# ---- design 1 ----
Design 1, routed metal, one colour a layer:
Two of the layers only.
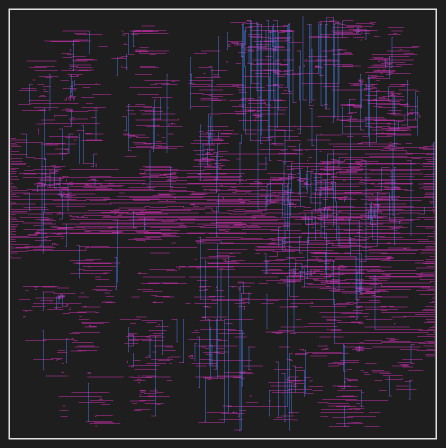
Design 1, the clock network:
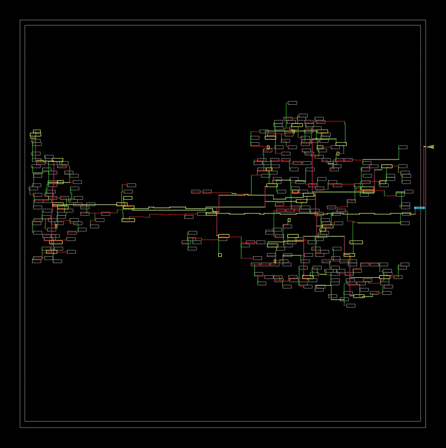
Design 1, the metal 4 layer:
Scale bar: 100 µm. Cells faint in the background.
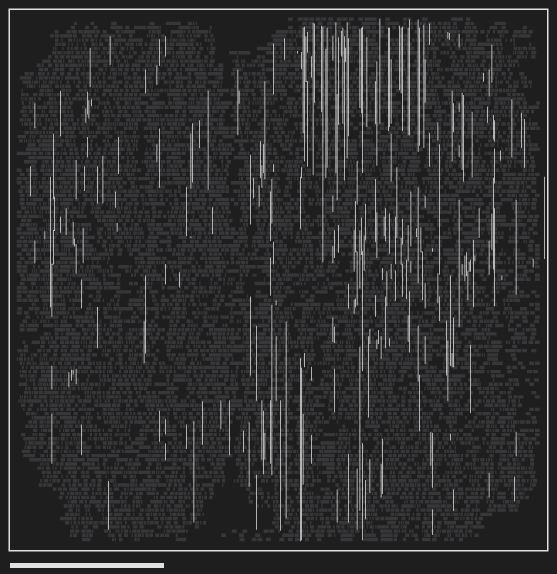
[src/rtl/aes_pkg.sv]
// ---------------------------------------------------------------------------
// aes_pkg
// Shared declarations for the iterative AES SubBytes block:
//   aes_state_e      - controller states IDLE / BUSY / DONE
//   AES_BLOCK_BYTES  - bytes in one AES state (16)
//   aes_lanes_legal  - returns 1 when a LANES value divides the state evenly
//                      and is one of 1, 2, 4, 8, 16
// ---------------------------------------------------------------------------
package aes_pkg;

  typedef enum logic [1:0] {
    IDLE = 2'd0,
    BUSY = 2'd1,
    DONE = 2'd2
  } aes_state_e;

  localparam int AES_BLOCK_BYTES = 16;

  function automatic bit aes_lanes_legal(input int lanes);
    return (lanes == 1) || (lanes == 2) || (lanes == 4) ||
           (lanes == 8) || (lanes == 16);
  endfunction

endpackage

[src/rtl/aes_sbox_dual.sv]
// ---------------------------------------------------------------------------
// aes_sbox_dual
// One-byte combinational AES S-box / inverse S-box, computed arithmetically
// (GF(2^8) inversion plus the affine map) rather than from a stored table.
// Ports:
//   in_byte  [7:0] - byte to substitute
//   inverse        - 1 = inverse S-box, 0 = forward S-box
//   out_byte [7:0] - substituted byte
// Macro AES_SUB_BYTES_FWD_EN: when defined both directions are built and
// 'inverse' selects; otherwise only the inverse path exists.
// ---------------------------------------------------------------------------
module aes_sbox_dual (
  input  logic [7:0] in_byte,
  input  logic       inverse,
  output logic [7:0] out_byte
);

  function automatic logic [7:0] xtime(input logic [7:0] a);
    return {a[6:0], 1'b0} ^ (a[7] ? 8'h1b : 8'h00);
  endfunction

  function automatic logic [7:0] gf_mul(input logic [7:0] a, input logic [7:0] b);
    logic [7:0] p;
    logic [7:0] aa;
    p  = 8'h00;
    aa = a;
    for (int i = 0; i < 8; i++) begin
      if (b[i]) p = p ^ aa;
      aa = xtime(aa);
    end
    return p;
  endfunction

  // x^254 is the multiplicative inverse in GF(2^8), and maps 0 to 0 as AES needs.
  function automatic logic [7:0] gf_inv(input logic [7:0] x);
    logic [7:0] base;
    logic [7:0] r;
    base = x;
    r    = 8'h01;
    for (int i = 1; i < 8; i++) begin
      base = gf_mul(base, base);
      r    = gf_mul(r, base);
    end
    return r;
  endfunction

  function automatic logic [7:0] rotl(input logic [7:0] x, input int n);
    return (x << n) | (x >> (8 - n));
  endfunction

  function automatic logic [7:0] affine_inv(input logic [7:0] s);
    return rotl(s, 1) ^ rotl(s, 3) ^ rotl(s, 6) ^ 8'h05;
  endfunction

`ifdef AES_SUB_BYTES_FWD_EN
  function automatic logic [7:0] affine_fwd(input logic [7:0] x);
    return x ^ rotl(x, 1) ^ rotl(x, 2) ^ rotl(x, 3) ^ rotl(x, 4) ^ 8'h63;
  endfunction

  logic [7:0] fwd_s;
  logic [7:0] inv_s;

  // Both directions are evaluated; the mode bit picks one.
  always_comb begin
    fwd_s = affine_fwd(gf_inv(in_byte));
    inv_s = gf_inv(affine_inv(in_byte));
    if (inverse) begin
      out_byte = inv_s;
    end else begin
      out_byte = fwd_s;
    end
  end
`else
  logic unused_inverse_s;
  assign unused_inverse_s = inverse;

  // Inverse-only build: the mode input has no effect.
  always_comb begin
    out_byte = gf_inv(affine_inv(in_byte));
  end
`endif

endmodule

[src/rtl/aes_sub_bytes_iter.sv]
// ---------------------------------------------------------------------------
// aes_sub_bytes_iter
// Iterative AES SubBytes / InvSubBytes over a 128-bit state, LANES bytes per
// cycle. A block is accepted in IDLE, processed in 16/LANES BUSY cycles and
// held in DONE until the consumer takes it.
// Parameter: LANES (1, 2, 4, 8, 16) - bytes substituted per cycle.
// Ports:
//   Clk, Rst (synchronous, active-high)
//   In_valid / In_ready / In_block[127:0] / In_inverse - input handshake
//   Out_valid / Out_ready / Out_block[127:0]            - output handshake
// Byte i of a block occupies bits [127-8i : 120-8i].
// Macro AES_SUB_BYTES_FWD_EN: enables the forward S-box; without it every
// block is inverse-substituted and In_inverse is ignored.
// ---------------------------------------------------------------------------
module aes_sub_bytes_iter
  import aes_pkg::*;
#(
  parameter int LANES = 4
) (
  input  logic         Clk,
  input  logic         Rst,
  input  logic         In_valid,
  output logic         In_ready,
  input  logic [127:0] In_block,
  input  logic         In_inverse,
  output logic         Out_valid,
  input  logic         Out_ready,
  output logic [127:0] Out_block
);

  if (!aes_lanes_legal(LANES)) begin : g_bad_lanes
    $error("aes_sub_bytes_iter: LANES must be 1, 2, 4, 8 or 16");
  end

  localparam int GROUPS = AES_BLOCK_BYTES / LANES;
  localparam int CW     = (GROUPS > 1) ? $clog2(GROUPS) : 1;
  localparam logic [CW-1:0] LAST_GROUP = CW'(GROUPS - 1);

  aes_state_e     state_q, state_d;
  logic [CW-1:0]  cnt_q, cnt_d;
  logic           mode_q, mode_d;
  logic [127:0]   work_q, work_d;
  logic           out_valid_q, out_valid_d;
  logic [127:0]   out_block_q, out_block_d;

  logic [7:0]     sb_in_s  [LANES];
  logic [7:0]     sb_out_s [LANES];
  logic           mode_in_s;

`ifdef AES_SUB_BYTES_FWD_EN
  assign mode_in_s = In_inverse;
`else
  logic unused_in_inverse_s;
  assign unused_in_inverse_s = In_inverse;
  assign mode_in_s = 1'b1;
`endif

  // LSB position of byte (c*LANES + l); byte 0 sits at the top of the word.
  function automatic logic [6:0] lane_lsb(input logic [CW-1:0] c, input int l);
    return 7'(8 * (AES_BLOCK_BYTES - 1 - (int'(c) * LANES + l)));
  endfunction

  for (genvar l = 0; l < LANES; l++) begin : g_lane
    assign sb_in_s[l] = work_q[lane_lsb(cnt_q, l) +: 8];
    aes_sbox_dual u_sbox (
      .in_byte  (sb_in_s[l]),
      .inverse  (mode_q),
      .out_byte (sb_out_s[l])
    );
  end

  assign In_ready  = (state_q == IDLE) && !Rst;
  assign Out_valid = out_valid_q;
  assign Out_block = out_block_q;

  // Next-state, datapath and registered-output computation.
  always_comb begin
    state_d     = state_q;
    cnt_d       = cnt_q;
    mode_d      = mode_q;
    work_d      = work_q;
    out_valid_d = out_valid_q;
    out_block_d = out_block_q;
    case (state_q)
      IDLE: begin
        if (In_valid && In_ready) begin
          state_d = BUSY;
          work_d  = In_block;
          mode_d  = mode_in_s;
          cnt_d   = {CW{1'b0}};
        end else begin
          state_d = IDLE;
        end
      end
      BUSY: begin
        for (int l = 0; l < LANES; l++) begin
          work_d[lane_lsb(cnt_q, l) +: 8] = sb_out_s[l];
        end
        if (cnt_q == LAST_GROUP) begin
          cnt_d       = {CW{1'b0}};
          state_d     = DONE;
          out_valid_d = 1'b1;
          // Publish the fully substituted word as it enters the working register.
          out_block_d = work_d;
        end else begin
          cnt_d   = cnt_q + CW'(1);
          state_d = BUSY;
        end
      end
      DONE: begin
        if (Out_ready) begin
          state_d     = IDLE;
          out_valid_d = 1'b0;
          out_block_d = 128'd0;
        end else begin
          state_d = DONE;
        end
      end
      default: begin
        state_d     = IDLE;
        cnt_d       = {CW{1'b0}};
        out_valid_d = 1'b0;
        out_block_d = 128'd0;
      end
    endcase
  end

  // State and output registers with synchronous reset.
  always_ff @(posedge Clk) begin
    if (Rst) begin
      state_q     <= IDLE;
      cnt_q       <= {CW{1'b0}};
      mode_q      <= 1'b0;
      work_q      <= 128'd0;
      out_valid_q <= 1'b0;
      out_block_q <= 128'd0;
    end else begin
      state_q     <= state_d;
      cnt_q       <= cnt_d;
      mode_q      <= mode_d;
      work_q      <= work_d;
      out_valid_q <= out_valid_d;
      out_block_q <= out_block_d;
    end
  end

endmodule
[config.mk]
export PLATFORM = sky130hd
export DESIGN_NAME = aes_sub_bytes_iter
export DESIGN_NICKNAME = d
export VERILOG_FILES = /design/src/rtl/aes_pkg.sv /design/src/rtl/aes_sbox_dual.sv /design/src/rtl/aes_sub_bytes_iter.sv
export SDC_FILE = /design/constraint.sdc
export NUM_CORES = 2
export LEC_CHECK = 0
export CORE_AREA = 4 4 344 346
export DETAILED_ROUTE_END_ITERATION = 10
export DIE_AREA = 0 0 348 350
export PLACE_DENSITY = 0.8
export SYNTH_ARGS = -nofsm -noshare
export SYNTH_HDL_FRONTEND = slang
export SYNTH_SLANG_ARGS = --single-unit
[constraint.sdc]
create_clock -name Clk -period 16.75 [get_ports Clk]
set_input_delay 2.5125 -clock Clk [delete_from_list [all_inputs] [get_ports Clk]]
set_output_delay 2.5125 -clock Clk [all_outputs]
set_load 0.02 [all_outputs]
==> impl_metrics.json <==
{
  "syn_to_final_growth_pct": 13.7,
  "cp-end-kind": "flop",
  "crit_path_start_kind": "flop",
  "grt_use_met3": 0.0803,
  "overflow": 0,
  "status": "finished, final reports clean",
  "fin_crit_sh": 0.964,
  "cpLargestDelayFamily": "XOR/XNOR gates",
  "chipArea_mm2": 0.122,
  "max-slew-margin-rel": 0.0482,
  "n_antenna_cell": 13,
  "cts_buffer_depth": 3,
  "viasPerCell": 6.27,
  "drive_gt1_frac": 0.131,
  "fill_cells": 9925
}
Notes on 'routed metal, one colour a layer' of design 1 above:
magenta -> M3  # wire length 26.3 mm
blue -> M4  # wire length 8530 µm
routed vias: 69400
Total GRT Usage: 0.360
final wirelength: 233000 µm
routed len/inst: 21.1 µm

Notes on 'the clock network' of design 1 above:
Sinks on Clock Net: 261
flop count: 261
# clk buffers: 34
skew final: 0.0219 ns

Notes on 'the metal 4 layer' of design 1 above:
wire length on this layer = 8530 µm
main direction = vertical
share of all routed wire = 3.7%
nets with wire on the layer = 242
longest straight run = 152 µm


# ---- design 2 ----
[config.mk]
export PLATFORM = sky130hd
export DESIGN_NAME = mmio_uart_tx
export DESIGN_NICKNAME = d
export VERILOG_FILES = /design/src/rtl/mmio_uart_pkg.sv /design/src/rtl/mmio_uart_tx_fifo.sv /design/src/rtl/mmio_uart_tx.sv
export SDC_FILE = /design/constraint.sdc
export NUM_CORES = 1
export LEC_CHECK = 0
export CORE_ASPECT_RATIO = 1.25
export CORE_MARGIN = 5
export CORE_UTILIZATION = 40
export CTS_CLUSTER_SIZE = 28
export DETAILED_ROUTE_END_ITERATION = 6
export PLACE_DENSITY_LB_ADDON = 0.08
export SYNTH_ARGS = -nofsm -noshare
export SYNTH_HDL_FRONTEND = slang
export SYNTH_HIERARCHICAL = 1
export SYNTH_SLANG_ARGS = --single-unit
[constraint.sdc]
create_clock -name clock -period 8.1 [get_ports clock]
set_clock_uncertainty 0.1 [all_clocks]
set_input_delay 0.81 -clock clock [delete_from_list [all_inputs] [get_ports clock]]
set_output_delay 0.81 -clock clock [all_outputs]
set_load 0.005 [all_outputs]
[src/rtl/mmio_uart_pkg.sv]
// Shared types and register-map constants for the memory-mapped UART transmitter.
package mmio_uart_pkg;

  typedef enum logic [1:0] {
    ST_IDLE  = 2'd0,
    ST_START = 2'd1,
    ST_DATA  = 2'd2,
    ST_STOP  = 2'd3
  } state_t;

  localparam logic [7:0] OFF_TXDATA = 8'd0;
  localparam logic [7:0] OFF_STATUS = 8'd1;

  localparam int BUSY  = 0;
  localparam int FULL  = 1;
  localparam int EMPTY = 2;
  localparam int OVF   = 3;

  function automatic logic [7:0] pack_status(input logic busy, input logic full,
                                             input logic empty, input logic ovf);
    logic [7:0] s;
    s        = 8'h00;
    s[BUSY]  = busy;
    s[FULL]  = full;
    s[EMPTY] = empty;
    s[OVF]   = ovf;
    return s;
  endfunction

endpackage

[src/rtl/mmio_uart_tx_fifo.sv]
// Small synchronous byte FIFO with a combinationally visible head entry.
module tx_fifo
  import mmio_uart_pkg::*;
#(
  parameter int FIFO_DEPTH = 4
) (
  input  logic                                clock,
  input  logic                                reset,
  input  logic                                push,
  input  logic                                pop,
  input  logic [7:0]                          din,
  output logic [7:0]                          dout,
  output logic [$clog2(FIFO_DEPTH+1)-1:0]     count,
  output logic                                full,
  output logic                                empty
);

  localparam int PTR_W = $clog2(FIFO_DEPTH);
  localparam int CNT_W = $clog2(FIFO_DEPTH + 1);

  logic [7:0]       mem_r [FIFO_DEPTH];
  logic [PTR_W-1:0] wr_ptr_r;
  logic [PTR_W-1:0] rd_ptr_r;
  logic [CNT_W-1:0] count_r;
  logic             do_push_s;
  logic             do_pop_s;

  // A full FIFO still accepts a byte when the head leaves in the same cycle.
  assign do_pop_s  = pop && !empty;
  assign do_push_s = push && (!full || do_pop_s);
  assign full      = (count_r == CNT_W'(FIFO_DEPTH));
  assign empty     = (count_r == {CNT_W{1'b0}});
  assign count     = count_r;
  assign dout      = mem_r[rd_ptr_r];

  // Storage array write port.
  always_ff @(posedge clock) begin
    if (do_push_s) begin
      mem_r[wr_ptr_r] <= din;
    end
  end

  // Pointer and occupancy bookkeeping.
  always_ff @(posedge clock or posedge reset) begin
    if (reset) begin
      wr_ptr_r <= {PTR_W{1'b0}};
      rd_ptr_r <= {PTR_W{1'b0}};
      count_r  <= {CNT_W{1'b0}};
    end else begin
      if (do_push_s) wr_ptr_r <= wr_ptr_r + PTR_W'(1);
      if (do_pop_s)  rd_ptr_r <= rd_ptr_r + PTR_W'(1);
      case ({do_push_s, do_pop_s})
        2'b10:   count_r <= count_r + CNT_W'(1);
        2'b01:   count_r <= count_r - CNT_W'(1);
        default: count_r <= count_r;
      endcase
    end
  end

endmodule

[src/rtl/mmio_uart_tx.sv]
// Memory-mapped 8N1 UART transmitter: TXDATA/STATUS register decode, TX FIFO and baud-timed shifter.
module mmio_uart_tx
  import mmio_uart_pkg::*;
#(
  parameter logic [7:0] BASE_ADDR    = 8'hF0,
  parameter int         CLKS_PER_BIT = 16,
  parameter int         FIFO_DEPTH   = 4
) (
  input  logic       clock,
  input  logic       reset,
  input  logic [7:0] addr,
  input  logic [7:0] w_data,
  input  logic       w_en,
  output logic       hit,
  output logic [7:0] r_data,
  output logic       tx
);

  localparam int                CNT_W       = $clog2(FIFO_DEPTH + 1);
  localparam int                BAUD_W      = $clog2(CLKS_PER_BIT);
  localparam logic [BAUD_W-1:0] BAUD_RELOAD = BAUD_W'(CLKS_PER_BIT - 1);
  localparam logic [7:0]        TXDATA_ADDR = BASE_ADDR + OFF_TXDATA;
  localparam logic [7:0]        STATUS_ADDR = BASE_ADDR + OFF_STATUS;

  logic              sel_data_s;
  logic              sel_status_s;
  logic              push_s;
  logic              pop_s;
  logic              tick_s;
  logic              ovf_set_s;
  logic              ovf_clr_s;
  logic [7:0]        status_s;
  logic [7:0]        fifo_dout_s;
  logic [CNT_W-1:0]  fifo_count_s;
  logic              fifo_full_s;
  logic              fifo_empty_s;

  state_t            state_r;
  logic [BAUD_W-1:0] baud_r;
  logic [2:0]        bit_idx_r;
  logic [7:0]        shift_r;
  logic              ovf_r;
  logic              tx_r;

  assign sel_data_s   = (addr == TXDATA_ADDR);
  assign sel_status_s = (addr == STATUS_ADDR);
  assign push_s       = w_en && sel_data_s;
  assign ovf_clr_s    = w_en && sel_status_s;
  assign tick_s       = (baud_r == {BAUD_W{1'b0}});
  // The head leaves either from idle or straight out of a finishing stop bit.
  assign pop_s        = !fifo_empty_s && ((state_r == ST_IDLE) || ((state_r == ST_STOP) && tick_s));
  assign ovf_set_s    = push_s && fifo_full_s && !pop_s;
  assign status_s     = pack_status(state_r != ST_IDLE,
                                    fifo_count_s == CNT_W'(FIFO_DEPTH),
                                    fifo_count_s == {CNT_W{1'b0}},
                                    ovf_r);
  assign tx           = tx_r;

  tx_fifo #(.FIFO_DEPTH(FIFO_DEPTH)) u_fifo (
    .clock (clock),
    .reset (reset),
    .push  (push_s),
    .pop   (pop_s),
    .din   (w_data),
    .dout  (fifo_dout_s),
    .count (fifo_count_s),
    .full  (fifo_full_s),
    .empty (fifo_empty_s)
  );

  // Read-port mux seen by the CPU alongside data memory.
  always_comb begin
    hit = sel_data_s || sel_status_s;
    if (sel_status_s) begin
      r_data = status_s;
    end else begin
      r_data = 8'h00;
    end
  end

  // Sticky overflow flag; a new overflow outranks a simultaneous clear.
  always_ff @(posedge clock or posedge reset) begin
    if (reset) begin
      ovf_r <= 1'b0;
    end else if (ovf_set_s) begin
      ovf_r <= 1'b1;
    end else if (ovf_clr_s) begin
      ovf_r <= 1'b0;
    end else begin
      ovf_r <= ovf_r;
    end
  end

  // Frame sequencer: start bit, eight data bits LSB first, stop bit.
  always_ff @(posedge clock or posedge reset) begin
    if (reset) begin
      state_r   <= ST_IDLE;
      baud_r    <= {BAUD_W{1'b0}};
      bit_idx_r <= 3'd0;
      shift_r   <= 8'h00;
      tx_r      <= 1'b1;
    end else begin
      case (state_r)
        ST_IDLE: begin
          tx_r <= 1'b1;
          if (pop_s) begin
            shift_r <= fifo_dout_s;
            baud_r  <= BAUD_RELOAD;
            state_r <= ST_START;
            tx_r    <= 1'b0;
          end
        end
        ST_START: begin
          if (tick_s) begin
            state_r   <= ST_DATA;
            bit_idx_r <= 3'd0;
            baud_r    <= BAUD_RELOAD;
            tx_r      <= shift_r[0];
          end else begin
            baud_r <= baud_r - BAUD_W'(1);
          end
        end
        ST_DATA: begin
          if (tick_s) begin
            baud_r <= BAUD_RELOAD;
            if (bit_idx_r == 3'd7) begin
              state_r <= ST_STOP;
              tx_r    <= 1'b1;
            end else begin
              shift_r   <= {1'b0, shift_r[7:1]};
              bit_idx_r <= bit_idx_r + 3'd1;
              tx_r      <= shift_r[1];
            end
          end else begin
            baud_r <= baud_r - BAUD_W'(1);
          end
        end
        ST_STOP: begin
          if (tick_s) begin
            if (pop_s) begin
              shift_r <= fifo_dout_s;
              baud_r  <= BAUD_RELOAD;
              state_r <= ST_START;
              tx_r    <= 1'b0;
            end else begin
              state_r <= ST_IDLE;
              tx_r    <= 1'b1;
            end
          end else begin
            baud_r <= baud_r - BAUD_W'(1);
          end
        end
        default: begin
          state_r <= ST_IDLE;
          tx_r    <= 1'b1;
        end
      endcase
    end
  end

endmodule

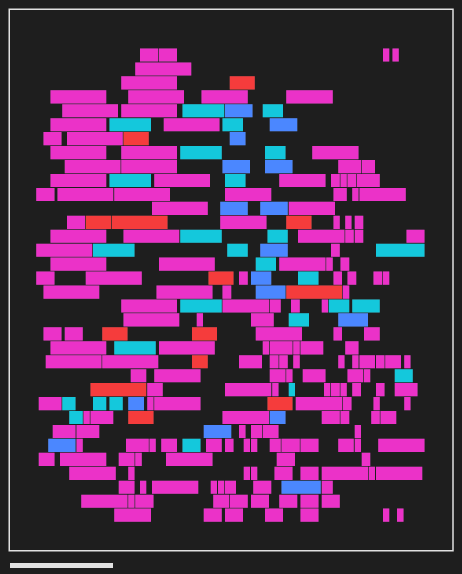
Design 2: cells by drive strength
Scale bar: 20 µm.
cyan -> x2  # cells 27, share 11%
blue -> x3 and x4  # cells 16, share 6.5%
magenta -> x1 and smaller  # cells 190, share 77%
red -> x6 and larger  # cells 13, share 5.3%
number of non-clock buffers: 24
synth-to-layout area growth: 19.1%
Final WS setup: 4.53 ns
design area: 0.00346 mm²

==> impl_metrics.json <==
{
  "pg_seq_uw": 316,
  "crit_chain": "clkdlybuf4s50_1 -> nand4_1 -> nor4_4 -> nand2_1 -> nor4b_1 -> clkdlybuf4s50_1",
  "fin_crit_ns": 3.57,
  "yosys-top-cells-count": "edfxtp_1 (32), dfrtp_1 (25), inv_1 (16)",
  "r2r_start": "u_fifo/count[0]$_DFFE_PP0P_",
  "hold-path-endpoint": "tx$_DFFE_PP1P_",
  "antenna_found_initial": 0,
  "globalRoute.busiestLayer": "met2",
  "worstHoldPathCells": 2,
  "status": "finished, final reports clean",
  "pre_cts_ws_ns": 4.51,
  "wl_met2_um": 2570,
  "clkSlewWorstSetupHoldPaths_ns": 0.07,
  "fp_util": 0.414,
  "synth.distinct_cells": 51,
  "drtIter0Drc": 78,
  "most_common_cell": "edfxtp_1"
}
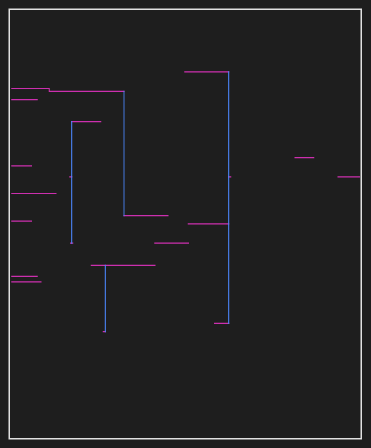
Design 2: routed metal, one colour a layer
Two of the layers only.
blue -> M4  # wire length 139 µm
magenta -> M3  # wire length 145 µm
final wirelength: 5040 µm
routed len/inst: 15.0 µm
Total GRT Usage: 0.121
routed vias: 1687


# ---- design 3 ----
**src/rtl/f4_pkg.sv**
```systemverilog
// rtl/f4_pkg.sv - class codes, FIFO depth and occupancy encoding shared by f4_stream and its consumers
package f4_pkg;

  localparam logic [1:0] CLS_NEG  = 2'd0;
  localparam logic [1:0] CLS_POS  = 2'd1;
  localparam logic [1:0] CLS_ZERO = 2'd2;

  localparam int FIFO_DEPTH = 3;

  // Occupancy state doubles as the FIFO entry count.
  typedef enum logic [1:0] {
    EMPTY = 2'd0,
    ONE   = 2'd1,
    TWO   = 2'd2,
    FULL  = 2'd3
  } occ_t;

  function automatic logic [1:0] ptr_inc(input logic [1:0] p);
    return (p == 2'(FIFO_DEPTH - 1)) ? 2'd0 : p + 2'd1;
  endfunction

endpackage

```
**src/rtl/f4_stream_if.sv**
```systemverilog
// rtl/f4_stream_if.sv - argument/result valid-ready handshake bundle for f4_stream
interface f4_stream_if #(
  parameter int DATA_W = 8
) ();

  logic              in_valid;
  logic              in_ready;
  logic [DATA_W-1:0] in_data;
  logic              out_valid;
  logic              out_ready;
  logic [DATA_W-1:0] out_data;

  modport master (
    output in_valid, in_data, out_ready,
    input  in_ready, out_valid, out_data
  );

  modport slave (
    input  in_valid, in_data, out_ready,
    output in_ready, out_valid, out_data
  );

endinterface

```
**src/rtl/f4_classify.sv**
```systemverilog
// rtl/f4_classify.sv - combinational sign classifier, code zero-extended to DATA_W
module f4_classify
  import f4_pkg::*;
#(
  parameter int DATA_W = 8
) (
  input  logic [DATA_W-1:0] data,
  output logic [DATA_W-1:0] cls
);

  always_comb begin
    cls = DATA_W'(CLS_ZERO);
    if (data[DATA_W-1]) begin
      cls = DATA_W'(CLS_NEG);
    end else if (data != '0) begin
      cls = DATA_W'(CLS_POS);
    end
  end

endmodule

```
**src/rtl/f4_stream.sv**
```systemverilog
// rtl/f4_stream.sv - stage-1 register plus 3-entry class-code FIFO; F4_STREAM_STATS_EN adds saturating class counters
module f4_stream
  import f4_pkg::*;
#(
  parameter int DATA_W = 8,
  parameter int CNT_W  = 16
) (
  input  logic             clock,
  input  logic             reset_n,
  f4_stream_if.slave       bus
`ifdef F4_STREAM_STATS_EN
  ,
  input  logic             stats_clr,
  output logic [CNT_W-1:0] cnt_neg,
  output logic [CNT_W-1:0] cnt_pos,
  output logic [CNT_W-1:0] cnt_zero
`endif
);

  occ_t              state;
  occ_t              state_nxt;
  logic              s1_valid;
  logic [DATA_W-1:0] s1_data;
  logic [DATA_W-1:0] s1_cls;
  logic [DATA_W-1:0] mem [FIFO_DEPTH];
  logic [1:0]        wr_ptr;
  logic [1:0]        rd_ptr;
  logic [1:0]        fifo_count;
  logic              in_ready;
  logic              out_valid;
  logic              in_fire;
  logic              push;
  logic              pop;

  f4_classify #(.DATA_W(DATA_W)) u_classify (
    .data (s1_data),
    .cls  (s1_cls)
  );

  assign fifo_count = state;
  assign in_fire    = bus.in_valid && in_ready;
  assign push       = s1_valid;
  assign pop        = out_valid && bus.out_ready;

  // in_ready looks only at registered state (never out_ready) and is forced low while in reset.
  always_comb begin
    state_nxt = state;
    out_valid = (state != EMPTY);
    in_ready  = reset_n && (({1'b0, fifo_count} + {2'b00, s1_valid}) < 3'(FIFO_DEPTH));
    case ({push, pop})
      2'b10:   state_nxt = occ_t'(state + 2'd1);
      2'b01:   state_nxt = occ_t'(state - 2'd1);
      default: state_nxt = state;
    endcase
  end

  always_ff @(posedge clock or negedge reset_n) begin
    if (!reset_n) begin
      state <= EMPTY;
    end else begin
      state <= state_nxt;
    end
  end

  always_ff @(posedge clock or negedge reset_n) begin
    if (!reset_n) begin
      s1_valid <= 1'b0;
      s1_data  <= '0;
      wr_ptr   <= 2'd0;
      rd_ptr   <= 2'd0;
      for (int i = 0; i < FIFO_DEPTH; i++) begin
        mem[i] <= '0;
      end
    end else begin
      s1_valid <= in_fire;
      if (in_fire) begin
        s1_data <= bus.in_data;
      end
      if (push) begin
        mem[wr_ptr] <= s1_cls;
        wr_ptr      <= ptr_inc(wr_ptr);
      end
      if (pop) begin
        rd_ptr <= ptr_inc(rd_ptr);
      end
    end
  end

  assign bus.in_ready  = in_ready;
  assign bus.out_valid = out_valid;
  assign bus.out_data  = mem[rd_ptr];

`ifdef F4_STREAM_STATS_EN
  always_ff @(posedge clock or negedge reset_n) begin
    if (!reset_n) begin
      cnt_neg  <= '0;
      cnt_pos  <= '0;
      cnt_zero <= '0;
    end else if (stats_clr) begin
      cnt_neg  <= '0;
      cnt_pos  <= '0;
      cnt_zero <= '0;
    end else if (push) begin
      if (s1_cls == DATA_W'(CLS_NEG) && cnt_neg != '1) begin
        cnt_neg <= cnt_neg + 1'b1;
      end
      if (s1_cls == DATA_W'(CLS_POS) && cnt_pos != '1) begin
        cnt_pos <= cnt_pos + 1'b1;
      end
      if (s1_cls == DATA_W'(CLS_ZERO) && cnt_zero != '1) begin
        cnt_zero <= cnt_zero + 1'b1;
      end
    end
  end
`else
  logic [CNT_W-1:0] unused_cnt_w;
  assign unused_cnt_w = '0;
`endif

endmodule

```
**src/flat_wrapper.sv**
```systemverilog
// flat-port wrapper written by rule: the top's interface ports become plain ports
module f4_stream_flat import f4_pkg::*;
#(
  parameter int DATA_W = 8,
  parameter int CNT_W  = 16
)
  (clock, reset_n, bus_in_valid, bus_in_data, bus_out_ready, bus_in_ready, bus_out_valid, bus_out_data);
  f4_stream_if #(.DATA_W(DATA_W)) bus_i ();
  input  logic clock;
  input  logic reset_n;
  input wire logic [$bits(bus_i.in_valid)-1:0] bus_in_valid;
  input wire logic [$bits(bus_i.in_data)-1:0] bus_in_data;
  input wire logic [$bits(bus_i.out_ready)-1:0] bus_out_ready;
  output wire logic [$bits(bus_i.in_ready)-1:0] bus_in_ready;
  output wire logic [$bits(bus_i.out_valid)-1:0] bus_out_valid;
  output wire logic [$bits(bus_i.out_data)-1:0] bus_out_data;
  assign bus_i.in_valid = bus_in_valid;
  assign bus_i.in_data = bus_in_data;
  assign bus_i.out_ready = bus_out_ready;
  assign bus_in_ready = bus_i.in_ready;
  assign bus_out_valid = bus_i.out_valid;
  assign bus_out_data = bus_i.out_data;
  f4_stream #(.DATA_W(DATA_W), .CNT_W(CNT_W)) u_core (.clock(clock), .reset_n(reset_n), .bus(bus_i));
endmodule
```
**config.mk**
```make
export PLATFORM = sky130hd
export DESIGN_NAME = f4_stream_flat
export DESIGN_NICKNAME = d
export VERILOG_FILES = /design/src/rtl/f4_pkg.sv /design/src/rtl/f4_stream_if.sv /design/src/rtl/f4_classify.sv /design/src/rtl/f4_stream.sv /design/src/flat_wrapper.sv
export SDC_FILE = /design/constraint.sdc
export NUM_CORES = 1
export LEC_CHECK = 0
export ABC_AREA = 1
export CORE_ASPECT_RATIO = 1.2
export CORE_UTILIZATION = 52
export DETAILED_ROUTE_END_ITERATION = 16
export PLACE_DENSITY_LB_ADDON = 0.08
export SYNTH_ARGS = -nofsm -noshare
export SYNTH_HDL_FRONTEND = slang
export SYNTH_SLANG_ARGS = --single-unit
```
**constraint.sdc**
```tcl
create_clock -name clock -period 3.3 [get_ports clock]
set_input_delay 0.66 -clock clock [delete_from_list [all_inputs] [get_ports clock]]
set_output_delay 0.66 -clock clock [all_outputs]
set_load 0.005 [all_outputs]
```
==> impl_metrics.json <==
{
  "rsz0062_at_grt": "no",
  "synthCells": 120,
  "rows": 17,
  "hold_violations": 0,
  "antenna_found_initial": 0,
  "flop_cell": "dfrtp_1",
  "die_h_um": 50.5,
  "drt-wirelength-per-cell_um": 10.2,
  "ys_cells": 120,
  "p_comb_uw": 357,
  "grt_use_met3": 0.0324,
  "arrival_ns": 1.93,
  "seqCellArea_um2": 526,
  "place_inst": 153,
  "gr-usage-all-layers": 0.182,
  "gp_congestion": 0.760,
  "status": "finished, final reports clean",
  "seq_share": 0.442
}
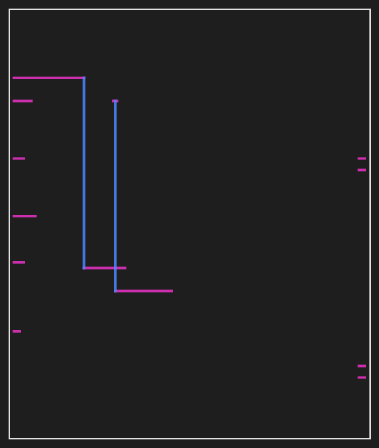
Design 3: routed metal, one colour a layer
Two of the layers only.
magenta -> M3  # wire length 30.4 µm
blue -> M4  # wire length 44.9 µm

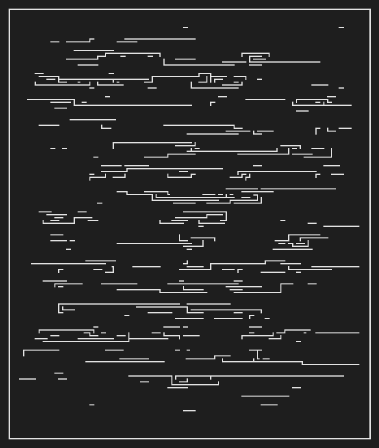
Design 3: signal wires on met1
nets with wire on the layer = 132
longest straight run = 19.8 µm
wire length on this layer = 751 µm
share of all routed wire = 47%
main direction = horizontal
final wirelength: 1610 µm
met1 Track Usage GR: 0.230
routed vias: 743

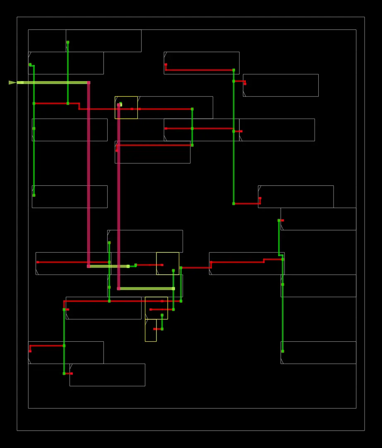
Design 3: the clock network
skew final: 0.00375 ns
flop count: 21


# ---- design 4 ----
Design 4, metal 2:
Cells faint in the background.
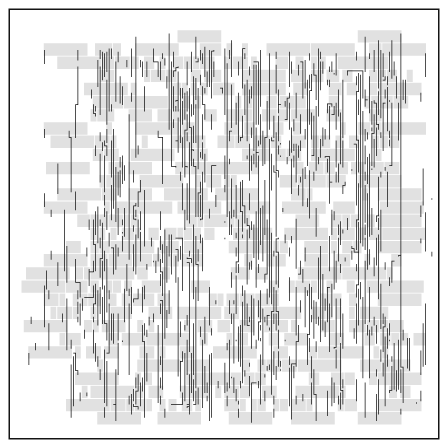
Design 4, cells by drive strength:
Scale bar: 20 µm.
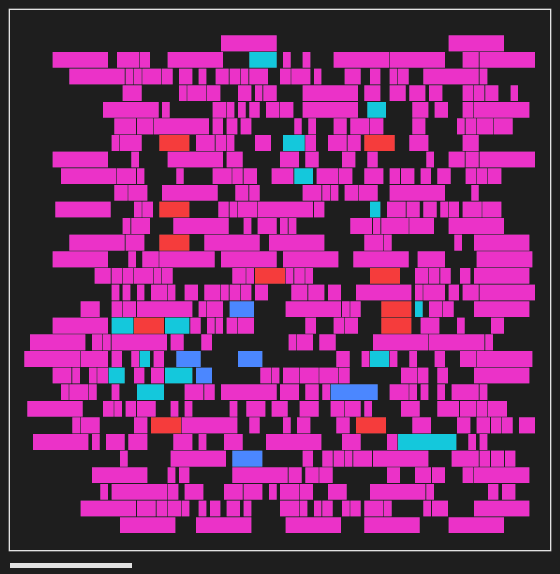
File: src/rtl/difficulty_ramp_pkg.sv
// Shared game-timing constants for the plane game difficulty ramp.
// Default floors, ceilings and step periods used by difficulty_ramp.
package difficulty_ramp_pkg;
   localparam int CLK_HZ          = 50_000_000;
   localparam int AMT_W_DEF       = 4;
   localparam int AMT_MIN_DEF     = 1;
   localparam int AMT_MAX_DEF     = 10;
   localparam int AMT_PERIOD_DEF  = 10 * CLK_HZ;
   localparam int RATE_W_DEF      = 2;
   localparam int RATE_MIN_DEF    = 0;
   localparam int RATE_MAX_DEF    = 3;
   localparam int RATE_PERIOD_DEF = 10 * CLK_HZ;
endpackage

File: src/rtl/ramp_channel.sv
// One saturating difficulty channel: a free-running period timer that bumps
// the value once per period until it reaches its ceiling.
module ramp_channel #(
   parameter int W      = 4,
   parameter int MIN    = 1,
   parameter int MAX    = 10,
   parameter int PERIOD = 4
) (
   input  logic         clk,
   input  logic         resetn,
   input  logic         enable,
   input  logic         restart,
   output logic [W-1:0] value,
   output logic         step,
   output logic         at_max
);
   localparam int             TW         = $clog2(PERIOD + 1);
   localparam logic [TW-1:0]  TMR_LAST   = TW'(PERIOD - 1);
   localparam logic [W-1:0]   VMIN       = W'(MIN);
   localparam logic [W-1:0]   VMAX       = W'(MAX);
   localparam logic           AT_MAX_RST = (MIN == MAX);

   logic [TW-1:0] tmr_q, tmr_d;
   logic [W-1:0]  val_q, val_d;
   logic          step_q, step_d;
   logic          max_q, max_d;
   logic          wrap;

   assign wrap = (tmr_q == TMR_LAST);

   always_comb begin
      tmr_d  = tmr_q;
      val_d  = val_q;
      step_d = 1'b0;
      max_d  = max_q;
      if (restart) begin
         tmr_d = '0;
         val_d = VMIN;
         max_d = AT_MAX_RST;
      end else if (enable) begin
         tmr_d = wrap ? '0 : tmr_q + TW'(1);
         // Timer keeps cycling at the ceiling; only the value stops moving.
         if (wrap && (val_q != VMAX)) begin
            val_d  = val_q + W'(1);
            step_d = 1'b1;
         end
         max_d = (val_d == VMAX);
      end
   end

   always_ff @(posedge clk or negedge resetn) begin
      if (!resetn) begin
         tmr_q  <= '0;
         val_q  <= VMIN;
         step_q <= 1'b0;
         max_q  <= AT_MAX_RST;
      end else begin
         tmr_q  <= tmr_d;
         val_q  <= val_d;
         step_q <= step_d;
         max_q  <= max_d;
      end
   end

   assign value  = val_q;
   assign step   = step_q;
   assign at_max = max_q;
endmodule

File: src/rtl/difficulty_ramp.sv
// Game-difficulty ramp: two independent saturating channels (plane count and
// flying speed) advanced while the game FSM holds enable high.
module difficulty_ramp
   import difficulty_ramp_pkg::*;
#(
   parameter int AMT_W       = AMT_W_DEF,
   parameter int AMT_MIN     = AMT_MIN_DEF,
   parameter int AMT_MAX     = AMT_MAX_DEF,
   parameter int AMT_PERIOD  = AMT_PERIOD_DEF,
   parameter int RATE_W      = RATE_W_DEF,
   parameter int RATE_MIN    = RATE_MIN_DEF,
   parameter int RATE_MAX    = RATE_MAX_DEF,
   parameter int RATE_PERIOD = RATE_PERIOD_DEF
) (
   input  logic              clk,
   input  logic              resetn,
   input  logic              enable,
   input  logic              restart,
   output logic [AMT_W-1:0]  plane_amount,
   output logic [RATE_W-1:0] flying_rate,
   output logic              amt_step,
   output logic              rate_step,
   output logic              max_level
);
   logic amt_at_max, rate_at_max;

   ramp_channel #(.W(AMT_W), .MIN(AMT_MIN), .MAX(AMT_MAX), .PERIOD(AMT_PERIOD)) u_amt (
      .clk     (clk),
      .resetn  (resetn),
      .enable  (enable),
      .restart (restart),
      .value   (plane_amount),
      .step    (amt_step),
      .at_max  (amt_at_max)
   );

   ramp_channel #(.W(RATE_W), .MIN(RATE_MIN), .MAX(RATE_MAX), .PERIOD(RATE_PERIOD)) u_rate (
      .clk     (clk),
      .resetn  (resetn),
      .enable  (enable),
      .restart (restart),
      .value   (flying_rate),
      .step    (rate_step),
      .at_max  (rate_at_max)
   );

   // Both flags are flops, so this AND has no path from the inputs.
   assign max_level = amt_at_max & rate_at_max;
endmodule
File: config.mk
export PLATFORM = sky130hd
export DESIGN_NAME = difficulty_ramp
export DESIGN_NICKNAME = d
export VERILOG_FILES = /design/src/rtl/difficulty_ramp_pkg.sv /design/src/rtl/ramp_channel.sv /design/src/rtl/difficulty_ramp.sv
export SDC_FILE = /design/constraint.sdc
export NUM_CORES = 1
export LEC_CHECK = 0
export ABC_AREA = 0
export CAP_MARGIN = 20
export CORE_MARGIN = 2
export CORE_UTILIZATION = 55
export DETAILED_ROUTE_END_ITERATION = 8
export DONT_BUFFER_PORTS = 1
export PLACE_DENSITY = 0.7
export SETUP_SLACK_MARGIN = 0.5
export SYNTH_ARGS = -nofsm -noshare
export SYNTH_HDL_FRONTEND = slang
export SYNTH_SLANG_ARGS = --single-unit
File: constraint.sdc
create_clock -name clk -period 4.4 [get_ports clk]
set_input_delay 0.88 -clock clk [delete_from_list [all_inputs] [get_ports clk]]
set_output_delay 0.88 -clock clk [all_outputs]
set_load 0.01 [all_outputs]
==> impl_metrics.json <==
{
  "grt_max_degree": 69,
  "status": "finished, final reports clean",
  "insertion_delay_ns": 0.33,
  "htreeDepth": 3,
  "ys_sh_simple": 0.315,
  "port_buffers": 0,
  "maxCapViolCount": 0,
  "area_dominant_class": "combinational gates",
  "tightest_slew_ns": 0.849,
  "clk_share": 0.0407,
  "core_mm2": 0.00683,
  "top_power_group": "sequential cells",
  "yosys-dominant-comb-family": "simple AND/OR/NAND/NOR gates",
  "buffers": 1,
  "crit_path_start_kind": "flop",
  "antenna_found_initial": 0,
  "nWellTaps": 96,
  "fin_crit_ns": 2.45,
  "sw_frac_of_total": 0.222,
  "cp-end-kind": "flop",
  "grt_use_met3": 0.0354,
  "fa_ha_area_frac": 0.0160,
  "ys_sh_aoi": 0.128
}
About 'metal 2' of design 4:
share of all routed wire = 44%
main direction = vertical
longest straight run = 68.8 µm
nets with wire on the layer = 354
wire length on this layer = 3770 µm
met2 usage: 0.352
routed vias: 3265
final wirelength: 8640 µm

About 'cells by drive strength' of design 4:
blue -> x3 and x4  # cells 6, share 1.4%
magenta -> x1 and smaller  # cells 398, share 93%
red -> x6 and larger  # cells 11, share 2.6%
cyan -> x2  # cells 14, share 3.3%


# ---- design 5 ----
Design 5, the clock network:
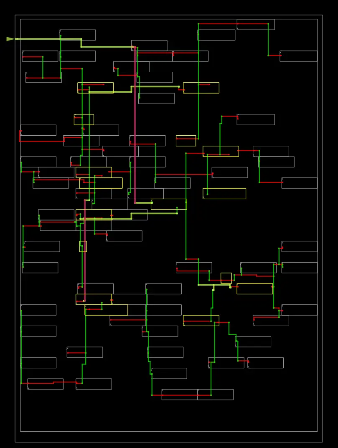
Design 5, signal wires on met1:
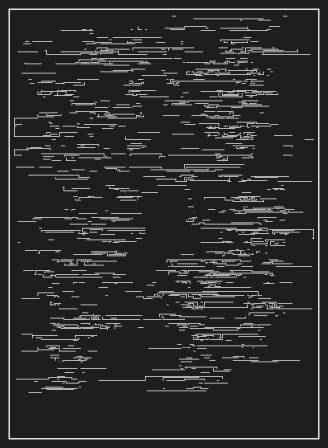
Design 5, cells by drive strength:
Scale bar: 20 µm.
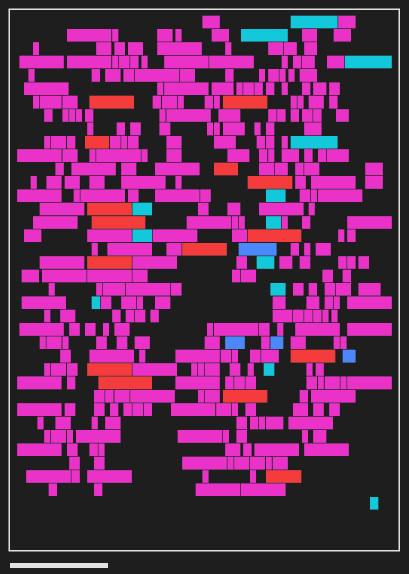
[src/rtl/led_btn_ctrl.sv]
// ---------------------------------------------------------------------------
// led_btn_ctrl
//   Two raw push-buttons (mode, action) are synchronised, debounced and turned
//   into single-cycle press events. A four-mode controller drives an N_LED-wide
//   LED bank: TOGGLE (invert bit 0), COUNT (binary increment), SHIFT (rotate
//   left) and BLINK (free-running inversion of the whole bank).
//
// Ports
//   clk        system clock (1 MHz nominal), single domain
//   n_reset    asynchronous active-low reset
//   btn_mode   raw mode button, active-high, asynchronous to clk
//   btn_act    raw action button, active-high, asynchronous to clk
//   led        LED drive, registered
//   mode       current mode (0 TOGGLE, 1 COUNT, 2 SHIFT, 3 BLINK), registered
//   act_pulse  one-cycle strobe for every accepted action press, registered
// ---------------------------------------------------------------------------

// Button conditioning: 2-FF synchroniser, counter debouncer, rising-edge press.
//   clk, n_reset  clock / asynchronous active-low reset
//   raw           raw button level
//   press         one-cycle, combinational strobe on a debounced rising edge
module led_btn_cond #(
  parameter int DEB_CYCLES = 20000
) (
  input  logic clk,
  input  logic n_reset,
  input  logic raw,
  output logic press
);

  localparam int CW = $clog2(DEB_CYCLES + 1);

  logic          sync0;
  logic          s;
  logic          d;
  logic          d_prev;
  logic [CW-1:0] cnt;

  // NOTE: state registers use non-blocking assignments so every flop samples
  // the pre-edge value of its neighbours; blocking here would collapse the
  // synchroniser chain into a single stage.
  always_ff @(posedge clk or negedge n_reset) begin
    if (!n_reset) begin
      sync0  <= 1'b0;
      s      <= 1'b0;
      d      <= 1'b0;
      d_prev <= 1'b0;
      cnt    <= '0;
    end else begin
      sync0  <= raw;
      s      <= sync0;
      d_prev <= d;
      if (s == d) begin
        // Any return to the accepted level abandons the candidate change.
        cnt <= '0;
      end else if (cnt == CW'(DEB_CYCLES - 1)) begin
        // This edge is the DEB_CYCLES-th consecutive differing cycle.
        d   <= s;
        cnt <= '0;
      end else begin
        cnt <= cnt + CW'(1);
      end
    end
  end

  assign press = d & ~d_prev;

endmodule

module led_btn_ctrl #(
  parameter int N_LED      = 4,
  parameter int DEB_CYCLES = 20000,
  parameter int BLINK_DIV  = 250000
) (
  input  logic             clk,
  input  logic             n_reset,
  input  logic             btn_mode,
  input  logic             btn_act,
  output logic [N_LED-1:0] led,
  output logic [1:0]       mode,
  output logic             act_pulse
);

  localparam int BW = $clog2(BLINK_DIV);

  typedef enum logic [1:0] {
    TOGGLE = 2'd0,
    COUNT  = 2'd1,
    SHIFT  = 2'd2,
    BLINK  = 2'd3
  } mode_t;

  logic mode_press;
  logic act_press;

  led_btn_cond #(.DEB_CYCLES(DEB_CYCLES)) u_cond_mode (
    .clk     (clk),
    .n_reset (n_reset),
    .raw     (btn_mode),
    .press   (mode_press)
  );

  led_btn_cond #(.DEB_CYCLES(DEB_CYCLES)) u_cond_act (
    .clk     (clk),
    .n_reset (n_reset),
    .raw     (btn_act),
    .press   (act_press)
  );

  mode_t            mode_q,  mode_d;
  logic [N_LED-1:0] led_q,   led_d;
  logic             run_q,   run_d;
  logic [BW-1:0]    bcnt_q,  bcnt_d;
  logic             pulse_q, pulse_d;

  // LED value loaded when a mode is entered.
  function automatic logic [N_LED-1:0] entry_led(input mode_t m);
    logic [N_LED-1:0] v;
    v = '1;
    case (m)
      TOGGLE: v = '1;
      COUNT:  v = '0;
      SHIFT:  v = N_LED'(1);
      BLINK:  v = '1;
      default: v = '1;
    endcase
    return v;
  endfunction

  always_ff @(posedge clk or negedge n_reset) begin
    if (!n_reset) begin
      mode_q  <= TOGGLE;
      led_q   <= '1;
      run_q   <= 1'b0;
      bcnt_q  <= '0;
      pulse_q <= 1'b0;
    end else begin
      mode_q  <= mode_d;
      led_q   <= led_d;
      run_q   <= run_d;
      bcnt_q  <= bcnt_d;
      pulse_q <= pulse_d;
    end
  end

  // Priority: mode press, then action press, then blink timing. A mode press
  // swallows a coincident action press; an action press in BLINK overrides the
  // terminal-count inversion on the same edge.
  always_comb begin
    // NOTE: every output of this block gets a hold/default value first, so no
    // path through the branches below leaves a signal unassigned (no latches).
    mode_d  = mode_q;
    led_d   = led_q;
    run_d   = run_q;
    bcnt_d  = bcnt_q;
    pulse_d = 1'b0;

    if (mode_press) begin
      case (mode_q)
        TOGGLE:  mode_d = COUNT;
        COUNT:   mode_d = SHIFT;
        SHIFT:   mode_d = BLINK;
        BLINK:   mode_d = TOGGLE;
        default: mode_d = TOGGLE;
      endcase
      led_d  = entry_led(mode_d);
      run_d  = 1'b0;
      bcnt_d = '0;
    end else if (act_press) begin
      pulse_d = 1'b1;
      case (mode_q)
        TOGGLE: led_d[0] = ~led_q[0];
        COUNT:  led_d    = led_q + N_LED'(1);
        SHIFT:  led_d    = {led_q[N_LED-2:0], led_q[N_LED-1]};
        BLINK: begin
          run_d  = ~run_q;
          bcnt_d = '0;
        end
        default: led_d = led_q;
      endcase
    end else if (mode_q == BLINK && run_q) begin
      if (bcnt_q == BW'(BLINK_DIV - 1)) begin
        led_d  = ~led_q;
        bcnt_d = '0;
      end else begin
        bcnt_d = bcnt_q + BW'(1);
      end
    end
  end

  assign led       = led_q;
  assign mode      = mode_q;
  assign act_pulse = pulse_q;

endmodule

[config.mk]
export PLATFORM = sky130hd
export DESIGN_NAME = led_btn_ctrl
export DESIGN_NICKNAME = d
export VERILOG_FILES = /design/src/rtl/led_btn_ctrl.sv
export SDC_FILE = /design/constraint.sdc
export NUM_CORES = 1
export LEC_CHECK = 0
export CAP_MARGIN = 20
export CORE_ASPECT_RATIO = 1.4
export CORE_UTILIZATION = 40
export CTS_CLUSTER_SIZE = 8
export DETAILED_ROUTE_END_ITERATION = 6
export HOLD_SLACK_MARGIN = 0.02
export PLACE_DENSITY = 0.53
export SYNTH_ARGS = -nofsm -noshare
export SYNTH_HDL_FRONTEND = slang
export SYNTH_SLANG_ARGS = --single-unit
[constraint.sdc]
create_clock -name clk -period 4.1 [get_ports clk]
set_input_delay 0.615 -clock clk [delete_from_list [all_inputs] [get_ports clk]]
set_output_delay 0.615 -clock clk [all_outputs]
set_load 0.01 [all_outputs]
==> impl_metrics.json <==
{
  "multi_input_comb_cells": 266,
  "r2r_cells": 5,
  "seq_power_share": 0.410,
  "gr-usage-all-layers": 0.175,
  "fp_util": 0.410,
  "area_dominant_class": "combinational gates",
  "sw_frac_of_total": 0.191,
  "viasPerCell": 5.40,
  "grt_pass1_vias": 2546,
  "grtUsageMet2": 0.281,
  "power_frac_clock": 0.570,
  "status": "finished, final reports clean",
  "cts_buffer_depth": 2,
  "worstPathRequired_ns": 3.48,
  "maxSlewViolCount": 0
}
## Picture notes: 'the clock network' of design 5
flop count: 64
Sinks on Clock Net: 64
# clk buffers: 11
CTS Buf Count: 9

## Picture notes: 'signal wires on met1' of design 5
nets with wire on the layer = 336
longest straight run = 21.2 µm
share of all routed wire = 46%
wire length on this layer = 3080 µm
main direction = horizontal

## Picture notes: 'cells by drive strength' of design 5
blue -> x3 and x4  # cells 4, share 1.1%
cyan -> x2  # cells 13, share 3.6%
red -> x6 and larger  # cells 15, share 4.1%
magenta -> x1 and smaller  # cells 330, share 91%
number of non-clock buffers: 12
synth-to-layout area growth: 16.9%
Final WS setup: 2.01 ns


# ---- design 6 ----
Design 6, the clock network:
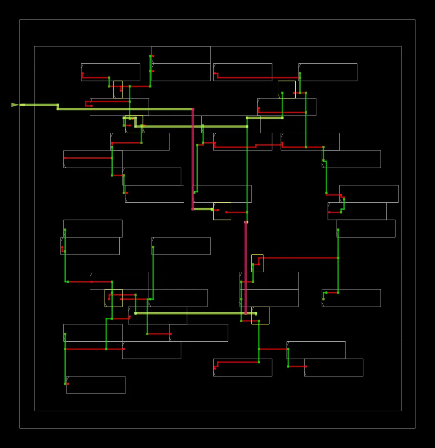
Design 6, routed metal, one colour a layer:
Two of the layers only.
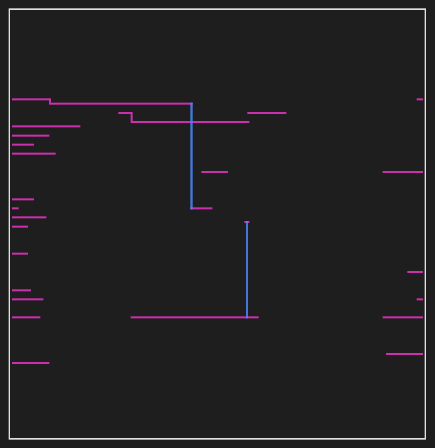
[src/rtl/serial_nma_ctrl.sv]
// serial_nma_ctrl
//
// Computes {co, s} = a + b + ci for N-bit operands. A single shared 2-bit
// digit adder is reused once per clock, so the sum is built one digit per
// cycle, least significant digit first. The carry between digits is held in
// a register from one cycle to the next.
//
// Parameters
//   N      operand width in bits. Must be even and at least 2.
//          The digit count is D = N/2.
//
// Ports
//   clk    rising-edge clock
//   rst_n  asynchronous active-low reset
//   start  request. Only sampled while idle.
//   a, b   operands. Captured on an accepted start.
//   ci     carry-in. Captured on an accepted start.
//   busy   high while digits are being processed
//   done   one-cycle pulse on the edge that updates s and co
//   s      registered sum. Holds the last result.
//   co     registered carry-out. Holds the last result.

module serial_nma_ctrl #(
  parameter int N = 8
) (
  input  logic         clk,
  input  logic         rst_n,
  input  logic         start,
  input  logic [N-1:0] a,
  input  logic [N-1:0] b,
  input  logic         ci,
  output logic         busy,
  output logic         done,
  output logic [N-1:0] s,
  output logic         co
);

  localparam int D  = N / 2;
  localparam int IW = (D > 1) ? $clog2(D) : 1;
  localparam logic [IW-1:0] LAST = IW'(D - 1);

  typedef enum logic {
    IDLE = 1'b0,
    RUN  = 1'b1
  } state_t;

  state_t        state;
  state_t        state_nxt;

  logic [IW-1:0] idx;
  logic [N-1:0]  a_r;
  logic [N-1:0]  b_r;
  logic          c_r;
  logic [N-1:0]  acc;

  logic [IW:0]   shamt;
  logic [1:0]    a_dig;
  logic [1:0]    b_dig;
  logic [2:0]    dsum;
  logic [1:0]    dig;
  logic          cout;
  logic          last;
  logic [N-1:0]  acc_nxt;

  // The digit slice. The current digit of each operand is selected by
  // shifting the operand right by 2*idx. A shift keeps the selection legal
  // for every N, including N=2, where idx is a single bit that stays at 0.
  // The next accumulator value is the current accumulator with the new digit
  // written into its slot. On the last digit this is the complete sum,
  // because acc is cleared at start and the upper digits are still zero.
  always_comb begin
    shamt   = {idx, 1'b0};
    a_dig   = 2'(a_r >> shamt);
    b_dig   = 2'(b_r >> shamt);
    dsum    = {1'b0, a_dig} + {1'b0, b_dig} + {2'b00, c_r};
    dig     = dsum[1:0];
    cout    = dsum[2];
    last    = (idx == LAST);
    acc_nxt = (acc & ~(N'(3) << shamt)) | (N'(dig) << shamt);
  end

  // State register for the IDLE/RUN controller.
  always_ff @(posedge clk or negedge rst_n) begin
    if (!rst_n) begin
      state <= IDLE;
    end else begin
      state <= state_nxt;
    end
  end

  // Next-state logic. A start request is only honoured in IDLE. Once in RUN,
  // the controller returns to IDLE right after the last digit. This makes
  // the done cycle an IDLE cycle, so a new request can be accepted then.
  always_comb begin
    state_nxt = state;
    case (state)
      IDLE: if (start) state_nxt = RUN;
      RUN:  if (last)  state_nxt = IDLE;
      default: state_nxt = IDLE;
    endcase
  end

  // Datapath registers.
  // On an accepted start, the operands and carry-in are latched, and the
  // digit index and accumulator are cleared.
  // In RUN, each edge stores one digit and carries into the next digit.
  // Only the final digit edge touches s/co, so partial sums never appear on
  // the outputs. done is cleared on every other edge, which makes it a
  // single-cycle pulse.
  always_ff @(posedge clk or negedge rst_n) begin
    if (!rst_n) begin
      idx  <= '0;
      a_r  <= '0;
      b_r  <= '0;
      c_r  <= 1'b0;
      acc  <= '0;
      s    <= '0;
      co   <= 1'b0;
      done <= 1'b0;
    end else begin
      done <= 1'b0;
      case (state)
        IDLE: begin
          if (start) begin
            a_r <= a;
            b_r <= b;
            c_r <= ci;
            idx <= '0;
            acc <= '0;
          end
        end
        RUN: begin
          acc <= acc_nxt;
          c_r <= cout;
          if (last) begin
            s    <= acc_nxt;
            co   <= cout;
            done <= 1'b1;
          end else begin
            idx <= idx + IW'(1);
          end
        end
        default: ;
      endcase
    end
  end

  // busy is decoded straight from the state register, so it does not glitch.
  assign busy = (state == RUN);

endmodule

[config.mk]
export PLATFORM = sky130hd
export DESIGN_NAME = serial_nma_ctrl
export DESIGN_NICKNAME = d
export VERILOG_FILES = /design/src/rtl/serial_nma_ctrl.sv
export SDC_FILE = /design/constraint.sdc
export NUM_CORES = 1
export LEC_CHECK = 0
export CAP_MARGIN = 20
export CORE_AREA = 2 2 60 62
export DETAILED_ROUTE_END_ITERATION = 8
export DIE_AREA = 0 0 62 64
export PLACE_DENSITY = 0.74
export SLEW_MARGIN = 10
export SYNTH_ARGS = -nofsm -noshare
export SYNTH_HDL_FRONTEND = slang
export SYNTH_SLANG_ARGS = --single-unit
[constraint.sdc]
create_clock -name clk -period 3.55 [get_ports clk]
set_clock_uncertainty 0.2 [all_clocks]
set_input_delay 0.8875 -clock clk [delete_from_list [all_inputs] [get_ports clk]]
set_output_delay 0.8875 -clock clk [all_outputs]
set_load 0.01 [all_outputs]
==> impl_metrics.json <==
{
  "top_power_group": "combinational cells",
  "buf_share": 0.155,
  "core_mm2": 0.00328,
  "port_buffers": 30,
  "pg_seq_uw": 765,
  "gr-usage-met1": 0.230,
  "drc": 0,
  "grt_pass1_vias": 1110,
  "path_max_fanout": 13,
  "fin_crit_ns": 3.05,
  "inverters": 7,
  "ys_sh_simple": 0.0476,
  "status": "finished, final reports clean",
  "ys_cells": 117,
  "p_clk_uw": 200,
  "seqCellArea_um2": 901,
  "multi_input_comb_cells": 69,
  "cp-endpoint": "s[3]$_DFFE_PN0P_",
  "layout_top_cell": "dfrtp_1",
  "viasPerCell": 5.24,
  "syn_to_final_growth_pct": 22.7,
  "insertion_delay_ns": 0.34,
  "ys_sh_aoi": 0.0861,
  "power_density_mw_per_mm2": 956,
  "antenna_found_initial": 0,
  "cpPeakStageDelay_ns": 0.67,
  "place_hpwl_um": 2090
}
About 'the clock network' of design 6:
flop count: 36
# clk buffers: 6
Sinks on Clock Net: 36

About 'routed metal, one colour a layer' of design 6:
blue -> M4  # wire length 29.9 µm
magenta -> M3  # wire length 152 µm
routed len/inst: 14.5 µm
final wirelength: 2870 µm
Total GRT Usage: 0.178


# ---- design 7 ----
==> src/rtl/grn_floyd_ctrl.sv <==
// Floyd cycle-detection sequencer for a bank of GRN nodes: steps tortoise/hare state vectors,
// then measures the attractor period once they meet.
module grn_floyd_ctrl #(
  parameter int unsigned N_NODES   = 32,
  parameter int unsigned CNT_W     = 16,
  parameter int unsigned MAX_STEPS = 1000
) (
  input  logic               clk,
  input  logic               rst,
  input  logic               start,
  input  logic [N_NODES-1:0] seed,
  input  logic [N_NODES-1:0] s0_i,
  input  logic [N_NODES-1:0] s1_i,
  output logic               reset_nos,
  output logic [N_NODES-1:0] init_state,
  output logic               start_s0,
  output logic               start_s1,
  output logic               busy,
  output logic               done,
  output logic               timeout,
  output logic [CNT_W-1:0]   meet_steps,
  output logic [CNT_W-1:0]   period
);

  typedef enum logic [2:0] {
    StIdle, StInit, StRunA, StRunB, StCmp1, StPerStep, StCmp2, StDone
  } state_e;

  localparam logic [CNT_W-1:0] MaxCnt = CNT_W'(MAX_STEPS);

  state_e             state_q, state_d;
  logic [N_NODES-1:0] seed_q, seed_d;
  logic [CNT_W-1:0]   cnt_q, cnt_d;
  logic [CNT_W-1:0]   meet_q, meet_d;
  logic [CNT_W-1:0]   period_q, period_d;
  logic               timeout_q, timeout_d;
  logic [CNT_W-1:0]   cnt_inc;
  logic               match;

  // One counter serves both phases; it restarts from zero when the meet is found.
  assign cnt_inc = (cnt_q >= MaxCnt) ? MaxCnt : cnt_q + 1'b1;
  assign match   = (s0_i == s1_i);

  always_ff @(posedge clk or negedge rst) begin
    if (!rst) begin
      state_q   <= StIdle;
      seed_q    <= '0;
      cnt_q     <= '0;
      meet_q    <= '0;
      period_q  <= '0;
      timeout_q <= 1'b0;
    end else begin
      state_q   <= state_d;
      seed_q    <= seed_d;
      cnt_q     <= cnt_d;
      meet_q    <= meet_d;
      period_q  <= period_d;
      timeout_q <= timeout_d;
    end
  end

  always_comb begin
    state_d   = state_q;
    seed_d    = seed_q;
    cnt_d     = cnt_q;
    meet_d    = meet_q;
    period_d  = period_q;
    timeout_d = timeout_q;
    unique case (state_q)
      StIdle, StDone: begin
        if (start) begin
          state_d   = StInit;
          seed_d    = seed;
          timeout_d = 1'b0;
          meet_d    = '0;
          period_d  = '0;
        end
      end
      StInit: begin
        cnt_d   = '0;
        state_d = StRunA;
      end
      StRunA: state_d = StRunB;
      StRunB: state_d = StCmp1;
      StCmp1: begin
        cnt_d = cnt_inc;
        if (match) begin
          meet_d  = cnt_inc;
          cnt_d   = '0;
          state_d = StPerStep;
        end else if (cnt_inc == MaxCnt) begin
          timeout_d = 1'b1;
          meet_d    = MaxCnt;
          period_d  = '0;
          state_d   = StDone;
        end else begin
          state_d = StRunA;
        end
      end
      StPerStep: state_d = StCmp2;
      StCmp2: begin
        cnt_d = cnt_inc;
        if (match) begin
          period_d = cnt_inc;
          state_d  = StDone;
        end else if (cnt_inc == MaxCnt) begin
          timeout_d = 1'b1;
          period_d  = '0;
          state_d   = StDone;
        end else begin
          state_d = StPerStep;
        end
      end
      default: state_d = StIdle;
    endcase
  end

  // Node controls depend on the state register alone.
  assign reset_nos  = (state_q == StInit);
  assign init_state = reset_nos ? seed_q : '0;
  assign start_s0   = (state_q == StRunA) || (state_q == StRunB);
  assign start_s1   = start_s0 || (state_q == StPerStep);
  assign busy       = (state_q != StIdle) && (state_q != StDone);
  assign done       = (state_q == StDone);
  assign timeout    = timeout_q;
  assign meet_steps = meet_q;
  assign period     = period_q;

endmodule

==> config.mk <==
export PLATFORM = sky130hd
export DESIGN_NAME = grn_floyd_ctrl
export DESIGN_NICKNAME = d
export VERILOG_FILES = /design/src/rtl/grn_floyd_ctrl.sv
export SDC_FILE = /design/constraint.sdc
export NUM_CORES = 1
export LEC_CHECK = 0
export CAP_MARGIN = 20
export CORE_ASPECT_RATIO = 0.75
export CORE_MARGIN = 8
export CORE_UTILIZATION = 46
export CTS_BUF_LIST = sky130_fd_sc_hd__clkbuf_4
export DETAILED_ROUTE_END_ITERATION = 6
export GPL_ROUTABILITY_DRIVEN = 0
export GPL_TIMING_DRIVEN = 0
export PLACE_DENSITY = 0.81
export REMOVE_ABC_BUFFERS = 1
export SLEW_MARGIN = 0
export SYNTH_ARGS = -nofsm -noshare
export SYNTH_HDL_FRONTEND = slang
export SYNTH_SLANG_ARGS = --single-unit
==> constraint.sdc <==
create_clock -name clk -period 2.9 [get_ports clk]
set_input_delay 0.725 -clock clk [delete_from_list [all_inputs] [get_ports clk]]
set_output_delay 0.725 -clock clk [all_outputs]
set_load 0.1 [all_outputs]
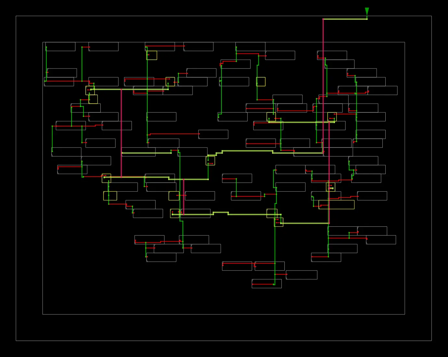
Design 7: the clock network
flop count: 84
CTS Buf Count: 9
# clk buffers: 9
clock-net power: 721 µW

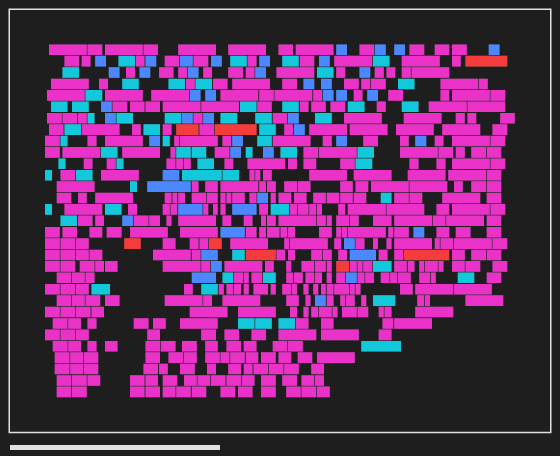
Design 7: cells by drive strength
Scale bar: 50 µm.
cyan -> x2  # cells 61, share 11%
magenta -> x1 and smaller  # cells 454, share 79%
blue -> x3 and x4  # cells 49, share 8.6%
red -> x6 and larger  # cells 8, share 1.4%
Final WS setup: 0.0980 ns
design area: 0.00631 mm²

==> impl_metrics.json <==
{
  "status": "finished, final reports clean",
  "grt_use_met3": 0.0655,
  "critPathKind": "flop to primary output",
  "hold_path.class": "primary input to async pin",
  "pre_cts_ws_ns": -0.811,
  "ant_nets": 0,
  "cts_tree": "done",
  "r2r_start": "cnt_q[12]$_DFFE_PN0P_",
  "overflow": 0,
  "cpPeakStageDelay_ns": 0.69,
  "fin_crit_sh": 0.966,
  "num_io_pins": 169,
  "yosys-top-cells-count": "dfrtp_1 (84), and3_1 (38), mux2_2 (38)",
  "p_int_mw": 2.75,
  "root_buffer": "clkbuf_4",
  "fp.dieW_um": 129,
  "seq_power_share": 0.324,
  "regMostFlops": "seed_q",
  "cp-end-kind": "primary output"
}

# ---- design 8 ----
Design 8, cells by drive strength:
Scale bar: 20 µm.
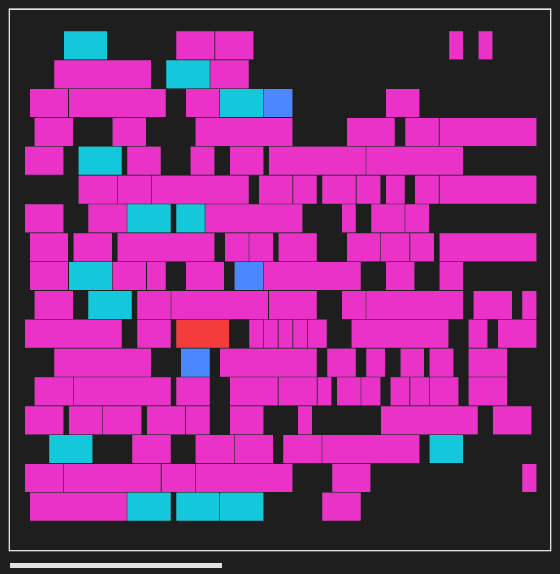
Design 8, the clock network:
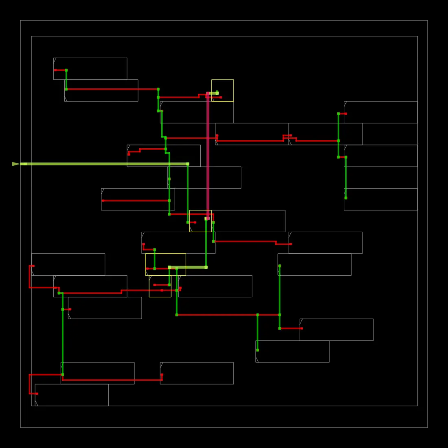
### src/rtl/clock_pkg.sv
// Shared definitions for the alarm clock blocks.
//   alarm_state_t : alarm sequencer FSM encoding
//   DEF_MAX_*     : default minute/hour ranges
//   minute_t/hour_t : time field types sized for the default ranges
package clock_pkg;

    localparam int unsigned DEF_MAX_MINUTES = 60;
    localparam int unsigned DEF_MAX_HOURS   = 24;

    localparam int unsigned DEF_MIN_W  = $clog2(DEF_MAX_MINUTES);
    localparam int unsigned DEF_HOUR_W = $clog2(DEF_MAX_HOURS);

    typedef logic [DEF_MIN_W-1:0]  minute_t;
    typedef logic [DEF_HOUR_W-1:0] hour_t;

    typedef enum logic [1:0] {
        DISARMED = 2'd0,
        ARMED    = 2'd1,
        RINGING  = 2'd2,
        SNOOZE   = 2'd3
    } alarm_state_t;

endpackage : clock_pkg

### src/rtl/sec_counter.sv
// Seconds counter: counts tick pulses up to LIMIT and then holds there.
//   clk, rst  : clock, asynchronous active-low reset
//   clear     : synchronous clear, dominates tick
//   tick      : one-cycle count enable (tick_sec)
//   count     : current count, saturates at LIMIT
//   done      : registered terminal-count flag, high while count == LIMIT
module sec_counter #(
    parameter  int unsigned LIMIT = 60,
    localparam int unsigned CNT_W = $clog2(LIMIT + 1)
) (
    input  logic             clk,
    input  logic             rst,
    input  logic             clear,
    input  logic             tick,
    output logic [CNT_W-1:0] count,
    output logic             done
);

    // Count with saturation; done rises together with the final increment.
    always_ff @(posedge clk or negedge rst) begin
        if (!rst) begin
            count <= '0;
            done  <= 1'b0;
        end else if (clear) begin
            count <= '0;
            done  <= 1'b0;
        end else if (tick && !done) begin
            count <= count + CNT_W'(1);
            done  <= (count == CNT_W'(LIMIT - 1));
        end
    end

endmodule : sec_counter

### src/rtl/alarm_sequencer.sv
// Alarm sequencer: arms on set_alarm, rings when the running time reaches the
// armed time, supports stop, timed auto-stop and a limited number of snoozes.
// Optional feature macro: ALARM_SNOOZE_EN (snooze state and snooze budget).
//   clk, rst                   : clock, asynchronous active-low reset
//   tick_sec                   : one-cycle pulse per second
//   cur_minutes, cur_hours     : running time
//   alarm_minutes, alarm_hours : alarm setting, captured on set_alarm
//   set_alarm, alarm_enable    : capture-and-arm pulse, master enable level
//   stop_btn, snooze_btn       : debounced button levels
//   buzzer, ringing, snoozing, armed, snooze_left : registered status
module alarm_sequencer
    import clock_pkg::*;
#(
    parameter  int unsigned MAX_MINUTES    = DEF_MAX_MINUTES,
    parameter  int unsigned MAX_HOURS      = DEF_MAX_HOURS,
    parameter  int unsigned RING_TIMEOUT_S = 60,
    parameter  int unsigned SNOOZE_S       = 300,
    parameter  int unsigned MAX_SNOOZES    = 3,
    localparam int unsigned MIN_W          = $clog2(MAX_MINUTES),
    localparam int unsigned HOUR_W         = $clog2(MAX_HOURS),
    localparam int unsigned SL_W           = $clog2(MAX_SNOOZES + 1)
) (
    input  logic              clk,
    input  logic              rst,
    input  logic              tick_sec,
    input  logic [MIN_W-1:0]  cur_minutes,
    input  logic [HOUR_W-1:0] cur_hours,
    input  logic [MIN_W-1:0]  alarm_minutes,
    input  logic [HOUR_W-1:0] alarm_hours,
    input  logic              set_alarm,
    input  logic              alarm_enable,
    input  logic              stop_btn,
    input  logic              snooze_btn,
    output logic              buzzer,
    output logic              ringing,
    output logic              snoozing,
    output logic              armed,
    output logic [SL_W-1:0]   snooze_left
);

    localparam int unsigned RING_W = $clog2(RING_TIMEOUT_S + 1);

    alarm_state_t      state;
    logic [MIN_W-1:0]  arm_min;
    logic [HOUR_W-1:0] arm_hour;
    logic              match_q;
    logic              stop_q;
    logic              match;
    logic              match_rise;
    logic              stop_edge;
    logic              snz_edge;
    logic              snooze_go;
    logic [RING_W-1:0] ring_cnt;
    logic              ring_done;
    logic              unused_cnt;

    // Alarm fires on the first cycle of a match only, against the latched setting.
    assign match      = (cur_minutes == arm_min) && (cur_hours == arm_hour);
    assign match_rise = match && !match_q;
    assign stop_edge  = stop_btn && !stop_q;

    // Ring timer runs only while ringing, so every entry starts from zero.
    sec_counter #(.LIMIT(RING_TIMEOUT_S)) u_ring_cnt (
        .clk   (clk),
        .rst   (rst),
        .clear (state != RINGING),
        .tick  (tick_sec),
        .count (ring_cnt),
        .done  (ring_done)
    );

`ifdef ALARM_SNOOZE_EN
    localparam int unsigned SNZ_W = $clog2(SNOOZE_S + 1);

    logic             snz_q;
    logic [SNZ_W-1:0] snz_cnt;
    logic             snz_done;

    assign snz_edge   = snooze_btn && !snz_q;
    assign snooze_go  = snz_edge && (snooze_left != '0);
    assign unused_cnt = (^ring_cnt) ^ (^snz_cnt);

    // Snooze timer runs only while snoozing.
    sec_counter #(.LIMIT(SNOOZE_S)) u_snz_cnt (
        .clk   (clk),
        .rst   (rst),
        .clear (state != SNOOZE),
        .tick  (tick_sec),
        .count (snz_cnt),
        .done  (snz_done)
    );

    // Snooze button history.
    always_ff @(posedge clk or negedge rst) begin
        if (!rst) begin
            snz_q <= 1'b0;
        end else begin
            snz_q <= snooze_btn;
        end
    end
`else
    logic unused_snooze;

    assign snz_edge      = 1'b0;
    assign snooze_go     = 1'b0;
    assign snoozing      = 1'b0;
    assign snooze_left   = '0;
    assign unused_cnt    = ^ring_cnt;
    assign unused_snooze = snooze_btn ^ (SNOOZE_S == 0);
`endif

    // Edge-detect history for the time match and the stop button.
    always_ff @(posedge clk or negedge rst) begin
        if (!rst) begin
            match_q <= 1'b0;
            stop_q  <= 1'b0;
        end else begin
            match_q <= match;
            stop_q  <= stop_btn;
        end
    end

    // Sequencer FSM: disable > set_alarm > stop > snooze > timeout/match.
    always_ff @(posedge clk or negedge rst) begin
        if (!rst) begin
            state    <= DISARMED;
            buzzer   <= 1'b0;
            ringing  <= 1'b0;
            armed    <= 1'b0;
            arm_min  <= '0;
            arm_hour <= '0;
`ifdef ALARM_SNOOZE_EN
            snoozing    <= 1'b0;
            snooze_left <= '0;
`endif
        end else if (!alarm_enable) begin
            state   <= DISARMED;
            buzzer  <= 1'b0;
            ringing <= 1'b0;
            armed   <= 1'b0;
`ifdef ALARM_SNOOZE_EN
            snoozing <= 1'b0;
`endif
        end else if (set_alarm) begin
            state    <= ARMED;
            buzzer   <= 1'b0;
            ringing  <= 1'b0;
            armed    <= 1'b1;
            arm_min  <= alarm_minutes;
            arm_hour <= alarm_hours;
`ifdef ALARM_SNOOZE_EN
            snoozing    <= 1'b0;
            snooze_left <= SL_W'(MAX_SNOOZES);
`endif
        end else begin
            case (state)
                ARMED: begin
                    if (match_rise) begin
                        state   <= RINGING;
                        buzzer  <= 1'b1;
                        ringing <= 1'b1;
                    end
                end
                RINGING: begin
`ifdef ALARM_SNOOZE_EN
                    if (!stop_edge && snooze_go) begin
                        state       <= SNOOZE;
                        buzzer      <= 1'b0;
                        ringing     <= 1'b0;
                        snoozing    <= 1'b1;
                        snooze_left <= snooze_left - SL_W'(1);
                    end else
`endif
                    // A snooze press with no budget left behaves like stop.
                    if (stop_edge || snz_edge || ring_done) begin
                        state   <= ARMED;
                        buzzer  <= 1'b0;
                        ringing <= 1'b0;
`ifdef ALARM_SNOOZE_EN
                        snooze_left <= SL_W'(MAX_SNOOZES);
`endif
                    end else if (tick_sec) begin
                        buzzer <= !buzzer;
                    end
                end
`ifdef ALARM_SNOOZE_EN
                SNOOZE: begin
                    if (stop_edge) begin
                        state       <= ARMED;
                        snoozing    <= 1'b0;
                        snooze_left <= SL_W'(MAX_SNOOZES);
                    end else if (snz_done) begin
                        state    <= RINGING;
                        buzzer   <= 1'b1;
                        ringing  <= 1'b1;
                        snoozing <= 1'b0;
                    end
                end
`endif
                default: begin
                end
            endcase
        end
    end

endmodule : alarm_sequencer

### config.mk
export PLATFORM = sky130hd
export DESIGN_NAME = alarm_sequencer
export DESIGN_NICKNAME = d
export VERILOG_FILES = /design/src/rtl/clock_pkg.sv /design/src/rtl/sec_counter.sv /design/src/rtl/alarm_sequencer.sv
export SDC_FILE = /design/constraint.sdc
export NUM_CORES = 1
export LEC_CHECK = 0
export ABC_CLOCK_PERIOD_IN_PS = 4700
export CORE_UTILIZATION = 49
export DETAILED_ROUTE_END_ITERATION = 6
export PLACE_DENSITY = 0.86
export SLEW_MARGIN = 5
export SYNTH_ARGS = -nofsm -noshare
export SYNTH_HDL_FRONTEND = slang
export SYNTH_SLANG_ARGS = --single-unit
### constraint.sdc
create_clock -name clk -period 4.7 [get_ports clk]
set_input_delay 0.94 -clock clk [delete_from_list [all_inputs] [get_ports clk]]
set_output_delay 0.94 -clock clk [all_outputs]
set_load 0.01 [all_outputs]
==> impl_metrics.json <==
{
  "status": "finished, final reports clean",
  "drc": 0,
  "max-slew-margin-rel": 0.314,
  "die_h_um": 50.9,
  "cts_tree": "done",
  "post_cts_resized": 0,
  "setup_violations": 0,
  "routed_wirelength_um": 2110,
  "most-common-layout-cells": "clkdlybuf4s50_1 (30), dfrtp_1 (24), xor2_1 (13)",
  "drtIter0Drc": 5,
  "cpLargestDelayFamily": "simple AND/OR/NAND/NOR gates",
  "seq_cells": 24,
  "worstHoldPathCells": 1,
  "comb_power_share": 0.196,
  "viasPerCell": 5.21,
  "pre_cts_ws_ns": 1.86,
  "port_buffers": 30,
  "p_clk_uw": 110,
  "power_frac_clock": 0.255,
  "met1Wirelength_um": 910,
  "hold_start": "armed$_DFFE_PN0N_",
  "p_comb_uw": 84.2
}
## Picture notes: 'cells by drive strength' of design 8
cyan -> x2  # cells 13, share 9.9%
red -> x6 and larger  # cells 1, share 0.76%
blue -> x3 and x4  # cells 3, share 2.3%
magenta -> x1 and smaller  # cells 114, share 87%
Final WS setup: 2.20 ns
number of non-clock buffers: 30

## Picture notes: 'the clock network' of design 8
CTS Buf Count: 3
clk latency late pin: 0.31 ns
# clk buffers: 4
Sinks on Clock Net: 24


# ---- design 9 ----
Design 9, routed metal, one colour a layer:
Two of the layers only.
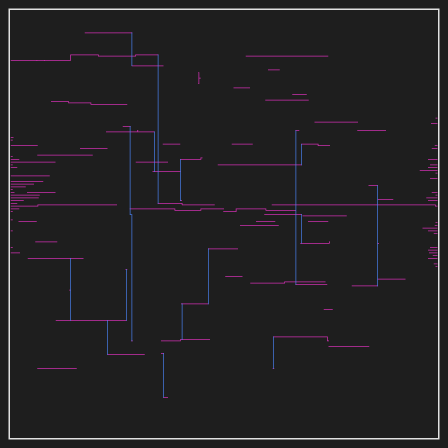
Design 9, metal 2:
Cells faint in the background.
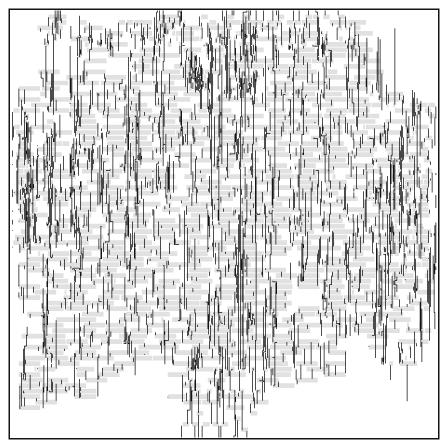
Design 9, the metal 4 layer:
Scale bar: 50 µm. Cells faint in the background.
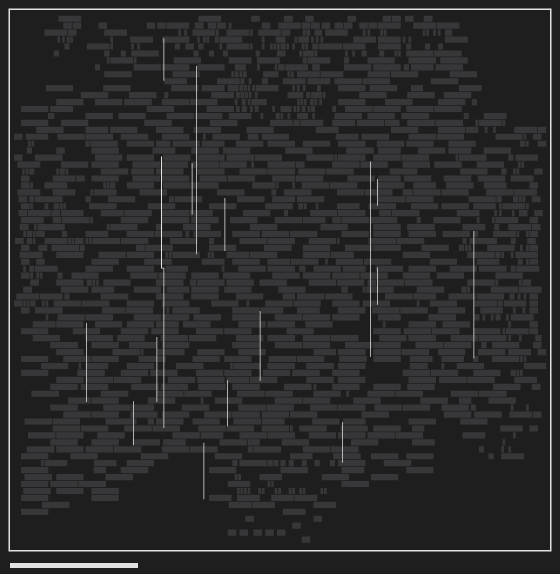
File: src/rtl/pe_conv_window_gen_conv1.sv
// Sliding-window generator for the conv1 MAC input buffer: raster pixels in,
// one flattened KxK window out, sequenced element-by-element over K*K beats.
module pe_conv_window_gen_conv1 #(
  parameter int pDATA_WIDTH    = 8,
  parameter int pKERNEL_SIZE   = 3,
  parameter int pINPUT_CHANNEL = 1,
  parameter int pIMG_WIDTH     = 32,
  parameter int pIMG_HEIGHT    = 32
) (
  input  logic                                                             clk,
  input  logic                                                             rst,
  input  logic                                                             in_valid,
  input  logic [pDATA_WIDTH*pINPUT_CHANNEL-1:0]                            in_data,
  output logic                                                             in_ready,
  output logic [pDATA_WIDTH*pINPUT_CHANNEL*pKERNEL_SIZE*pKERNEL_SIZE-1:0] win_data,
  output logic [$clog2(pKERNEL_SIZE*pKERNEL_SIZE)-1:0]                     pixel,
  output logic                                                             en,
  output logic                                                             frame_done
);
  localparam int K      = pKERNEL_SIZE;
  localparam int KK     = K * K;
  localparam int W      = pIMG_WIDTH;
  localparam int H      = pIMG_HEIGHT;
  localparam int DW     = pDATA_WIDTH * pINPUT_CHANNEL;
  localparam int PW     = $clog2(KK);
  localparam int CW     = $clog2(W);
  localparam int RW     = $clog2(H);
  // Past pixels needed so the oldest window tap, (K-1) rows plus (K-1) columns back, is still held.
  localparam int SR_LEN = (K - 1) * W + K - 1;

  typedef enum logic {FILL, SCAN} state_t;

  state_t                   state_q, state_d;
  logic [CW-1:0]            col_q, col_d;
  logic [RW-1:0]            row_q, row_d;
  logic                     last_q, last_d;
  logic                     ready_d, en_d, done_d, load_win;
  logic [PW-1:0]            pixel_d;
  logic                     accept;
  logic [SR_LEN-1:0][DW-1:0] sr;
  logic [KK-1:0][DW-1:0]    win_d;

  assign accept = in_valid & in_ready;

  // Line buffers as one long shift register; sr[0] is the most recent pixel.
  always_ff @(posedge clk) begin
    if (accept) sr <= {sr[SR_LEN-2:0], in_data};
  end

  // Window taps as they will look after the current pixel is shifted in.
  for (genvar p = 0; p < KK; p++) begin : g_tap
    localparam int OFS = (K - 1 - p / K) * W + (K - 1 - p % K);
    if (OFS == 0) begin : g_new
      assign win_d[KK-1-p] = in_data;
    end else begin : g_old
      assign win_d[KK-1-p] = sr[OFS-1];
    end
  end

  always_comb begin
    state_d  = state_q;
    col_d    = col_q;
    row_d    = row_q;
    last_d   = last_q;
    ready_d  = 1'b1;
    en_d     = 1'b0;
    pixel_d  = '0;
    done_d   = 1'b0;
    load_win = 1'b0;
    case (state_q)
      FILL: begin
        if (accept) begin
          if (col_q == CW'(W - 1)) begin
            col_d = '0;
            row_d = (row_q == RW'(H - 1)) ? '0 : row_q + RW'(1);
          end else begin
            col_d = col_q + CW'(1);
          end
          if (row_q >= RW'(K - 1) && col_q >= CW'(K - 1)) begin
            load_win = 1'b1;
            state_d  = SCAN;
            ready_d  = 1'b0;
            en_d     = 1'b1;
            last_d   = (row_q == RW'(H - 1)) && (col_q == CW'(W - 1));
          end
        end
      end
      SCAN: begin
        ready_d = 1'b0;
        en_d    = 1'b1;
        pixel_d = pixel + PW'(1);
        if (pixel == PW'(KK - 1)) begin
          state_d = FILL;
          ready_d = 1'b1;
          en_d    = 1'b0;
          pixel_d = '0;
          done_d  = last_q;
        end
      end
      default: state_d = FILL;
    endcase
  end

  always_ff @(posedge clk or negedge rst) begin
    if (!rst) begin
      state_q    <= FILL;
      col_q      <= '0;
      row_q      <= '0;
      last_q     <= 1'b0;
      in_ready   <= 1'b0;
      en         <= 1'b0;
      pixel      <= '0;
      frame_done <= 1'b0;
      win_data   <= '0;
    end else begin
      state_q    <= state_d;
      col_q      <= col_d;
      row_q      <= row_d;
      last_q     <= last_d;
      in_ready   <= ready_d;
      en         <= en_d;
      pixel      <= pixel_d;
      frame_done <= done_d;
      if (load_win) win_data <= win_d;
    end
  end
endmodule

File: config.mk
export PLATFORM = sky130hd
export DESIGN_NAME = pe_conv_window_gen_conv1
export DESIGN_NICKNAME = d
export VERILOG_FILES = /design/src/rtl/pe_conv_window_gen_conv1.sv
export SDC_FILE = /design/constraint.sdc
export NUM_CORES = 1
export LEC_CHECK = 0
export ABC_AREA = 1
export ABC_CLOCK_PERIOD_IN_PS = 17300
export CORE_UTILIZATION = 45
export DETAILED_ROUTE_END_ITERATION = 16
export PLACE_DENSITY_LB_ADDON = 0.2
export SLEW_MARGIN = 20
export SYNTH_ARGS = -nofsm -noshare
export SYNTH_HDL_FRONTEND = slang
export SYNTH_SLANG_ARGS = --single-unit
export TNS_END_PERCENT = 50
File: constraint.sdc
create_clock -name clk -period 17.3 [get_ports clk]
set_clock_uncertainty 0.15 [all_clocks]
set_input_delay 2.595 -clock clk [delete_from_list [all_inputs] [get_ports clk]]
set_output_delay 2.595 -clock clk [all_outputs]
set_load 0.01 [all_outputs]
==> impl_metrics.json <==
{
  "status": "finished, final reports clean",
  "ys_ff": 618,
  "critPathKind": "primary input to flop",
  "viasPerCell": 4.84,
  "worstHoldPathCells": 0,
  "globalRoute.busiestLayer": "met1",
  "fin_ws_ns": 10.83,
  "grt_pass1_vias": 8246,
  "synth_warnings": 0,
  "cpPeakStageDelay_ns": 0.90,
  "crit_chain": "clkdlybuf4s50_1 -> nand2_1 -> inv_8 -> buf_4 -> buf_4 -> buf_4",
  "max-slew-margin-rel": 0.266,
  "combGateArea_mm2": 0.00141,
  "place_hpwl_um": 14100,
  "area_dominant_class": "flip-flops and latches",
  "fp_util": 0.458,
  "regMostFlops": "sr",
  "grt_use_met3": 0.0323,
  "sw_frac_of_total": 0.240,
  "regToRegEndpoint": "sr[84]$_DFFE_PN_",
  "drive_gt1_frac": 0.0913,
  "fin_crit_ns": 6.47,
  "log.warning_count": 31,
  "chipArea_mm2": 0.0447,
  "crit_top_cell": "buf_4",
  "clk_share": 0.0840,
  "synth.top_cell.area_share": 0.803
}
Notes on 'routed metal, one colour a layer' of design 9 above:
blue -> M4  # wire length 542 µm
magenta -> M3  # wire length 1380 µm
final wirelength: 29300 µm
routed vias: 8289
routed len/inst: 17.1 µm
Total GRT Usage: 0.136

Notes on 'metal 2' of design 9 above:
nets with wire on the layer = 972
longest straight run = 98.8 µm
wire length on this layer = 12600 µm
main direction = vertical

Notes on 'the metal 4 layer' of design 9 above:
wire length on this layer = 542 µm
main direction = vertical
nets with wire on the layer = 6
share of all routed wire = 1.8%
longest straight run = 76.2 µm


# ---- design 10 ----
Design 10, the clock network:
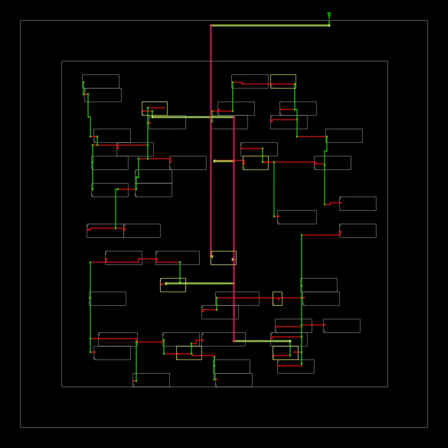
Design 10, the metal 4 layer:
Scale bar: 20 µm. Cells faint in the background.
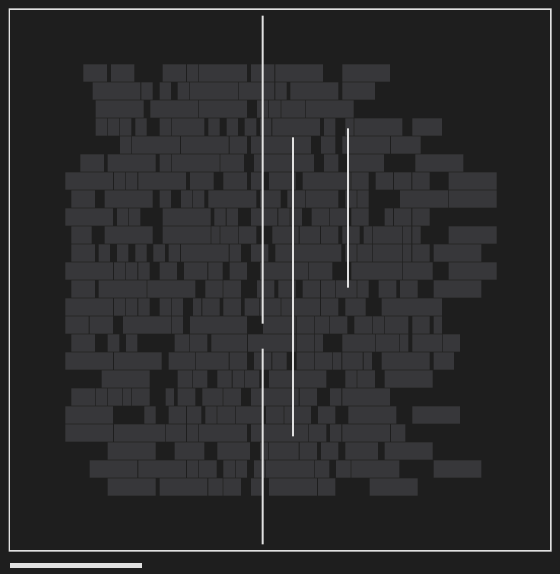
==> config.mk <==
export PLATFORM = sky130hd
export DESIGN_NAME = ib_seq_ctrl
export DESIGN_NICKNAME = d
export VERILOG_FILES = /design/src/rtl/ib_seq_ctrl.sv
export SDC_FILE = /design/constraint.sdc
export NUM_CORES = 1
export LEC_CHECK = 0
export CAP_MARGIN = 5
export CORE_MARGIN = 8
export CORE_UTILIZATION = 43
export DETAILED_ROUTE_END_ITERATION = 16
export PLACE_DENSITY = 0.76
export SLEW_MARGIN = 20
export SYNTH_ARGS = -nofsm -noshare
export SYNTH_HDL_FRONTEND = slang
export SYNTH_SLANG_ARGS = --single-unit
export TNS_END_PERCENT = 20
==> constraint.sdc <==
create_clock -name clk -period 1.32 [get_ports clk]
set_input_delay 0.33 -clock clk [delete_from_list [all_inputs] [get_ports clk]]
set_output_delay 0.33 -clock clk [all_outputs]
set_load 0.05 [all_outputs]
==> src/rtl/ib_seq_ctrl.sv <==
// ib_seq_ctrl
//   Sequencer for a bank of NUM_IB input buffers. A job first clears all
//   buffers. It then loads them one after another from a single input
//   stream, VECTOR words per buffer. Finally it replays every buffer in
//   parallel REPLAY times toward the MAC array.
//
//   Buffer command encoding on ib_ctl[2k+1:2k]:
//     0 = idle (also rewinds the address), 1 = store, 2 = output, 3 = clear
//
// Ports
//   clk        rising-edge clock
//   rst        synchronous active-high reset
//   start      pulse: begin a load/replay job (ignored while busy)
//   clear      abort: clear all buffers and return to idle (beats start)
//   in_valid   input word valid
//   in_data    input word
//   in_ready   high while the sequencer is loading
//   ib_ctl     per-buffer command, registered
//   ib_din     write data, aligned with ib_ctl
//   out_valid  buffer outputs hold valid data this cycle
//   out_last   with out_valid: last word of the last pass
//   busy       a job is in progress
//   done       one-cycle pulse after the last word of the last pass
//   err        sticky: a burst was interrupted; cleared by start/clear/rst
module ib_seq_ctrl #(
    parameter int WIDTH  = 16,
    parameter int VECTOR = 4,
    parameter int NUM_IB = 4,
    parameter int REPLAY = 1
) (
    input  logic                  clk,
    input  logic                  rst,
    input  logic                  start,
    input  logic                  clear,
    input  logic                  in_valid,
    input  logic [WIDTH-1:0]      in_data,
    output logic                  in_ready,
    output logic [2*NUM_IB-1:0]   ib_ctl,
    output logic [WIDTH-1:0]      ib_din,
    output logic                  out_valid,
    output logic                  out_last,
    output logic                  busy,
    output logic                  done,
    output logic                  err
);

    localparam int WC_W = $clog2(VECTOR) + 1;
    localparam int BI_W = $clog2(NUM_IB) + 1;
    localparam int PC_W = $clog2(REPLAY) + 1;

    localparam logic [1:0] CMD_IDLE  = 2'd0;
    localparam logic [1:0] CMD_STORE = 2'd1;
    localparam logic [1:0] CMD_OUT   = 2'd2;
    localparam logic [1:0] CMD_CLEAR = 2'd3;

    typedef enum logic [2:0] {
        S_IDLE,
        S_CLR,
        S_LOAD,
        S_GAP,
        S_OUT,
        S_DONE
    } state_t;

    state_t            state;
    logic [WC_W-1:0]   word_cnt;
    logic [BI_W-1:0]   buf_idx;
    logic [PC_W-1:0]   pass_cnt;
    logic [WC_W-1:0]   rd_cnt;
    logic              rd_vld_p0;
    logic              rd_last_p0;

    // Same command broadcast to every buffer.
    function automatic logic [2*NUM_IB-1:0] all_cmd(input logic [1:0] cmd);
        all_cmd = {NUM_IB{cmd}};
    endfunction

    // Store command to buffer idx, idle to all others.
    function automatic logic [2*NUM_IB-1:0] store_cmd(input logic [BI_W-1:0] idx);
        logic [2*NUM_IB-1:0] res;
        res = '0;
        for (int k = 0; k < NUM_IB; k++) begin
            if (idx == BI_W'(k)) begin
                res[2*k +: 2] = CMD_STORE;
            end
        end
        store_cmd = res;
    endfunction

    always_ff @(posedge clk) begin
        if (rst) begin
            state      <= S_IDLE;
            word_cnt   <= '0;
            buf_idx    <= '0;
            pass_cnt   <= '0;
            rd_cnt     <= '0;
            rd_vld_p0  <= 1'b0;
            rd_last_p0 <= 1'b0;
            in_ready   <= 1'b0;
            ib_ctl     <= '0;
            ib_din     <= '0;
            out_valid  <= 1'b0;
            out_last   <= 1'b0;
            busy       <= 1'b0;
            done       <= 1'b0;
            err        <= 1'b0;
        end else begin
            busy       <= (state != S_IDLE);
            rd_vld_p0  <= 1'b0;
            rd_last_p0 <= 1'b0;

            // Stage p1: buffers present the word addressed by the p0 read
            // command, so valid/last trail the output command by one cycle.
            out_valid  <= rd_vld_p0;
            out_last   <= rd_last_p0;

            // Job completes once the final word has left the buffers.
            done       <= out_valid & out_last;

            if (clear) begin
                state     <= S_IDLE;
                ib_ctl    <= all_cmd(CMD_CLEAR);
                in_ready  <= 1'b0;
                err       <= 1'b0;
                out_valid <= 1'b0;
                out_last  <= 1'b0;
                done      <= 1'b0;
                word_cnt  <= '0;
                buf_idx   <= '0;
                pass_cnt  <= '0;
                rd_cnt    <= '0;
            end else begin
                case (state)
                    S_IDLE: begin
                        ib_ctl <= all_cmd(CMD_IDLE);
                        // busy still reflects the previous job's tail cycle.
                        if (start && !busy) begin
                            state <= S_CLR;
                            err   <= 1'b0;
                        end
                    end

                    S_CLR: begin
                        ib_ctl   <= all_cmd(CMD_CLEAR);
                        state    <= S_LOAD;
                        in_ready <= 1'b1;
                        buf_idx  <= '0;
                        word_cnt <= '0;
                    end

                    S_LOAD: begin
                        if (in_valid) begin
                            ib_ctl <= store_cmd(buf_idx);
                            ib_din <= in_data;
                            if (word_cnt == WC_W'(VECTOR - 1)) begin
                                word_cnt <= '0;
                                buf_idx  <= buf_idx + 1'b1;
                                if (buf_idx == BI_W'(NUM_IB - 1)) begin
                                    state    <= S_GAP;
                                    in_ready <= 1'b0;
                                    pass_cnt <= '0;
                                end
                            end else begin
                                word_cnt <= word_cnt + 1'b1;
                            end
                        end else if (word_cnt != '0) begin
                            // Burst broken mid-way: wipe the bank and abort.
                            err      <= 1'b1;
                            ib_ctl   <= all_cmd(CMD_CLEAR);
                            state    <= S_IDLE;
                            in_ready <= 1'b0;
                            word_cnt <= '0;
                        end else begin
                            // Waiting between bursts; idle also rewinds the
                            // buffer that just finished.
                            ib_ctl <= all_cmd(CMD_IDLE);
                        end
                    end

                    S_GAP: begin
                        ib_ctl <= all_cmd(CMD_IDLE);
                        rd_cnt <= '0;
                        state  <= S_OUT;
                    end

                    // Stage p0: read command issued to every buffer.
                    S_OUT: begin
                        ib_ctl     <= all_cmd(CMD_OUT);
                        rd_vld_p0  <= 1'b1;
                        rd_last_p0 <= (rd_cnt == WC_W'(VECTOR - 1)) &&
                                      (pass_cnt == PC_W'(REPLAY - 1));
                        if (rd_cnt == WC_W'(VECTOR - 1)) begin
                            rd_cnt <= '0;
                            if (pass_cnt == PC_W'(REPLAY - 1)) begin
                                state <= S_DONE;
                            end else begin
                                pass_cnt <= pass_cnt + 1'b1;
                                state    <= S_GAP;
                            end
                        end else begin
                            rd_cnt <= rd_cnt + 1'b1;
                        end
                    end

                    S_DONE: begin
                        ib_ctl <= all_cmd(CMD_IDLE);
                        state  <= S_IDLE;
                    end

                    default: begin
                        ib_ctl <= all_cmd(CMD_IDLE);
                        state  <= S_IDLE;
                    end
                endcase
            end
        end
    end

endmodule

==> impl_metrics.json <==
{
  "num_vias": 1928,
  "yosys-stat-area_mm2": 0.00185,
  "nWellTaps": 52,
  "p_sw_uw": 657,
  "hold-path-endpoint": "out_valid$_SDFF_PP0_",
  "violations": "negative setup slack",
  "synth.distinct_cells": 43,
  "setup_violations": 9,
  "buf_share": 0.357,
  "syn_area_per_cell_um2": 8.94,
  "nets": 317,
  "synthCells": 207,
  "status": "complete, but fails checks",
  "clkSlewWorstSetupHoldPaths_ns": 0.08,
  "fin_ws_ns": -0.153,
  "area_dominant_class": "buffers",
  "ys_sh_simple": 0.214,
  "buffers": 93,
  "instances_no_fill": 341,
  "seq_share": 0.265,
  "rows": 24,
  "root_buffer": "clkbuf_8",
  "drive_gt1_frac": 0.367,
  "path_depth": 5,
  "overflow": 0
}
Notes on 'the clock network' of design 10 above:
skew final: 0.00527 ns
# clk buffers: 7
CTS Buf Count: 5
clk latency late pin: 0.30 ns
flop count: 41

Notes on 'the metal 4 layer' of design 10 above:
main direction = vertical
share of all routed wire = 2.5%
nets with wire on the layer = 4
wire length on this layer = 144 µm
longest straight run = 46.2 µm


# ---- design 11 ----
Design 11, the clock network:
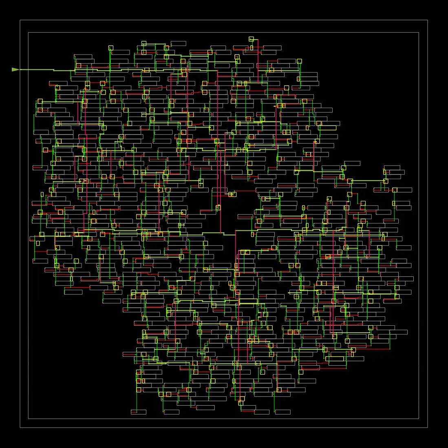
### src/rtl/dummy_streamer_pkg.sv
// Shared types and width helpers for the dummy AXIS streamer FIFO.
// Entry layout is {tlast, tkeep, tdata}.
package dummy_streamer_pkg;

  typedef enum logic {
    ST_FWD     = 1'b0,
    ST_DISCARD = 1'b1
  } state_t;

  function automatic int keep_w(input int data_width);
    return data_width / 8;
  endfunction

  function automatic int entry_w(input int data_width);
    return data_width + keep_w(data_width) + 1;
  endfunction

endpackage

### src/rtl/dummy_streamer_fifo_mem.sv
// FIFO storage for the streamer: register array with one write port and
// an asynchronous read of the head entry.
module streamer_fifo_mem #(
  parameter int WIDTH  = 37,
  parameter int ADDR_W = 4
) (
  input  logic              clk,
  input  logic              we,
  input  logic [ADDR_W-1:0] waddr,
  input  logic [WIDTH-1:0]  wdata,
  input  logic [ADDR_W-1:0] raddr,
  output logic [WIDTH-1:0]  rdata
);

  logic [WIDTH-1:0] mem [2**ADDR_W];

  always_ff @(posedge clk) begin
    if (we) mem[waddr] <= wdata;
  end

  assign rdata = mem[raddr];

endmodule

### src/rtl/dummy_streamer_fifo.sv
// AXIS FIFO with cut-through or store-and-forward release and packet-aligned flush.
// Optional beat/packet statistics outputs when DUMMY_STREAMER_STATS_EN is defined.
module dummy_streamer_fifo
  import dummy_streamer_pkg::*;
#(
  parameter int DATA_WIDTH        = 32,
  parameter int DEPTH_LOG2        = 4,
  parameter int STORE_AND_FORWARD = 0
) (
  input  logic                      clk,
  input  logic                      reset,
  input  logic [DATA_WIDTH-1:0]     S_AXI_TDATA,
  input  logic [DATA_WIDTH/8-1:0]   S_AXI_TKEEP,
  input  logic                      S_AXI_TVALID,
  output logic                      S_AXI_TREADY,
  input  logic                      S_AXI_TLAST,
  output logic [DATA_WIDTH-1:0]     M_AXI_TDATA,
  output logic [DATA_WIDTH/8-1:0]   M_AXI_TKEEP,
  output logic                      M_AXI_TVALID,
  input  logic                      M_AXI_TREADY,
  output logic                      M_AXI_TLAST,
  input  logic                      flush,
  output logic [DEPTH_LOG2:0]       occupancy
`ifdef DUMMY_STREAMER_STATS_EN
  ,
  output logic [31:0]               stat_beats,
  output logic [31:0]               stat_pkts
`endif
);

  localparam int KEEP_W  = keep_w(DATA_WIDTH);
  localparam int ENTRY_W = entry_w(DATA_WIDTH);
  localparam logic [DEPTH_LOG2:0]   FULL_CNT = (DEPTH_LOG2+1)'(1 << DEPTH_LOG2);
  localparam logic [DEPTH_LOG2:0]   CNT_ONE  = (DEPTH_LOG2+1)'(1);
  localparam logic [DEPTH_LOG2-1:0] PTR_ONE  = DEPTH_LOG2'(1);

  logic [DEPTH_LOG2-1:0] wr_ptr_reg, rd_ptr_reg;
  logic [DEPTH_LOG2:0]   occ_reg, pkt_cnt_reg;
  state_t                state_reg, state_next;
  logic                  in_pkt_reg, in_pkt_next;
  logic                  alive_reg;
  logic [ENTRY_W-1:0]    head_entry, hold_reg, out_entry;

  logic empty, full, s_ready, m_valid;
  logic push, pop, wr_en, wr_last, pop_last, do_flush;

  assign empty    = (occ_reg == '0);
  assign full     = (occ_reg == FULL_CNT);
  // alive_reg keeps ready low while reset is held and for the first edge after
  assign s_ready  = alive_reg & ((state_reg == ST_DISCARD) | !full);
  assign m_valid  = (STORE_AND_FORWARD != 0) ? (!empty && (pkt_cnt_reg != '0 || full))
                                             : !empty;
  assign push     = S_AXI_TVALID & s_ready;
  assign pop      = m_valid & M_AXI_TREADY;
  assign do_flush = flush & (state_reg == ST_FWD);
  assign wr_en    = push & (state_reg == ST_FWD) & !flush;
  assign wr_last  = wr_en & S_AXI_TLAST;
  assign pop_last = pop & head_entry[ENTRY_W-1];

  streamer_fifo_mem #(
    .WIDTH  (ENTRY_W),
    .ADDR_W (DEPTH_LOG2)
  ) u_mem (
    .clk   (clk),
    .we    (wr_en),
    .waddr (wr_ptr_reg),
    .wdata ({S_AXI_TLAST, S_AXI_TKEEP, S_AXI_TDATA}),
    .raddr (rd_ptr_reg),
    .rdata (head_entry)
  );

  always_comb begin
    state_next  = state_reg;
    in_pkt_next = in_pkt_reg;
    case (state_reg)
      ST_FWD: begin
        if (flush) begin
          in_pkt_next = 1'b0;
          // A beat with TLAST accepted in the flush cycle closes the packet itself
          if (in_pkt_reg ? !(push & S_AXI_TLAST) : (S_AXI_TVALID & !S_AXI_TLAST))
            state_next = ST_DISCARD;
        end else if (push) begin
          in_pkt_next = !S_AXI_TLAST;
        end
      end
      ST_DISCARD: begin
        if (push & S_AXI_TLAST) state_next = ST_FWD;
      end
      default: state_next = ST_FWD;
    endcase
  end

  always_ff @(posedge clk or negedge reset) begin
    if (!reset) begin
      wr_ptr_reg  <= '0;
      rd_ptr_reg  <= '0;
      occ_reg     <= '0;
      pkt_cnt_reg <= '0;
      state_reg   <= ST_FWD;
      in_pkt_reg  <= 1'b0;
      alive_reg   <= 1'b0;
      hold_reg    <= '0;
    end else begin
      alive_reg  <= 1'b1;
      state_reg  <= state_next;
      in_pkt_reg <= in_pkt_next;
      if (pop) hold_reg <= head_entry;
      if (do_flush) begin
        wr_ptr_reg  <= '0;
        rd_ptr_reg  <= '0;
        occ_reg     <= '0;
        pkt_cnt_reg <= '0;
      end else begin
        if (wr_en) wr_ptr_reg <= wr_ptr_reg + PTR_ONE;
        if (pop)   rd_ptr_reg <= rd_ptr_reg + PTR_ONE;
        case ({wr_en, pop})
          2'b10:   occ_reg <= occ_reg + CNT_ONE;
          2'b01:   occ_reg <= occ_reg - CNT_ONE;
          default: occ_reg <= occ_reg;
        endcase
        case ({wr_last, pop_last})
          2'b10:   pkt_cnt_reg <= pkt_cnt_reg + CNT_ONE;
          2'b01:   pkt_cnt_reg <= pkt_cnt_reg - CNT_ONE;
          default: pkt_cnt_reg <= pkt_cnt_reg;
        endcase
      end
    end
  end

`ifdef DUMMY_STREAMER_STATS_EN
  always_ff @(posedge clk or negedge reset) begin
    if (!reset) begin
      stat_beats <= '0;
      stat_pkts  <= '0;
    end else begin
      if (pop)      stat_beats <= stat_beats + 32'd1;
      if (pop_last) stat_pkts  <= stat_pkts + 32'd1;
    end
  end
`endif

  // Once drained, the master side keeps showing the last beat that left
  assign out_entry    = empty ? hold_reg : head_entry;
  assign M_AXI_TDATA  = out_entry[DATA_WIDTH-1:0];
  assign M_AXI_TKEEP  = out_entry[DATA_WIDTH +: KEEP_W];
  assign M_AXI_TLAST  = out_entry[ENTRY_W-1];
  assign M_AXI_TVALID = m_valid;
  assign S_AXI_TREADY = s_ready;
  assign occupancy    = occ_reg;

endmodule

### config.mk
export PLATFORM = sky130hd
export DESIGN_NAME = dummy_streamer_fifo
export DESIGN_NICKNAME = d
export VERILOG_FILES = /design/src/rtl/dummy_streamer_pkg.sv /design/src/rtl/dummy_streamer_fifo_mem.sv /design/src/rtl/dummy_streamer_fifo.sv
export SDC_FILE = /design/constraint.sdc
export NUM_CORES = 1
export LEC_CHECK = 0
export ABC_AREA = 1
export CORE_MARGIN = 5
export CORE_UTILIZATION = 45
export CTS_BUF_LIST = sky130_fd_sc_hd__clkbuf_4
export DETAILED_ROUTE_END_ITERATION = 12
export PLACE_DENSITY = 0.71
export SYNTH_ARGS = -nofsm -noshare
export SYNTH_HDL_FRONTEND = slang
export SYNTH_SLANG_ARGS = --single-unit
### constraint.sdc
create_clock -name clk -period 2.98 [get_ports clk]
set_clock_uncertainty 0.2 [all_clocks]
set_input_delay 0.596 -clock clk [delete_from_list [all_inputs] [get_ports clk]]
set_output_delay 0.596 -clock clk [all_outputs]
set_load 0.02 [all_outputs]
==> impl_metrics.json <==
{
  "cpPeakStageDelay_ns": 0.53,
  "final_cell_area_mm2": 0.0321,
  "violations": "negative setup slack",
  "cp-endpoint": "M_AXI_TLAST",
  "layout_top_cell": "edfxtp_1",
  "fin_ws_ns": -0.751,
  "vdd_drop_max_uv": 808,
  "synthCells": 1841,
  "status": "complete, but fails checks",
  "routed_wirelength_um": 69800,
  "core_mm2": 0.0566,
  "synth.top_cell.area_share": 0.688,
  "num_io_pins": 86,
  "yosys-dominant-comb-family": "AND-OR/OR-AND gates",
  "yosys.area.top_type": "edfxtp_1",
  "buffers": 246,
  "seq_power_share": 0.346,
  "dr_wl_met3_um": 6640,
  "drt_pass1_iterations": 6,
  "htreeDepth": 4,
  "synth.distinct_cells": 34,
  "max_freq_mhz": 268,
  "clkbuf_count": 245,
  "root_buffer": "clkbuf_4",
  "cts_buffer_depth": 3,
  "p_clk_mw": 7.54,
  "wl_met2_um": 34100,
  "setup_violations": 37,
  "pre_cts_ws_ns": -0.180,
  "ys_ff": 645
}
Notes on 'the clock network' of design 11 above:
CTS Buf Count: 163
clk latency late pin: 0.98 ns


# ---- design 12 ----
Design 12, metal 2:
Cells faint in the background.
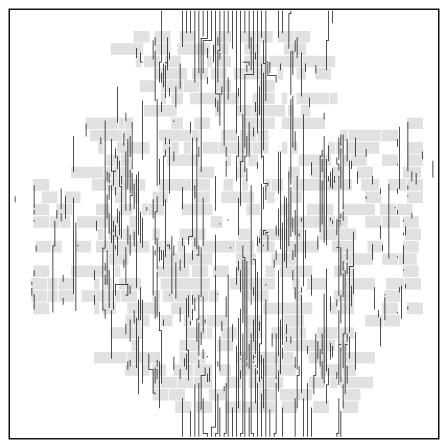
Design 12, routed metal, one colour a layer:
Two of the layers only.
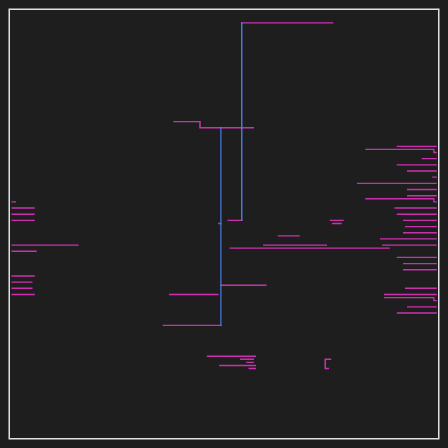
$ cat src/rtl/chip8_pkg.sv
// Shared CHIP-8 memory definitions: request space encodings, BRAM region bases,
// register-file indices and the controller state type.
package chip8_pkg;

  localparam int unsigned PROC_MEM_TYPE_COUNT = 3;
  localparam int unsigned PROC_TYPE_W         = $clog2(PROC_MEM_TYPE_COUNT);

  localparam logic [PROC_TYPE_W-1:0] PROC_MEM_TYPE_RAM   = PROC_TYPE_W'(0);
  localparam logic [PROC_TYPE_W-1:0] PROC_MEM_TYPE_REG   = PROC_TYPE_W'(1);
  localparam logic [PROC_TYPE_W-1:0] PROC_MEM_TYPE_STACK = PROC_TYPE_W'(2);

  localparam logic [12:0] REG_BASE   = 13'h1000;
  localparam logic [12:0] STACK_BASE = 13'h1020;

  localparam logic [4:0] REG_IH  = 5'd16;
  localparam logic [4:0] REG_IL  = 5'd17;
  localparam logic [4:0] REG_PCH = 5'd18;
  localparam logic [4:0] REG_PCL = 5'd19;
  localparam logic [4:0] REG_DT  = 5'd20;
  localparam logic [4:0] REG_ST  = 5'd21;
  localparam logic [4:0] REG_SP  = 5'd22;

  // Register file and stack together span 64 bytes from REG_BASE.
  localparam logic [5:0] INIT_LAST = 6'd63;

  typedef enum logic {
    ST_INIT,
    ST_RUN
  } mem_state_t;

endpackage

$ cat src/rtl/chip8_mem_addr_map.sv
// Combinational translation of a typed processor address into a flat BRAM
// address, flagging out-of-range offsets and unknown spaces as illegal.
module chip8_mem_addr_map
  import chip8_pkg::*;
(
  input  logic [PROC_TYPE_W-1:0] mem_type,
  input  logic [11:0]            addr,
  output logic [12:0]            bram_addr,
  output logic                   legal
);

  always_comb begin
    bram_addr = '0;
    legal     = 1'b0;
    case (mem_type)
      PROC_MEM_TYPE_RAM: begin
        bram_addr = {1'b0, addr};
        legal     = 1'b1;
      end
      PROC_MEM_TYPE_REG: begin
        bram_addr = REG_BASE + {8'd0, addr[4:0]};
        legal     = (addr[11:5] == '0);
      end
      PROC_MEM_TYPE_STACK: begin
        bram_addr = STACK_BASE + {8'd0, addr[4:0]};
        legal     = (addr[11:5] == '0);
      end
      default: begin
        bram_addr = '0;
        legal     = 1'b0;
      end
    endcase
  end

endmodule

$ cat src/rtl/chip8_mem_ctrl.sv
// Single-port BRAM owner for CHIP-8 RAM, registers and stack: clears register
// space after reset, then serves pipelined processor requests or loader writes.
module chip8_mem_ctrl
  import chip8_pkg::*;
#(
  parameter int unsigned BRAM_LATENCY = 2,
  parameter logic [15:0] PC_INIT      = 16'h0200
) (
  input  logic                   clk_in,
  input  logic                   rst_in,
  input  logic                   proc_valid_in,
  input  logic                   proc_we_in,
  input  logic [11:0]            proc_addr_in,
  input  logic [7:0]             proc_data_in,
  input  logic [PROC_TYPE_W-1:0] proc_type_in,
  output logic                   proc_ready_out,
  output logic                   proc_valid_out,
  output logic [7:0]             proc_data_out,
  input  logic                   load_active_in,
  input  logic                   load_valid_in,
  input  logic [11:0]            load_addr_in,
  input  logic [7:0]             load_data_in,
  output logic [12:0]            bram_addr_out,
  output logic                   bram_we_out,
  output logic [7:0]             bram_din_out,
  input  logic [7:0]             bram_dout_in,
  output logic                   init_done_out,
  output logic                   error_out
);

  mem_state_t state, next_state;

  logic [5:0]            init_cnt;
  logic [7:0]            init_data;
  logic [12:0]           map_addr;
  logic                  map_legal;
  logic                  accept;
  logic                  rd_accept;
  logic [BRAM_LATENCY:0] rd_pipe;

  chip8_mem_addr_map u_addr_map (
    .mem_type  (proc_type_in),
    .addr      (proc_addr_in),
    .bram_addr (map_addr),
    .legal     (map_legal)
  );

  always_ff @(posedge clk_in) begin
    if (rst_in) state <= ST_INIT;
    else        state <= next_state;
  end

  always_comb begin
    next_state     = state;
    proc_ready_out = 1'b0;
    case (state)
      ST_INIT: if (init_cnt == INIT_LAST) next_state = ST_RUN;
      ST_RUN:  proc_ready_out = !load_active_in;
      default: next_state = ST_INIT;
    endcase
  end

  assign accept    = proc_valid_in & proc_ready_out;
  assign rd_accept = accept & ~proc_we_in & map_legal;

  always_comb begin
    init_data = '0;
    if (init_cnt == {1'b0, REG_PCH}) init_data = PC_INIT[15:8];
    if (init_cnt == {1'b0, REG_PCL}) init_data = PC_INIT[7:0];
  end

  // Read tag travels BRAM_LATENCY+1 stages so the capture lines up with dout.
  always_ff @(posedge clk_in) begin
    if (rst_in) begin
      init_cnt       <= '0;
      rd_pipe        <= '0;
      proc_valid_out <= 1'b0;
      proc_data_out  <= '0;
      bram_addr_out  <= '0;
      bram_we_out    <= 1'b0;
      bram_din_out   <= '0;
      init_done_out  <= 1'b0;
      error_out      <= 1'b0;
    end else begin
      bram_we_out    <= 1'b0;
      rd_pipe        <= {rd_pipe[BRAM_LATENCY-1:0], rd_accept};
      proc_valid_out <= rd_pipe[BRAM_LATENCY];
      if (rd_pipe[BRAM_LATENCY]) proc_data_out <= bram_dout_in;

      if (state == ST_INIT) begin
        init_cnt      <= init_cnt + 6'd1;
        bram_addr_out <= REG_BASE + {7'd0, init_cnt};
        bram_we_out   <= 1'b1;
        bram_din_out  <= init_data;
        if (init_cnt == INIT_LAST) init_done_out <= 1'b1;
      end else if (load_active_in) begin
        if (load_valid_in) begin
          bram_addr_out <= {1'b0, load_addr_in};
          bram_we_out   <= 1'b1;
          bram_din_out  <= load_data_in;
        end
      end else if (accept) begin
        if (map_legal) begin
          bram_addr_out <= map_addr;
          bram_we_out   <= proc_we_in;
          bram_din_out  <= proc_data_in;
        end else begin
          error_out <= 1'b1;
        end
      end
    end
  end

endmodule

$ cat config.mk
export PLATFORM = sky130hd
export DESIGN_NAME = chip8_mem_ctrl
export DESIGN_NICKNAME = d
export VERILOG_FILES = /design/src/rtl/chip8_pkg.sv /design/src/rtl/chip8_mem_addr_map.sv /design/src/rtl/chip8_mem_ctrl.sv
export SDC_FILE = /design/constraint.sdc
export NUM_CORES = 1
export LEC_CHECK = 0
export ABC_CLOCK_PERIOD_IN_PS = 3700
export CORE_MARGIN = 3
export CORE_UTILIZATION = 30
export CTS_BUF_LIST = sky130_fd_sc_hd__clkbuf_4
export DETAILED_ROUTE_END_ITERATION = 10
export GPL_ROUTABILITY_DRIVEN = 1
export GPL_TIMING_DRIVEN = 0
export PLACE_DENSITY = 0.61
export SYNTH_ARGS = -nofsm -noshare
export SYNTH_HDL_FRONTEND = slang
export SYNTH_HIERARCHICAL = 1
export SYNTH_SLANG_ARGS = --single-unit
$ cat constraint.sdc
create_clock -name clk_in -period 3.7 [get_ports clk_in]
set_input_delay 1.11 -clock clk_in [delete_from_list [all_inputs] [get_ports clk_in]]
set_output_delay 1.11 -clock clk_in [all_outputs]
set_load 0.005 [all_outputs]
==> impl_metrics.json <==
{
  "syn_to_final_growth_pct": 47.0,
  "n_antenna_cell": 0,
  "drc": 0,
  "ys_ff": 43,
  "instances_no_fill": 432,
  "num_io_pins": 90,
  "worstHoldPathCells": 1,
  "multi_input_comb_cells": 170,
  "cts_tree": "done",
  "area_dominant_class": "combinational gates",
  "insertion_delay_ns": 0.35,
  "p_clk_uw": 374,
  "status": "finished, final reports clean",
  "seq_power_share": 0.477,
  "synth.distinct_cells": 45,
  "grt_pass1_wl_um": 10100,
  "regToRegEndpoint": "bram_din_out[1]$_SDFFE_PP0P_",
  "maxSlewViolCount": 0
}
About 'metal 2' of design 12:
main direction = vertical
share of all routed wire = 49%
longest straight run = 42.5 µm
routed vias: 2054
final wirelength: 6360 µm
met2 usage: 0.258

About 'routed metal, one colour a layer' of design 12:
blue -> M4  # wire length 87.0 µm
magenta -> M3  # wire length 434 µm


# ---- design 13 ----
Design 13, routed metal, one colour a layer:
Two of the layers only.
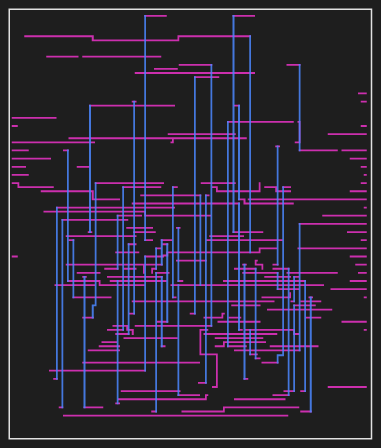
Design 13, the metal 4 layer:
Scale bar: 20 µm. Cells faint in the background.
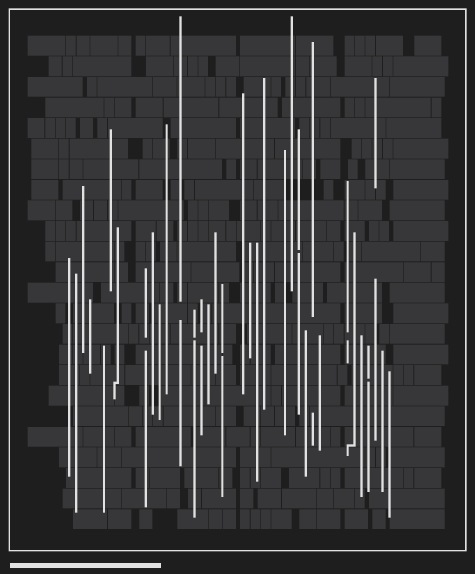
### src/rtl/instr_fetch_decode.sv
// Fetch/decode front end: requests one instruction word per pc_addr, decodes it into registered
// datapath controls, and holds them until the execute stage accepts. All state moves on negedge.
module instr_fetch_decode #(
  parameter int unsigned TIMEOUT = 15
) (
  input  logic        clk,
  input  logic        reset,
  input  logic [7:0]  pc_addr,
  output logic [7:0]  imem_addr,
  output logic        imem_req,
  input  logic        imem_ready,
  input  logic [31:0] imem_rdata,
  input  logic        exec_ready,
  output logic        pc_inc,
  output logic        instr_valid,
  output logic        reg_write,
  output logic        imm_sel,
  output logic        neg_sel,
  output logic        illegal,
  output logic [2:0]  alu_op,
  output logic [2:0]  dest_reg,
  output logic [2:0]  src1_reg,
  output logic [2:0]  src2_reg,
  output logic [7:0]  imm,
  output logic        fetch_err
);

  localparam int unsigned CntW = $clog2(TIMEOUT + 1);

  typedef enum logic [1:0] {StIdle, StReq, StIssue, StErr} state_e;

  state_e          state_q;
  logic [CntW-1:0] cnt_q;

  logic       dec_illegal;
  logic       dec_reg_write;
  logic       dec_imm_sel;
  logic       dec_neg_sel;
  logic [2:0] dec_alu_op;

  // Only the low three bits of the dest/src1 bytes address the register file.
  logic unused_rdata;
  assign unused_rdata = ^{imem_rdata[23:19], imem_rdata[15:11]};

  always_comb begin
    dec_illegal   = 1'b0;
    dec_reg_write = 1'b1;
    dec_imm_sel   = 1'b0;
    dec_neg_sel   = 1'b0;
    dec_alu_op    = 3'b000;
    case (imem_rdata[31:24])
      8'h00: dec_imm_sel = 1'b1;
      8'h01: dec_alu_op  = 3'b000;
      8'h02: dec_alu_op  = 3'b001;
      8'h03: begin
        dec_alu_op  = 3'b001;
        dec_neg_sel = 1'b1;
      end
      8'h04: dec_alu_op  = 3'b010;
      8'h05: dec_alu_op  = 3'b011;
      default: begin
        dec_illegal   = 1'b1;
        dec_reg_write = 1'b0;
      end
    endcase
  end

  // Reset must also mask acceptance within the same cycle.
  assign pc_inc = reset && (state_q == StIssue) && exec_ready;

  always_ff @(negedge clk) begin
    if (!reset) begin
      state_q     <= StIdle;
      cnt_q       <= '0;
      imem_addr   <= '0;
      imem_req    <= 1'b0;
      instr_valid <= 1'b0;
      reg_write   <= 1'b0;
      imm_sel     <= 1'b0;
      neg_sel     <= 1'b0;
      illegal     <= 1'b0;
      alu_op      <= '0;
      dest_reg    <= '0;
      src1_reg    <= '0;
      src2_reg    <= '0;
      imm         <= '0;
      fetch_err   <= 1'b0;
    end else begin
      case (state_q)
        StIdle: begin
          state_q   <= StReq;
          imem_req  <= 1'b1;
          imem_addr <= pc_addr;
          cnt_q     <= '0;
        end
        StReq: begin
          // A response on the final allowed cycle still wins over the timeout.
          if (imem_ready) begin
            state_q     <= StIssue;
            imem_req    <= 1'b0;
            instr_valid <= 1'b1;
            reg_write   <= dec_reg_write;
            imm_sel     <= dec_imm_sel;
            neg_sel     <= dec_neg_sel;
            illegal     <= dec_illegal;
            alu_op      <= dec_alu_op;
            dest_reg    <= imem_rdata[18:16];
            src1_reg    <= imem_rdata[10:8];
            src2_reg    <= imem_rdata[2:0];
            imm         <= imem_rdata[7:0];
          end else if (cnt_q == CntW'(TIMEOUT - 1)) begin
            state_q   <= StErr;
            cnt_q     <= cnt_q + 1'b1;
            imem_req  <= 1'b0;
            fetch_err <= 1'b1;
          end else begin
            cnt_q <= cnt_q + 1'b1;
          end
        end
        StIssue: begin
          if (exec_ready) begin
            state_q     <= StReq;
            instr_valid <= 1'b0;
            imem_req    <= 1'b1;
            imem_addr   <= pc_addr;
            cnt_q       <= '0;
          end
        end
        StErr: begin
          state_q <= StErr;
        end
        default: state_q <= StIdle;
      endcase
    end
  end

endmodule
### config.mk
export PLATFORM = sky130hd
export DESIGN_NAME = instr_fetch_decode
export DESIGN_NICKNAME = d
export VERILOG_FILES = /design/src/rtl/instr_fetch_decode.sv
export SDC_FILE = /design/constraint.sdc
export NUM_CORES = 1
export LEC_CHECK = 0
export ABC_AREA = 1
export CAP_MARGIN = 20
export CORE_ASPECT_RATIO = 1.2
export CORE_MARGIN = 2
export CORE_UTILIZATION = 41
export CTS_BUF_LIST = sky130_fd_sc_hd__clkbuf_8
export CTS_CLUSTER_SIZE = 10
export DETAILED_ROUTE_END_ITERATION = 12
export PLACE_DENSITY = 0.93
export SLEW_MARGIN = 20
export SYNTH_ARGS = -nofsm -noshare
export SYNTH_HDL_FRONTEND = slang
export SYNTH_SLANG_ARGS = --single-unit
export TNS_END_PERCENT = 10
### constraint.sdc
create_clock -name clk -period 1.3 [get_ports clk]
set_input_delay 0.26 -clock clk [delete_from_list [all_inputs] [get_ports clk]]
set_output_delay 0.26 -clock clk [all_outputs]
set_load 0.05 [all_outputs]
==> impl_metrics.json <==
{
  "status": "complete, but fails checks",
  "violations": "negative setup slack",
  "netlist_area_mm2": 0.00155,
  "setup_violations": 67,
  "post_cts_buffers": 4,
  "p_comb_mw": 1.06,
  "finClkSkew_ns": 0.0638,
  "grt_pass1_vias": 2247,
  "hold_path.class": "flop to flop",
  "place_hpwl_um": 3480,
  "pre_cts_ws_ns": -1.07,
  "layout_top_cell": "nand2_1",
  "fin_ws_ns": -0.725,
  "combGateArea_um2": 825,
  "hold_violations": 0,
  "hold_start": "reg_write$_SDFFE_NN0P_",
  "seq_power_share": 0.331,
  "p_int_mw": 2.21,
  "syn_to_final_growth_pct": 112,
  "clkSinkCount": 37,
  "synth-xor-area-share": 0,
  "grt_max_degree": 16,
  "dr.max_layer_used": "met4",
  "grtUsageMet2": 0.658,
  "root_buffer": "clkbuf_8",
  "worstPathRequired_ns": 1.04,
  "power_frac_clock": 0.398,
  "clkbuf_count": 5,
  "holdBufCountCts": 0,
  "top_cells_by_area": "dfxtp_1 (48%), nand2_1 (13%), nor2_1 (8.2%)"
}
Notes on 'routed metal, one colour a layer' of design 13 above:
blue -> M4  # wire length 896 µm
magenta -> M3  # wire length 1030 µm
routed vias: 2289
final wirelength: 9310 µm

Notes on 'the metal 4 layer' of design 13 above:
wire length on this layer = 896 µm
nets with wire on the layer = 42
main direction = vertical
share of all routed wire = 9.6%
longest straight run = 43.5 µm



## Gallery

Routed metal, one colour a layer.
Two of the layers only.
picture 1
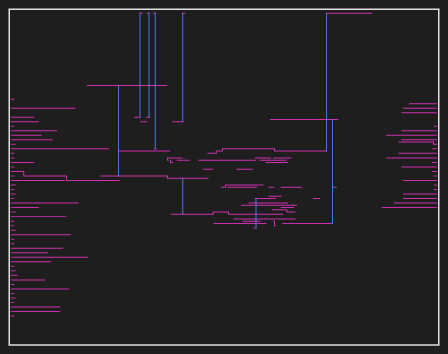
picture 2
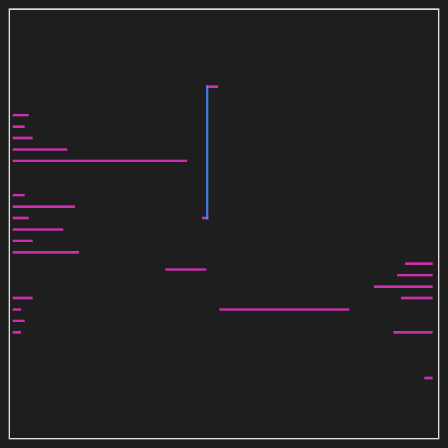
picture 3
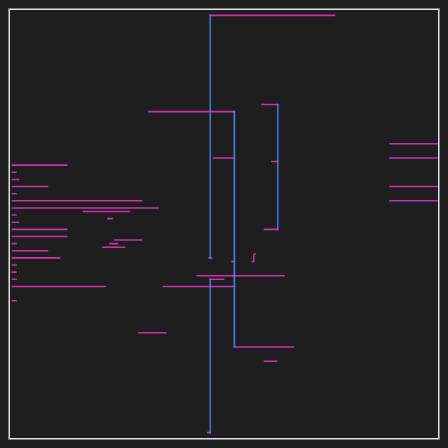
picture 4
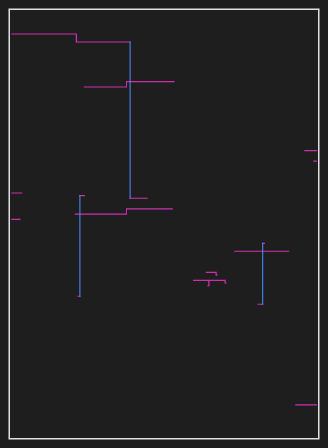
picture 5
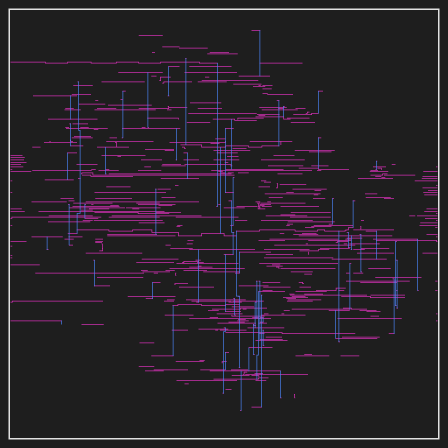
picture 6
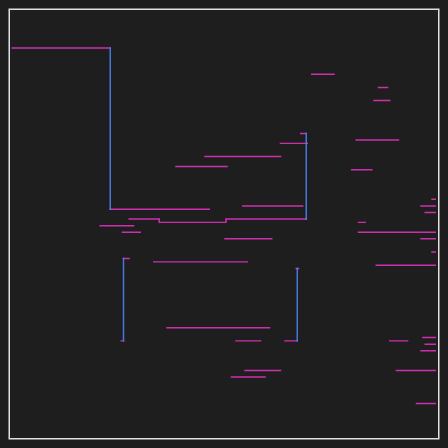
| from | picture |
|---|---|
| design 4 | picture 6 |
| design 5 | picture 4 |
| design 8 | picture 2 |
| design 10 | picture 3 |
| design 7 | picture 1 |
| design 11 | picture 5 |


==> layout pictures side by side <==
Signal wires on met1.
image #1
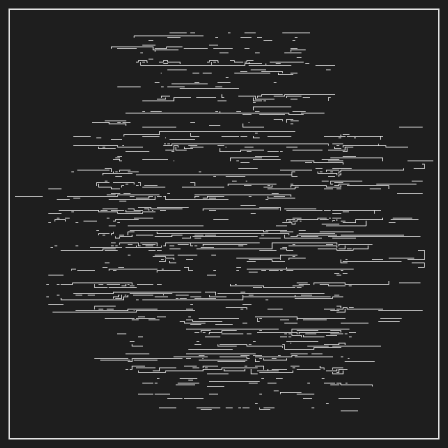
image #2
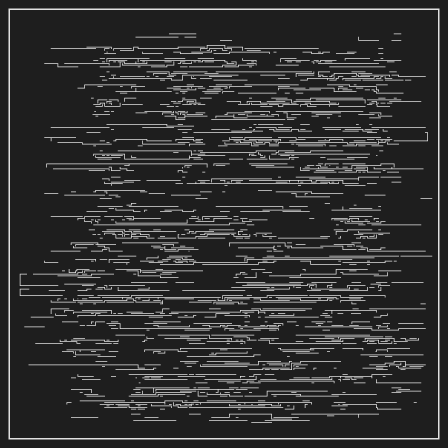
image #3
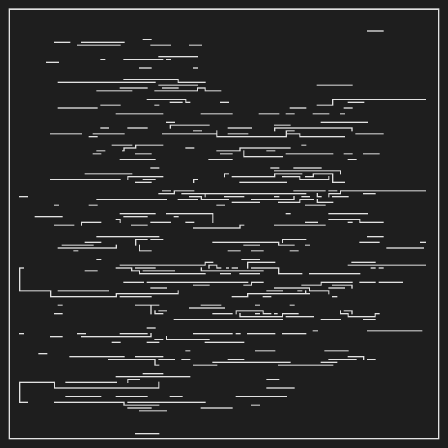
image #4
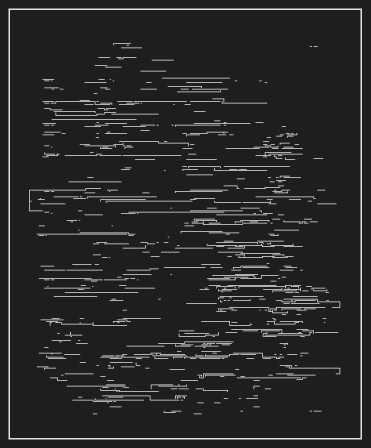
image #5
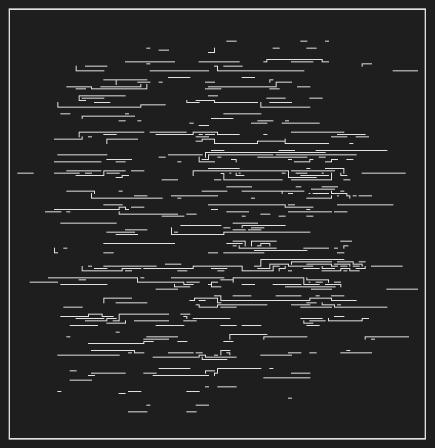
- image #5 = design 6
- image #2 = design 4
- image #1 = design 12
- image #4 = design 2
- image #3 = design 8

Power and IR drop assume default switching activity.
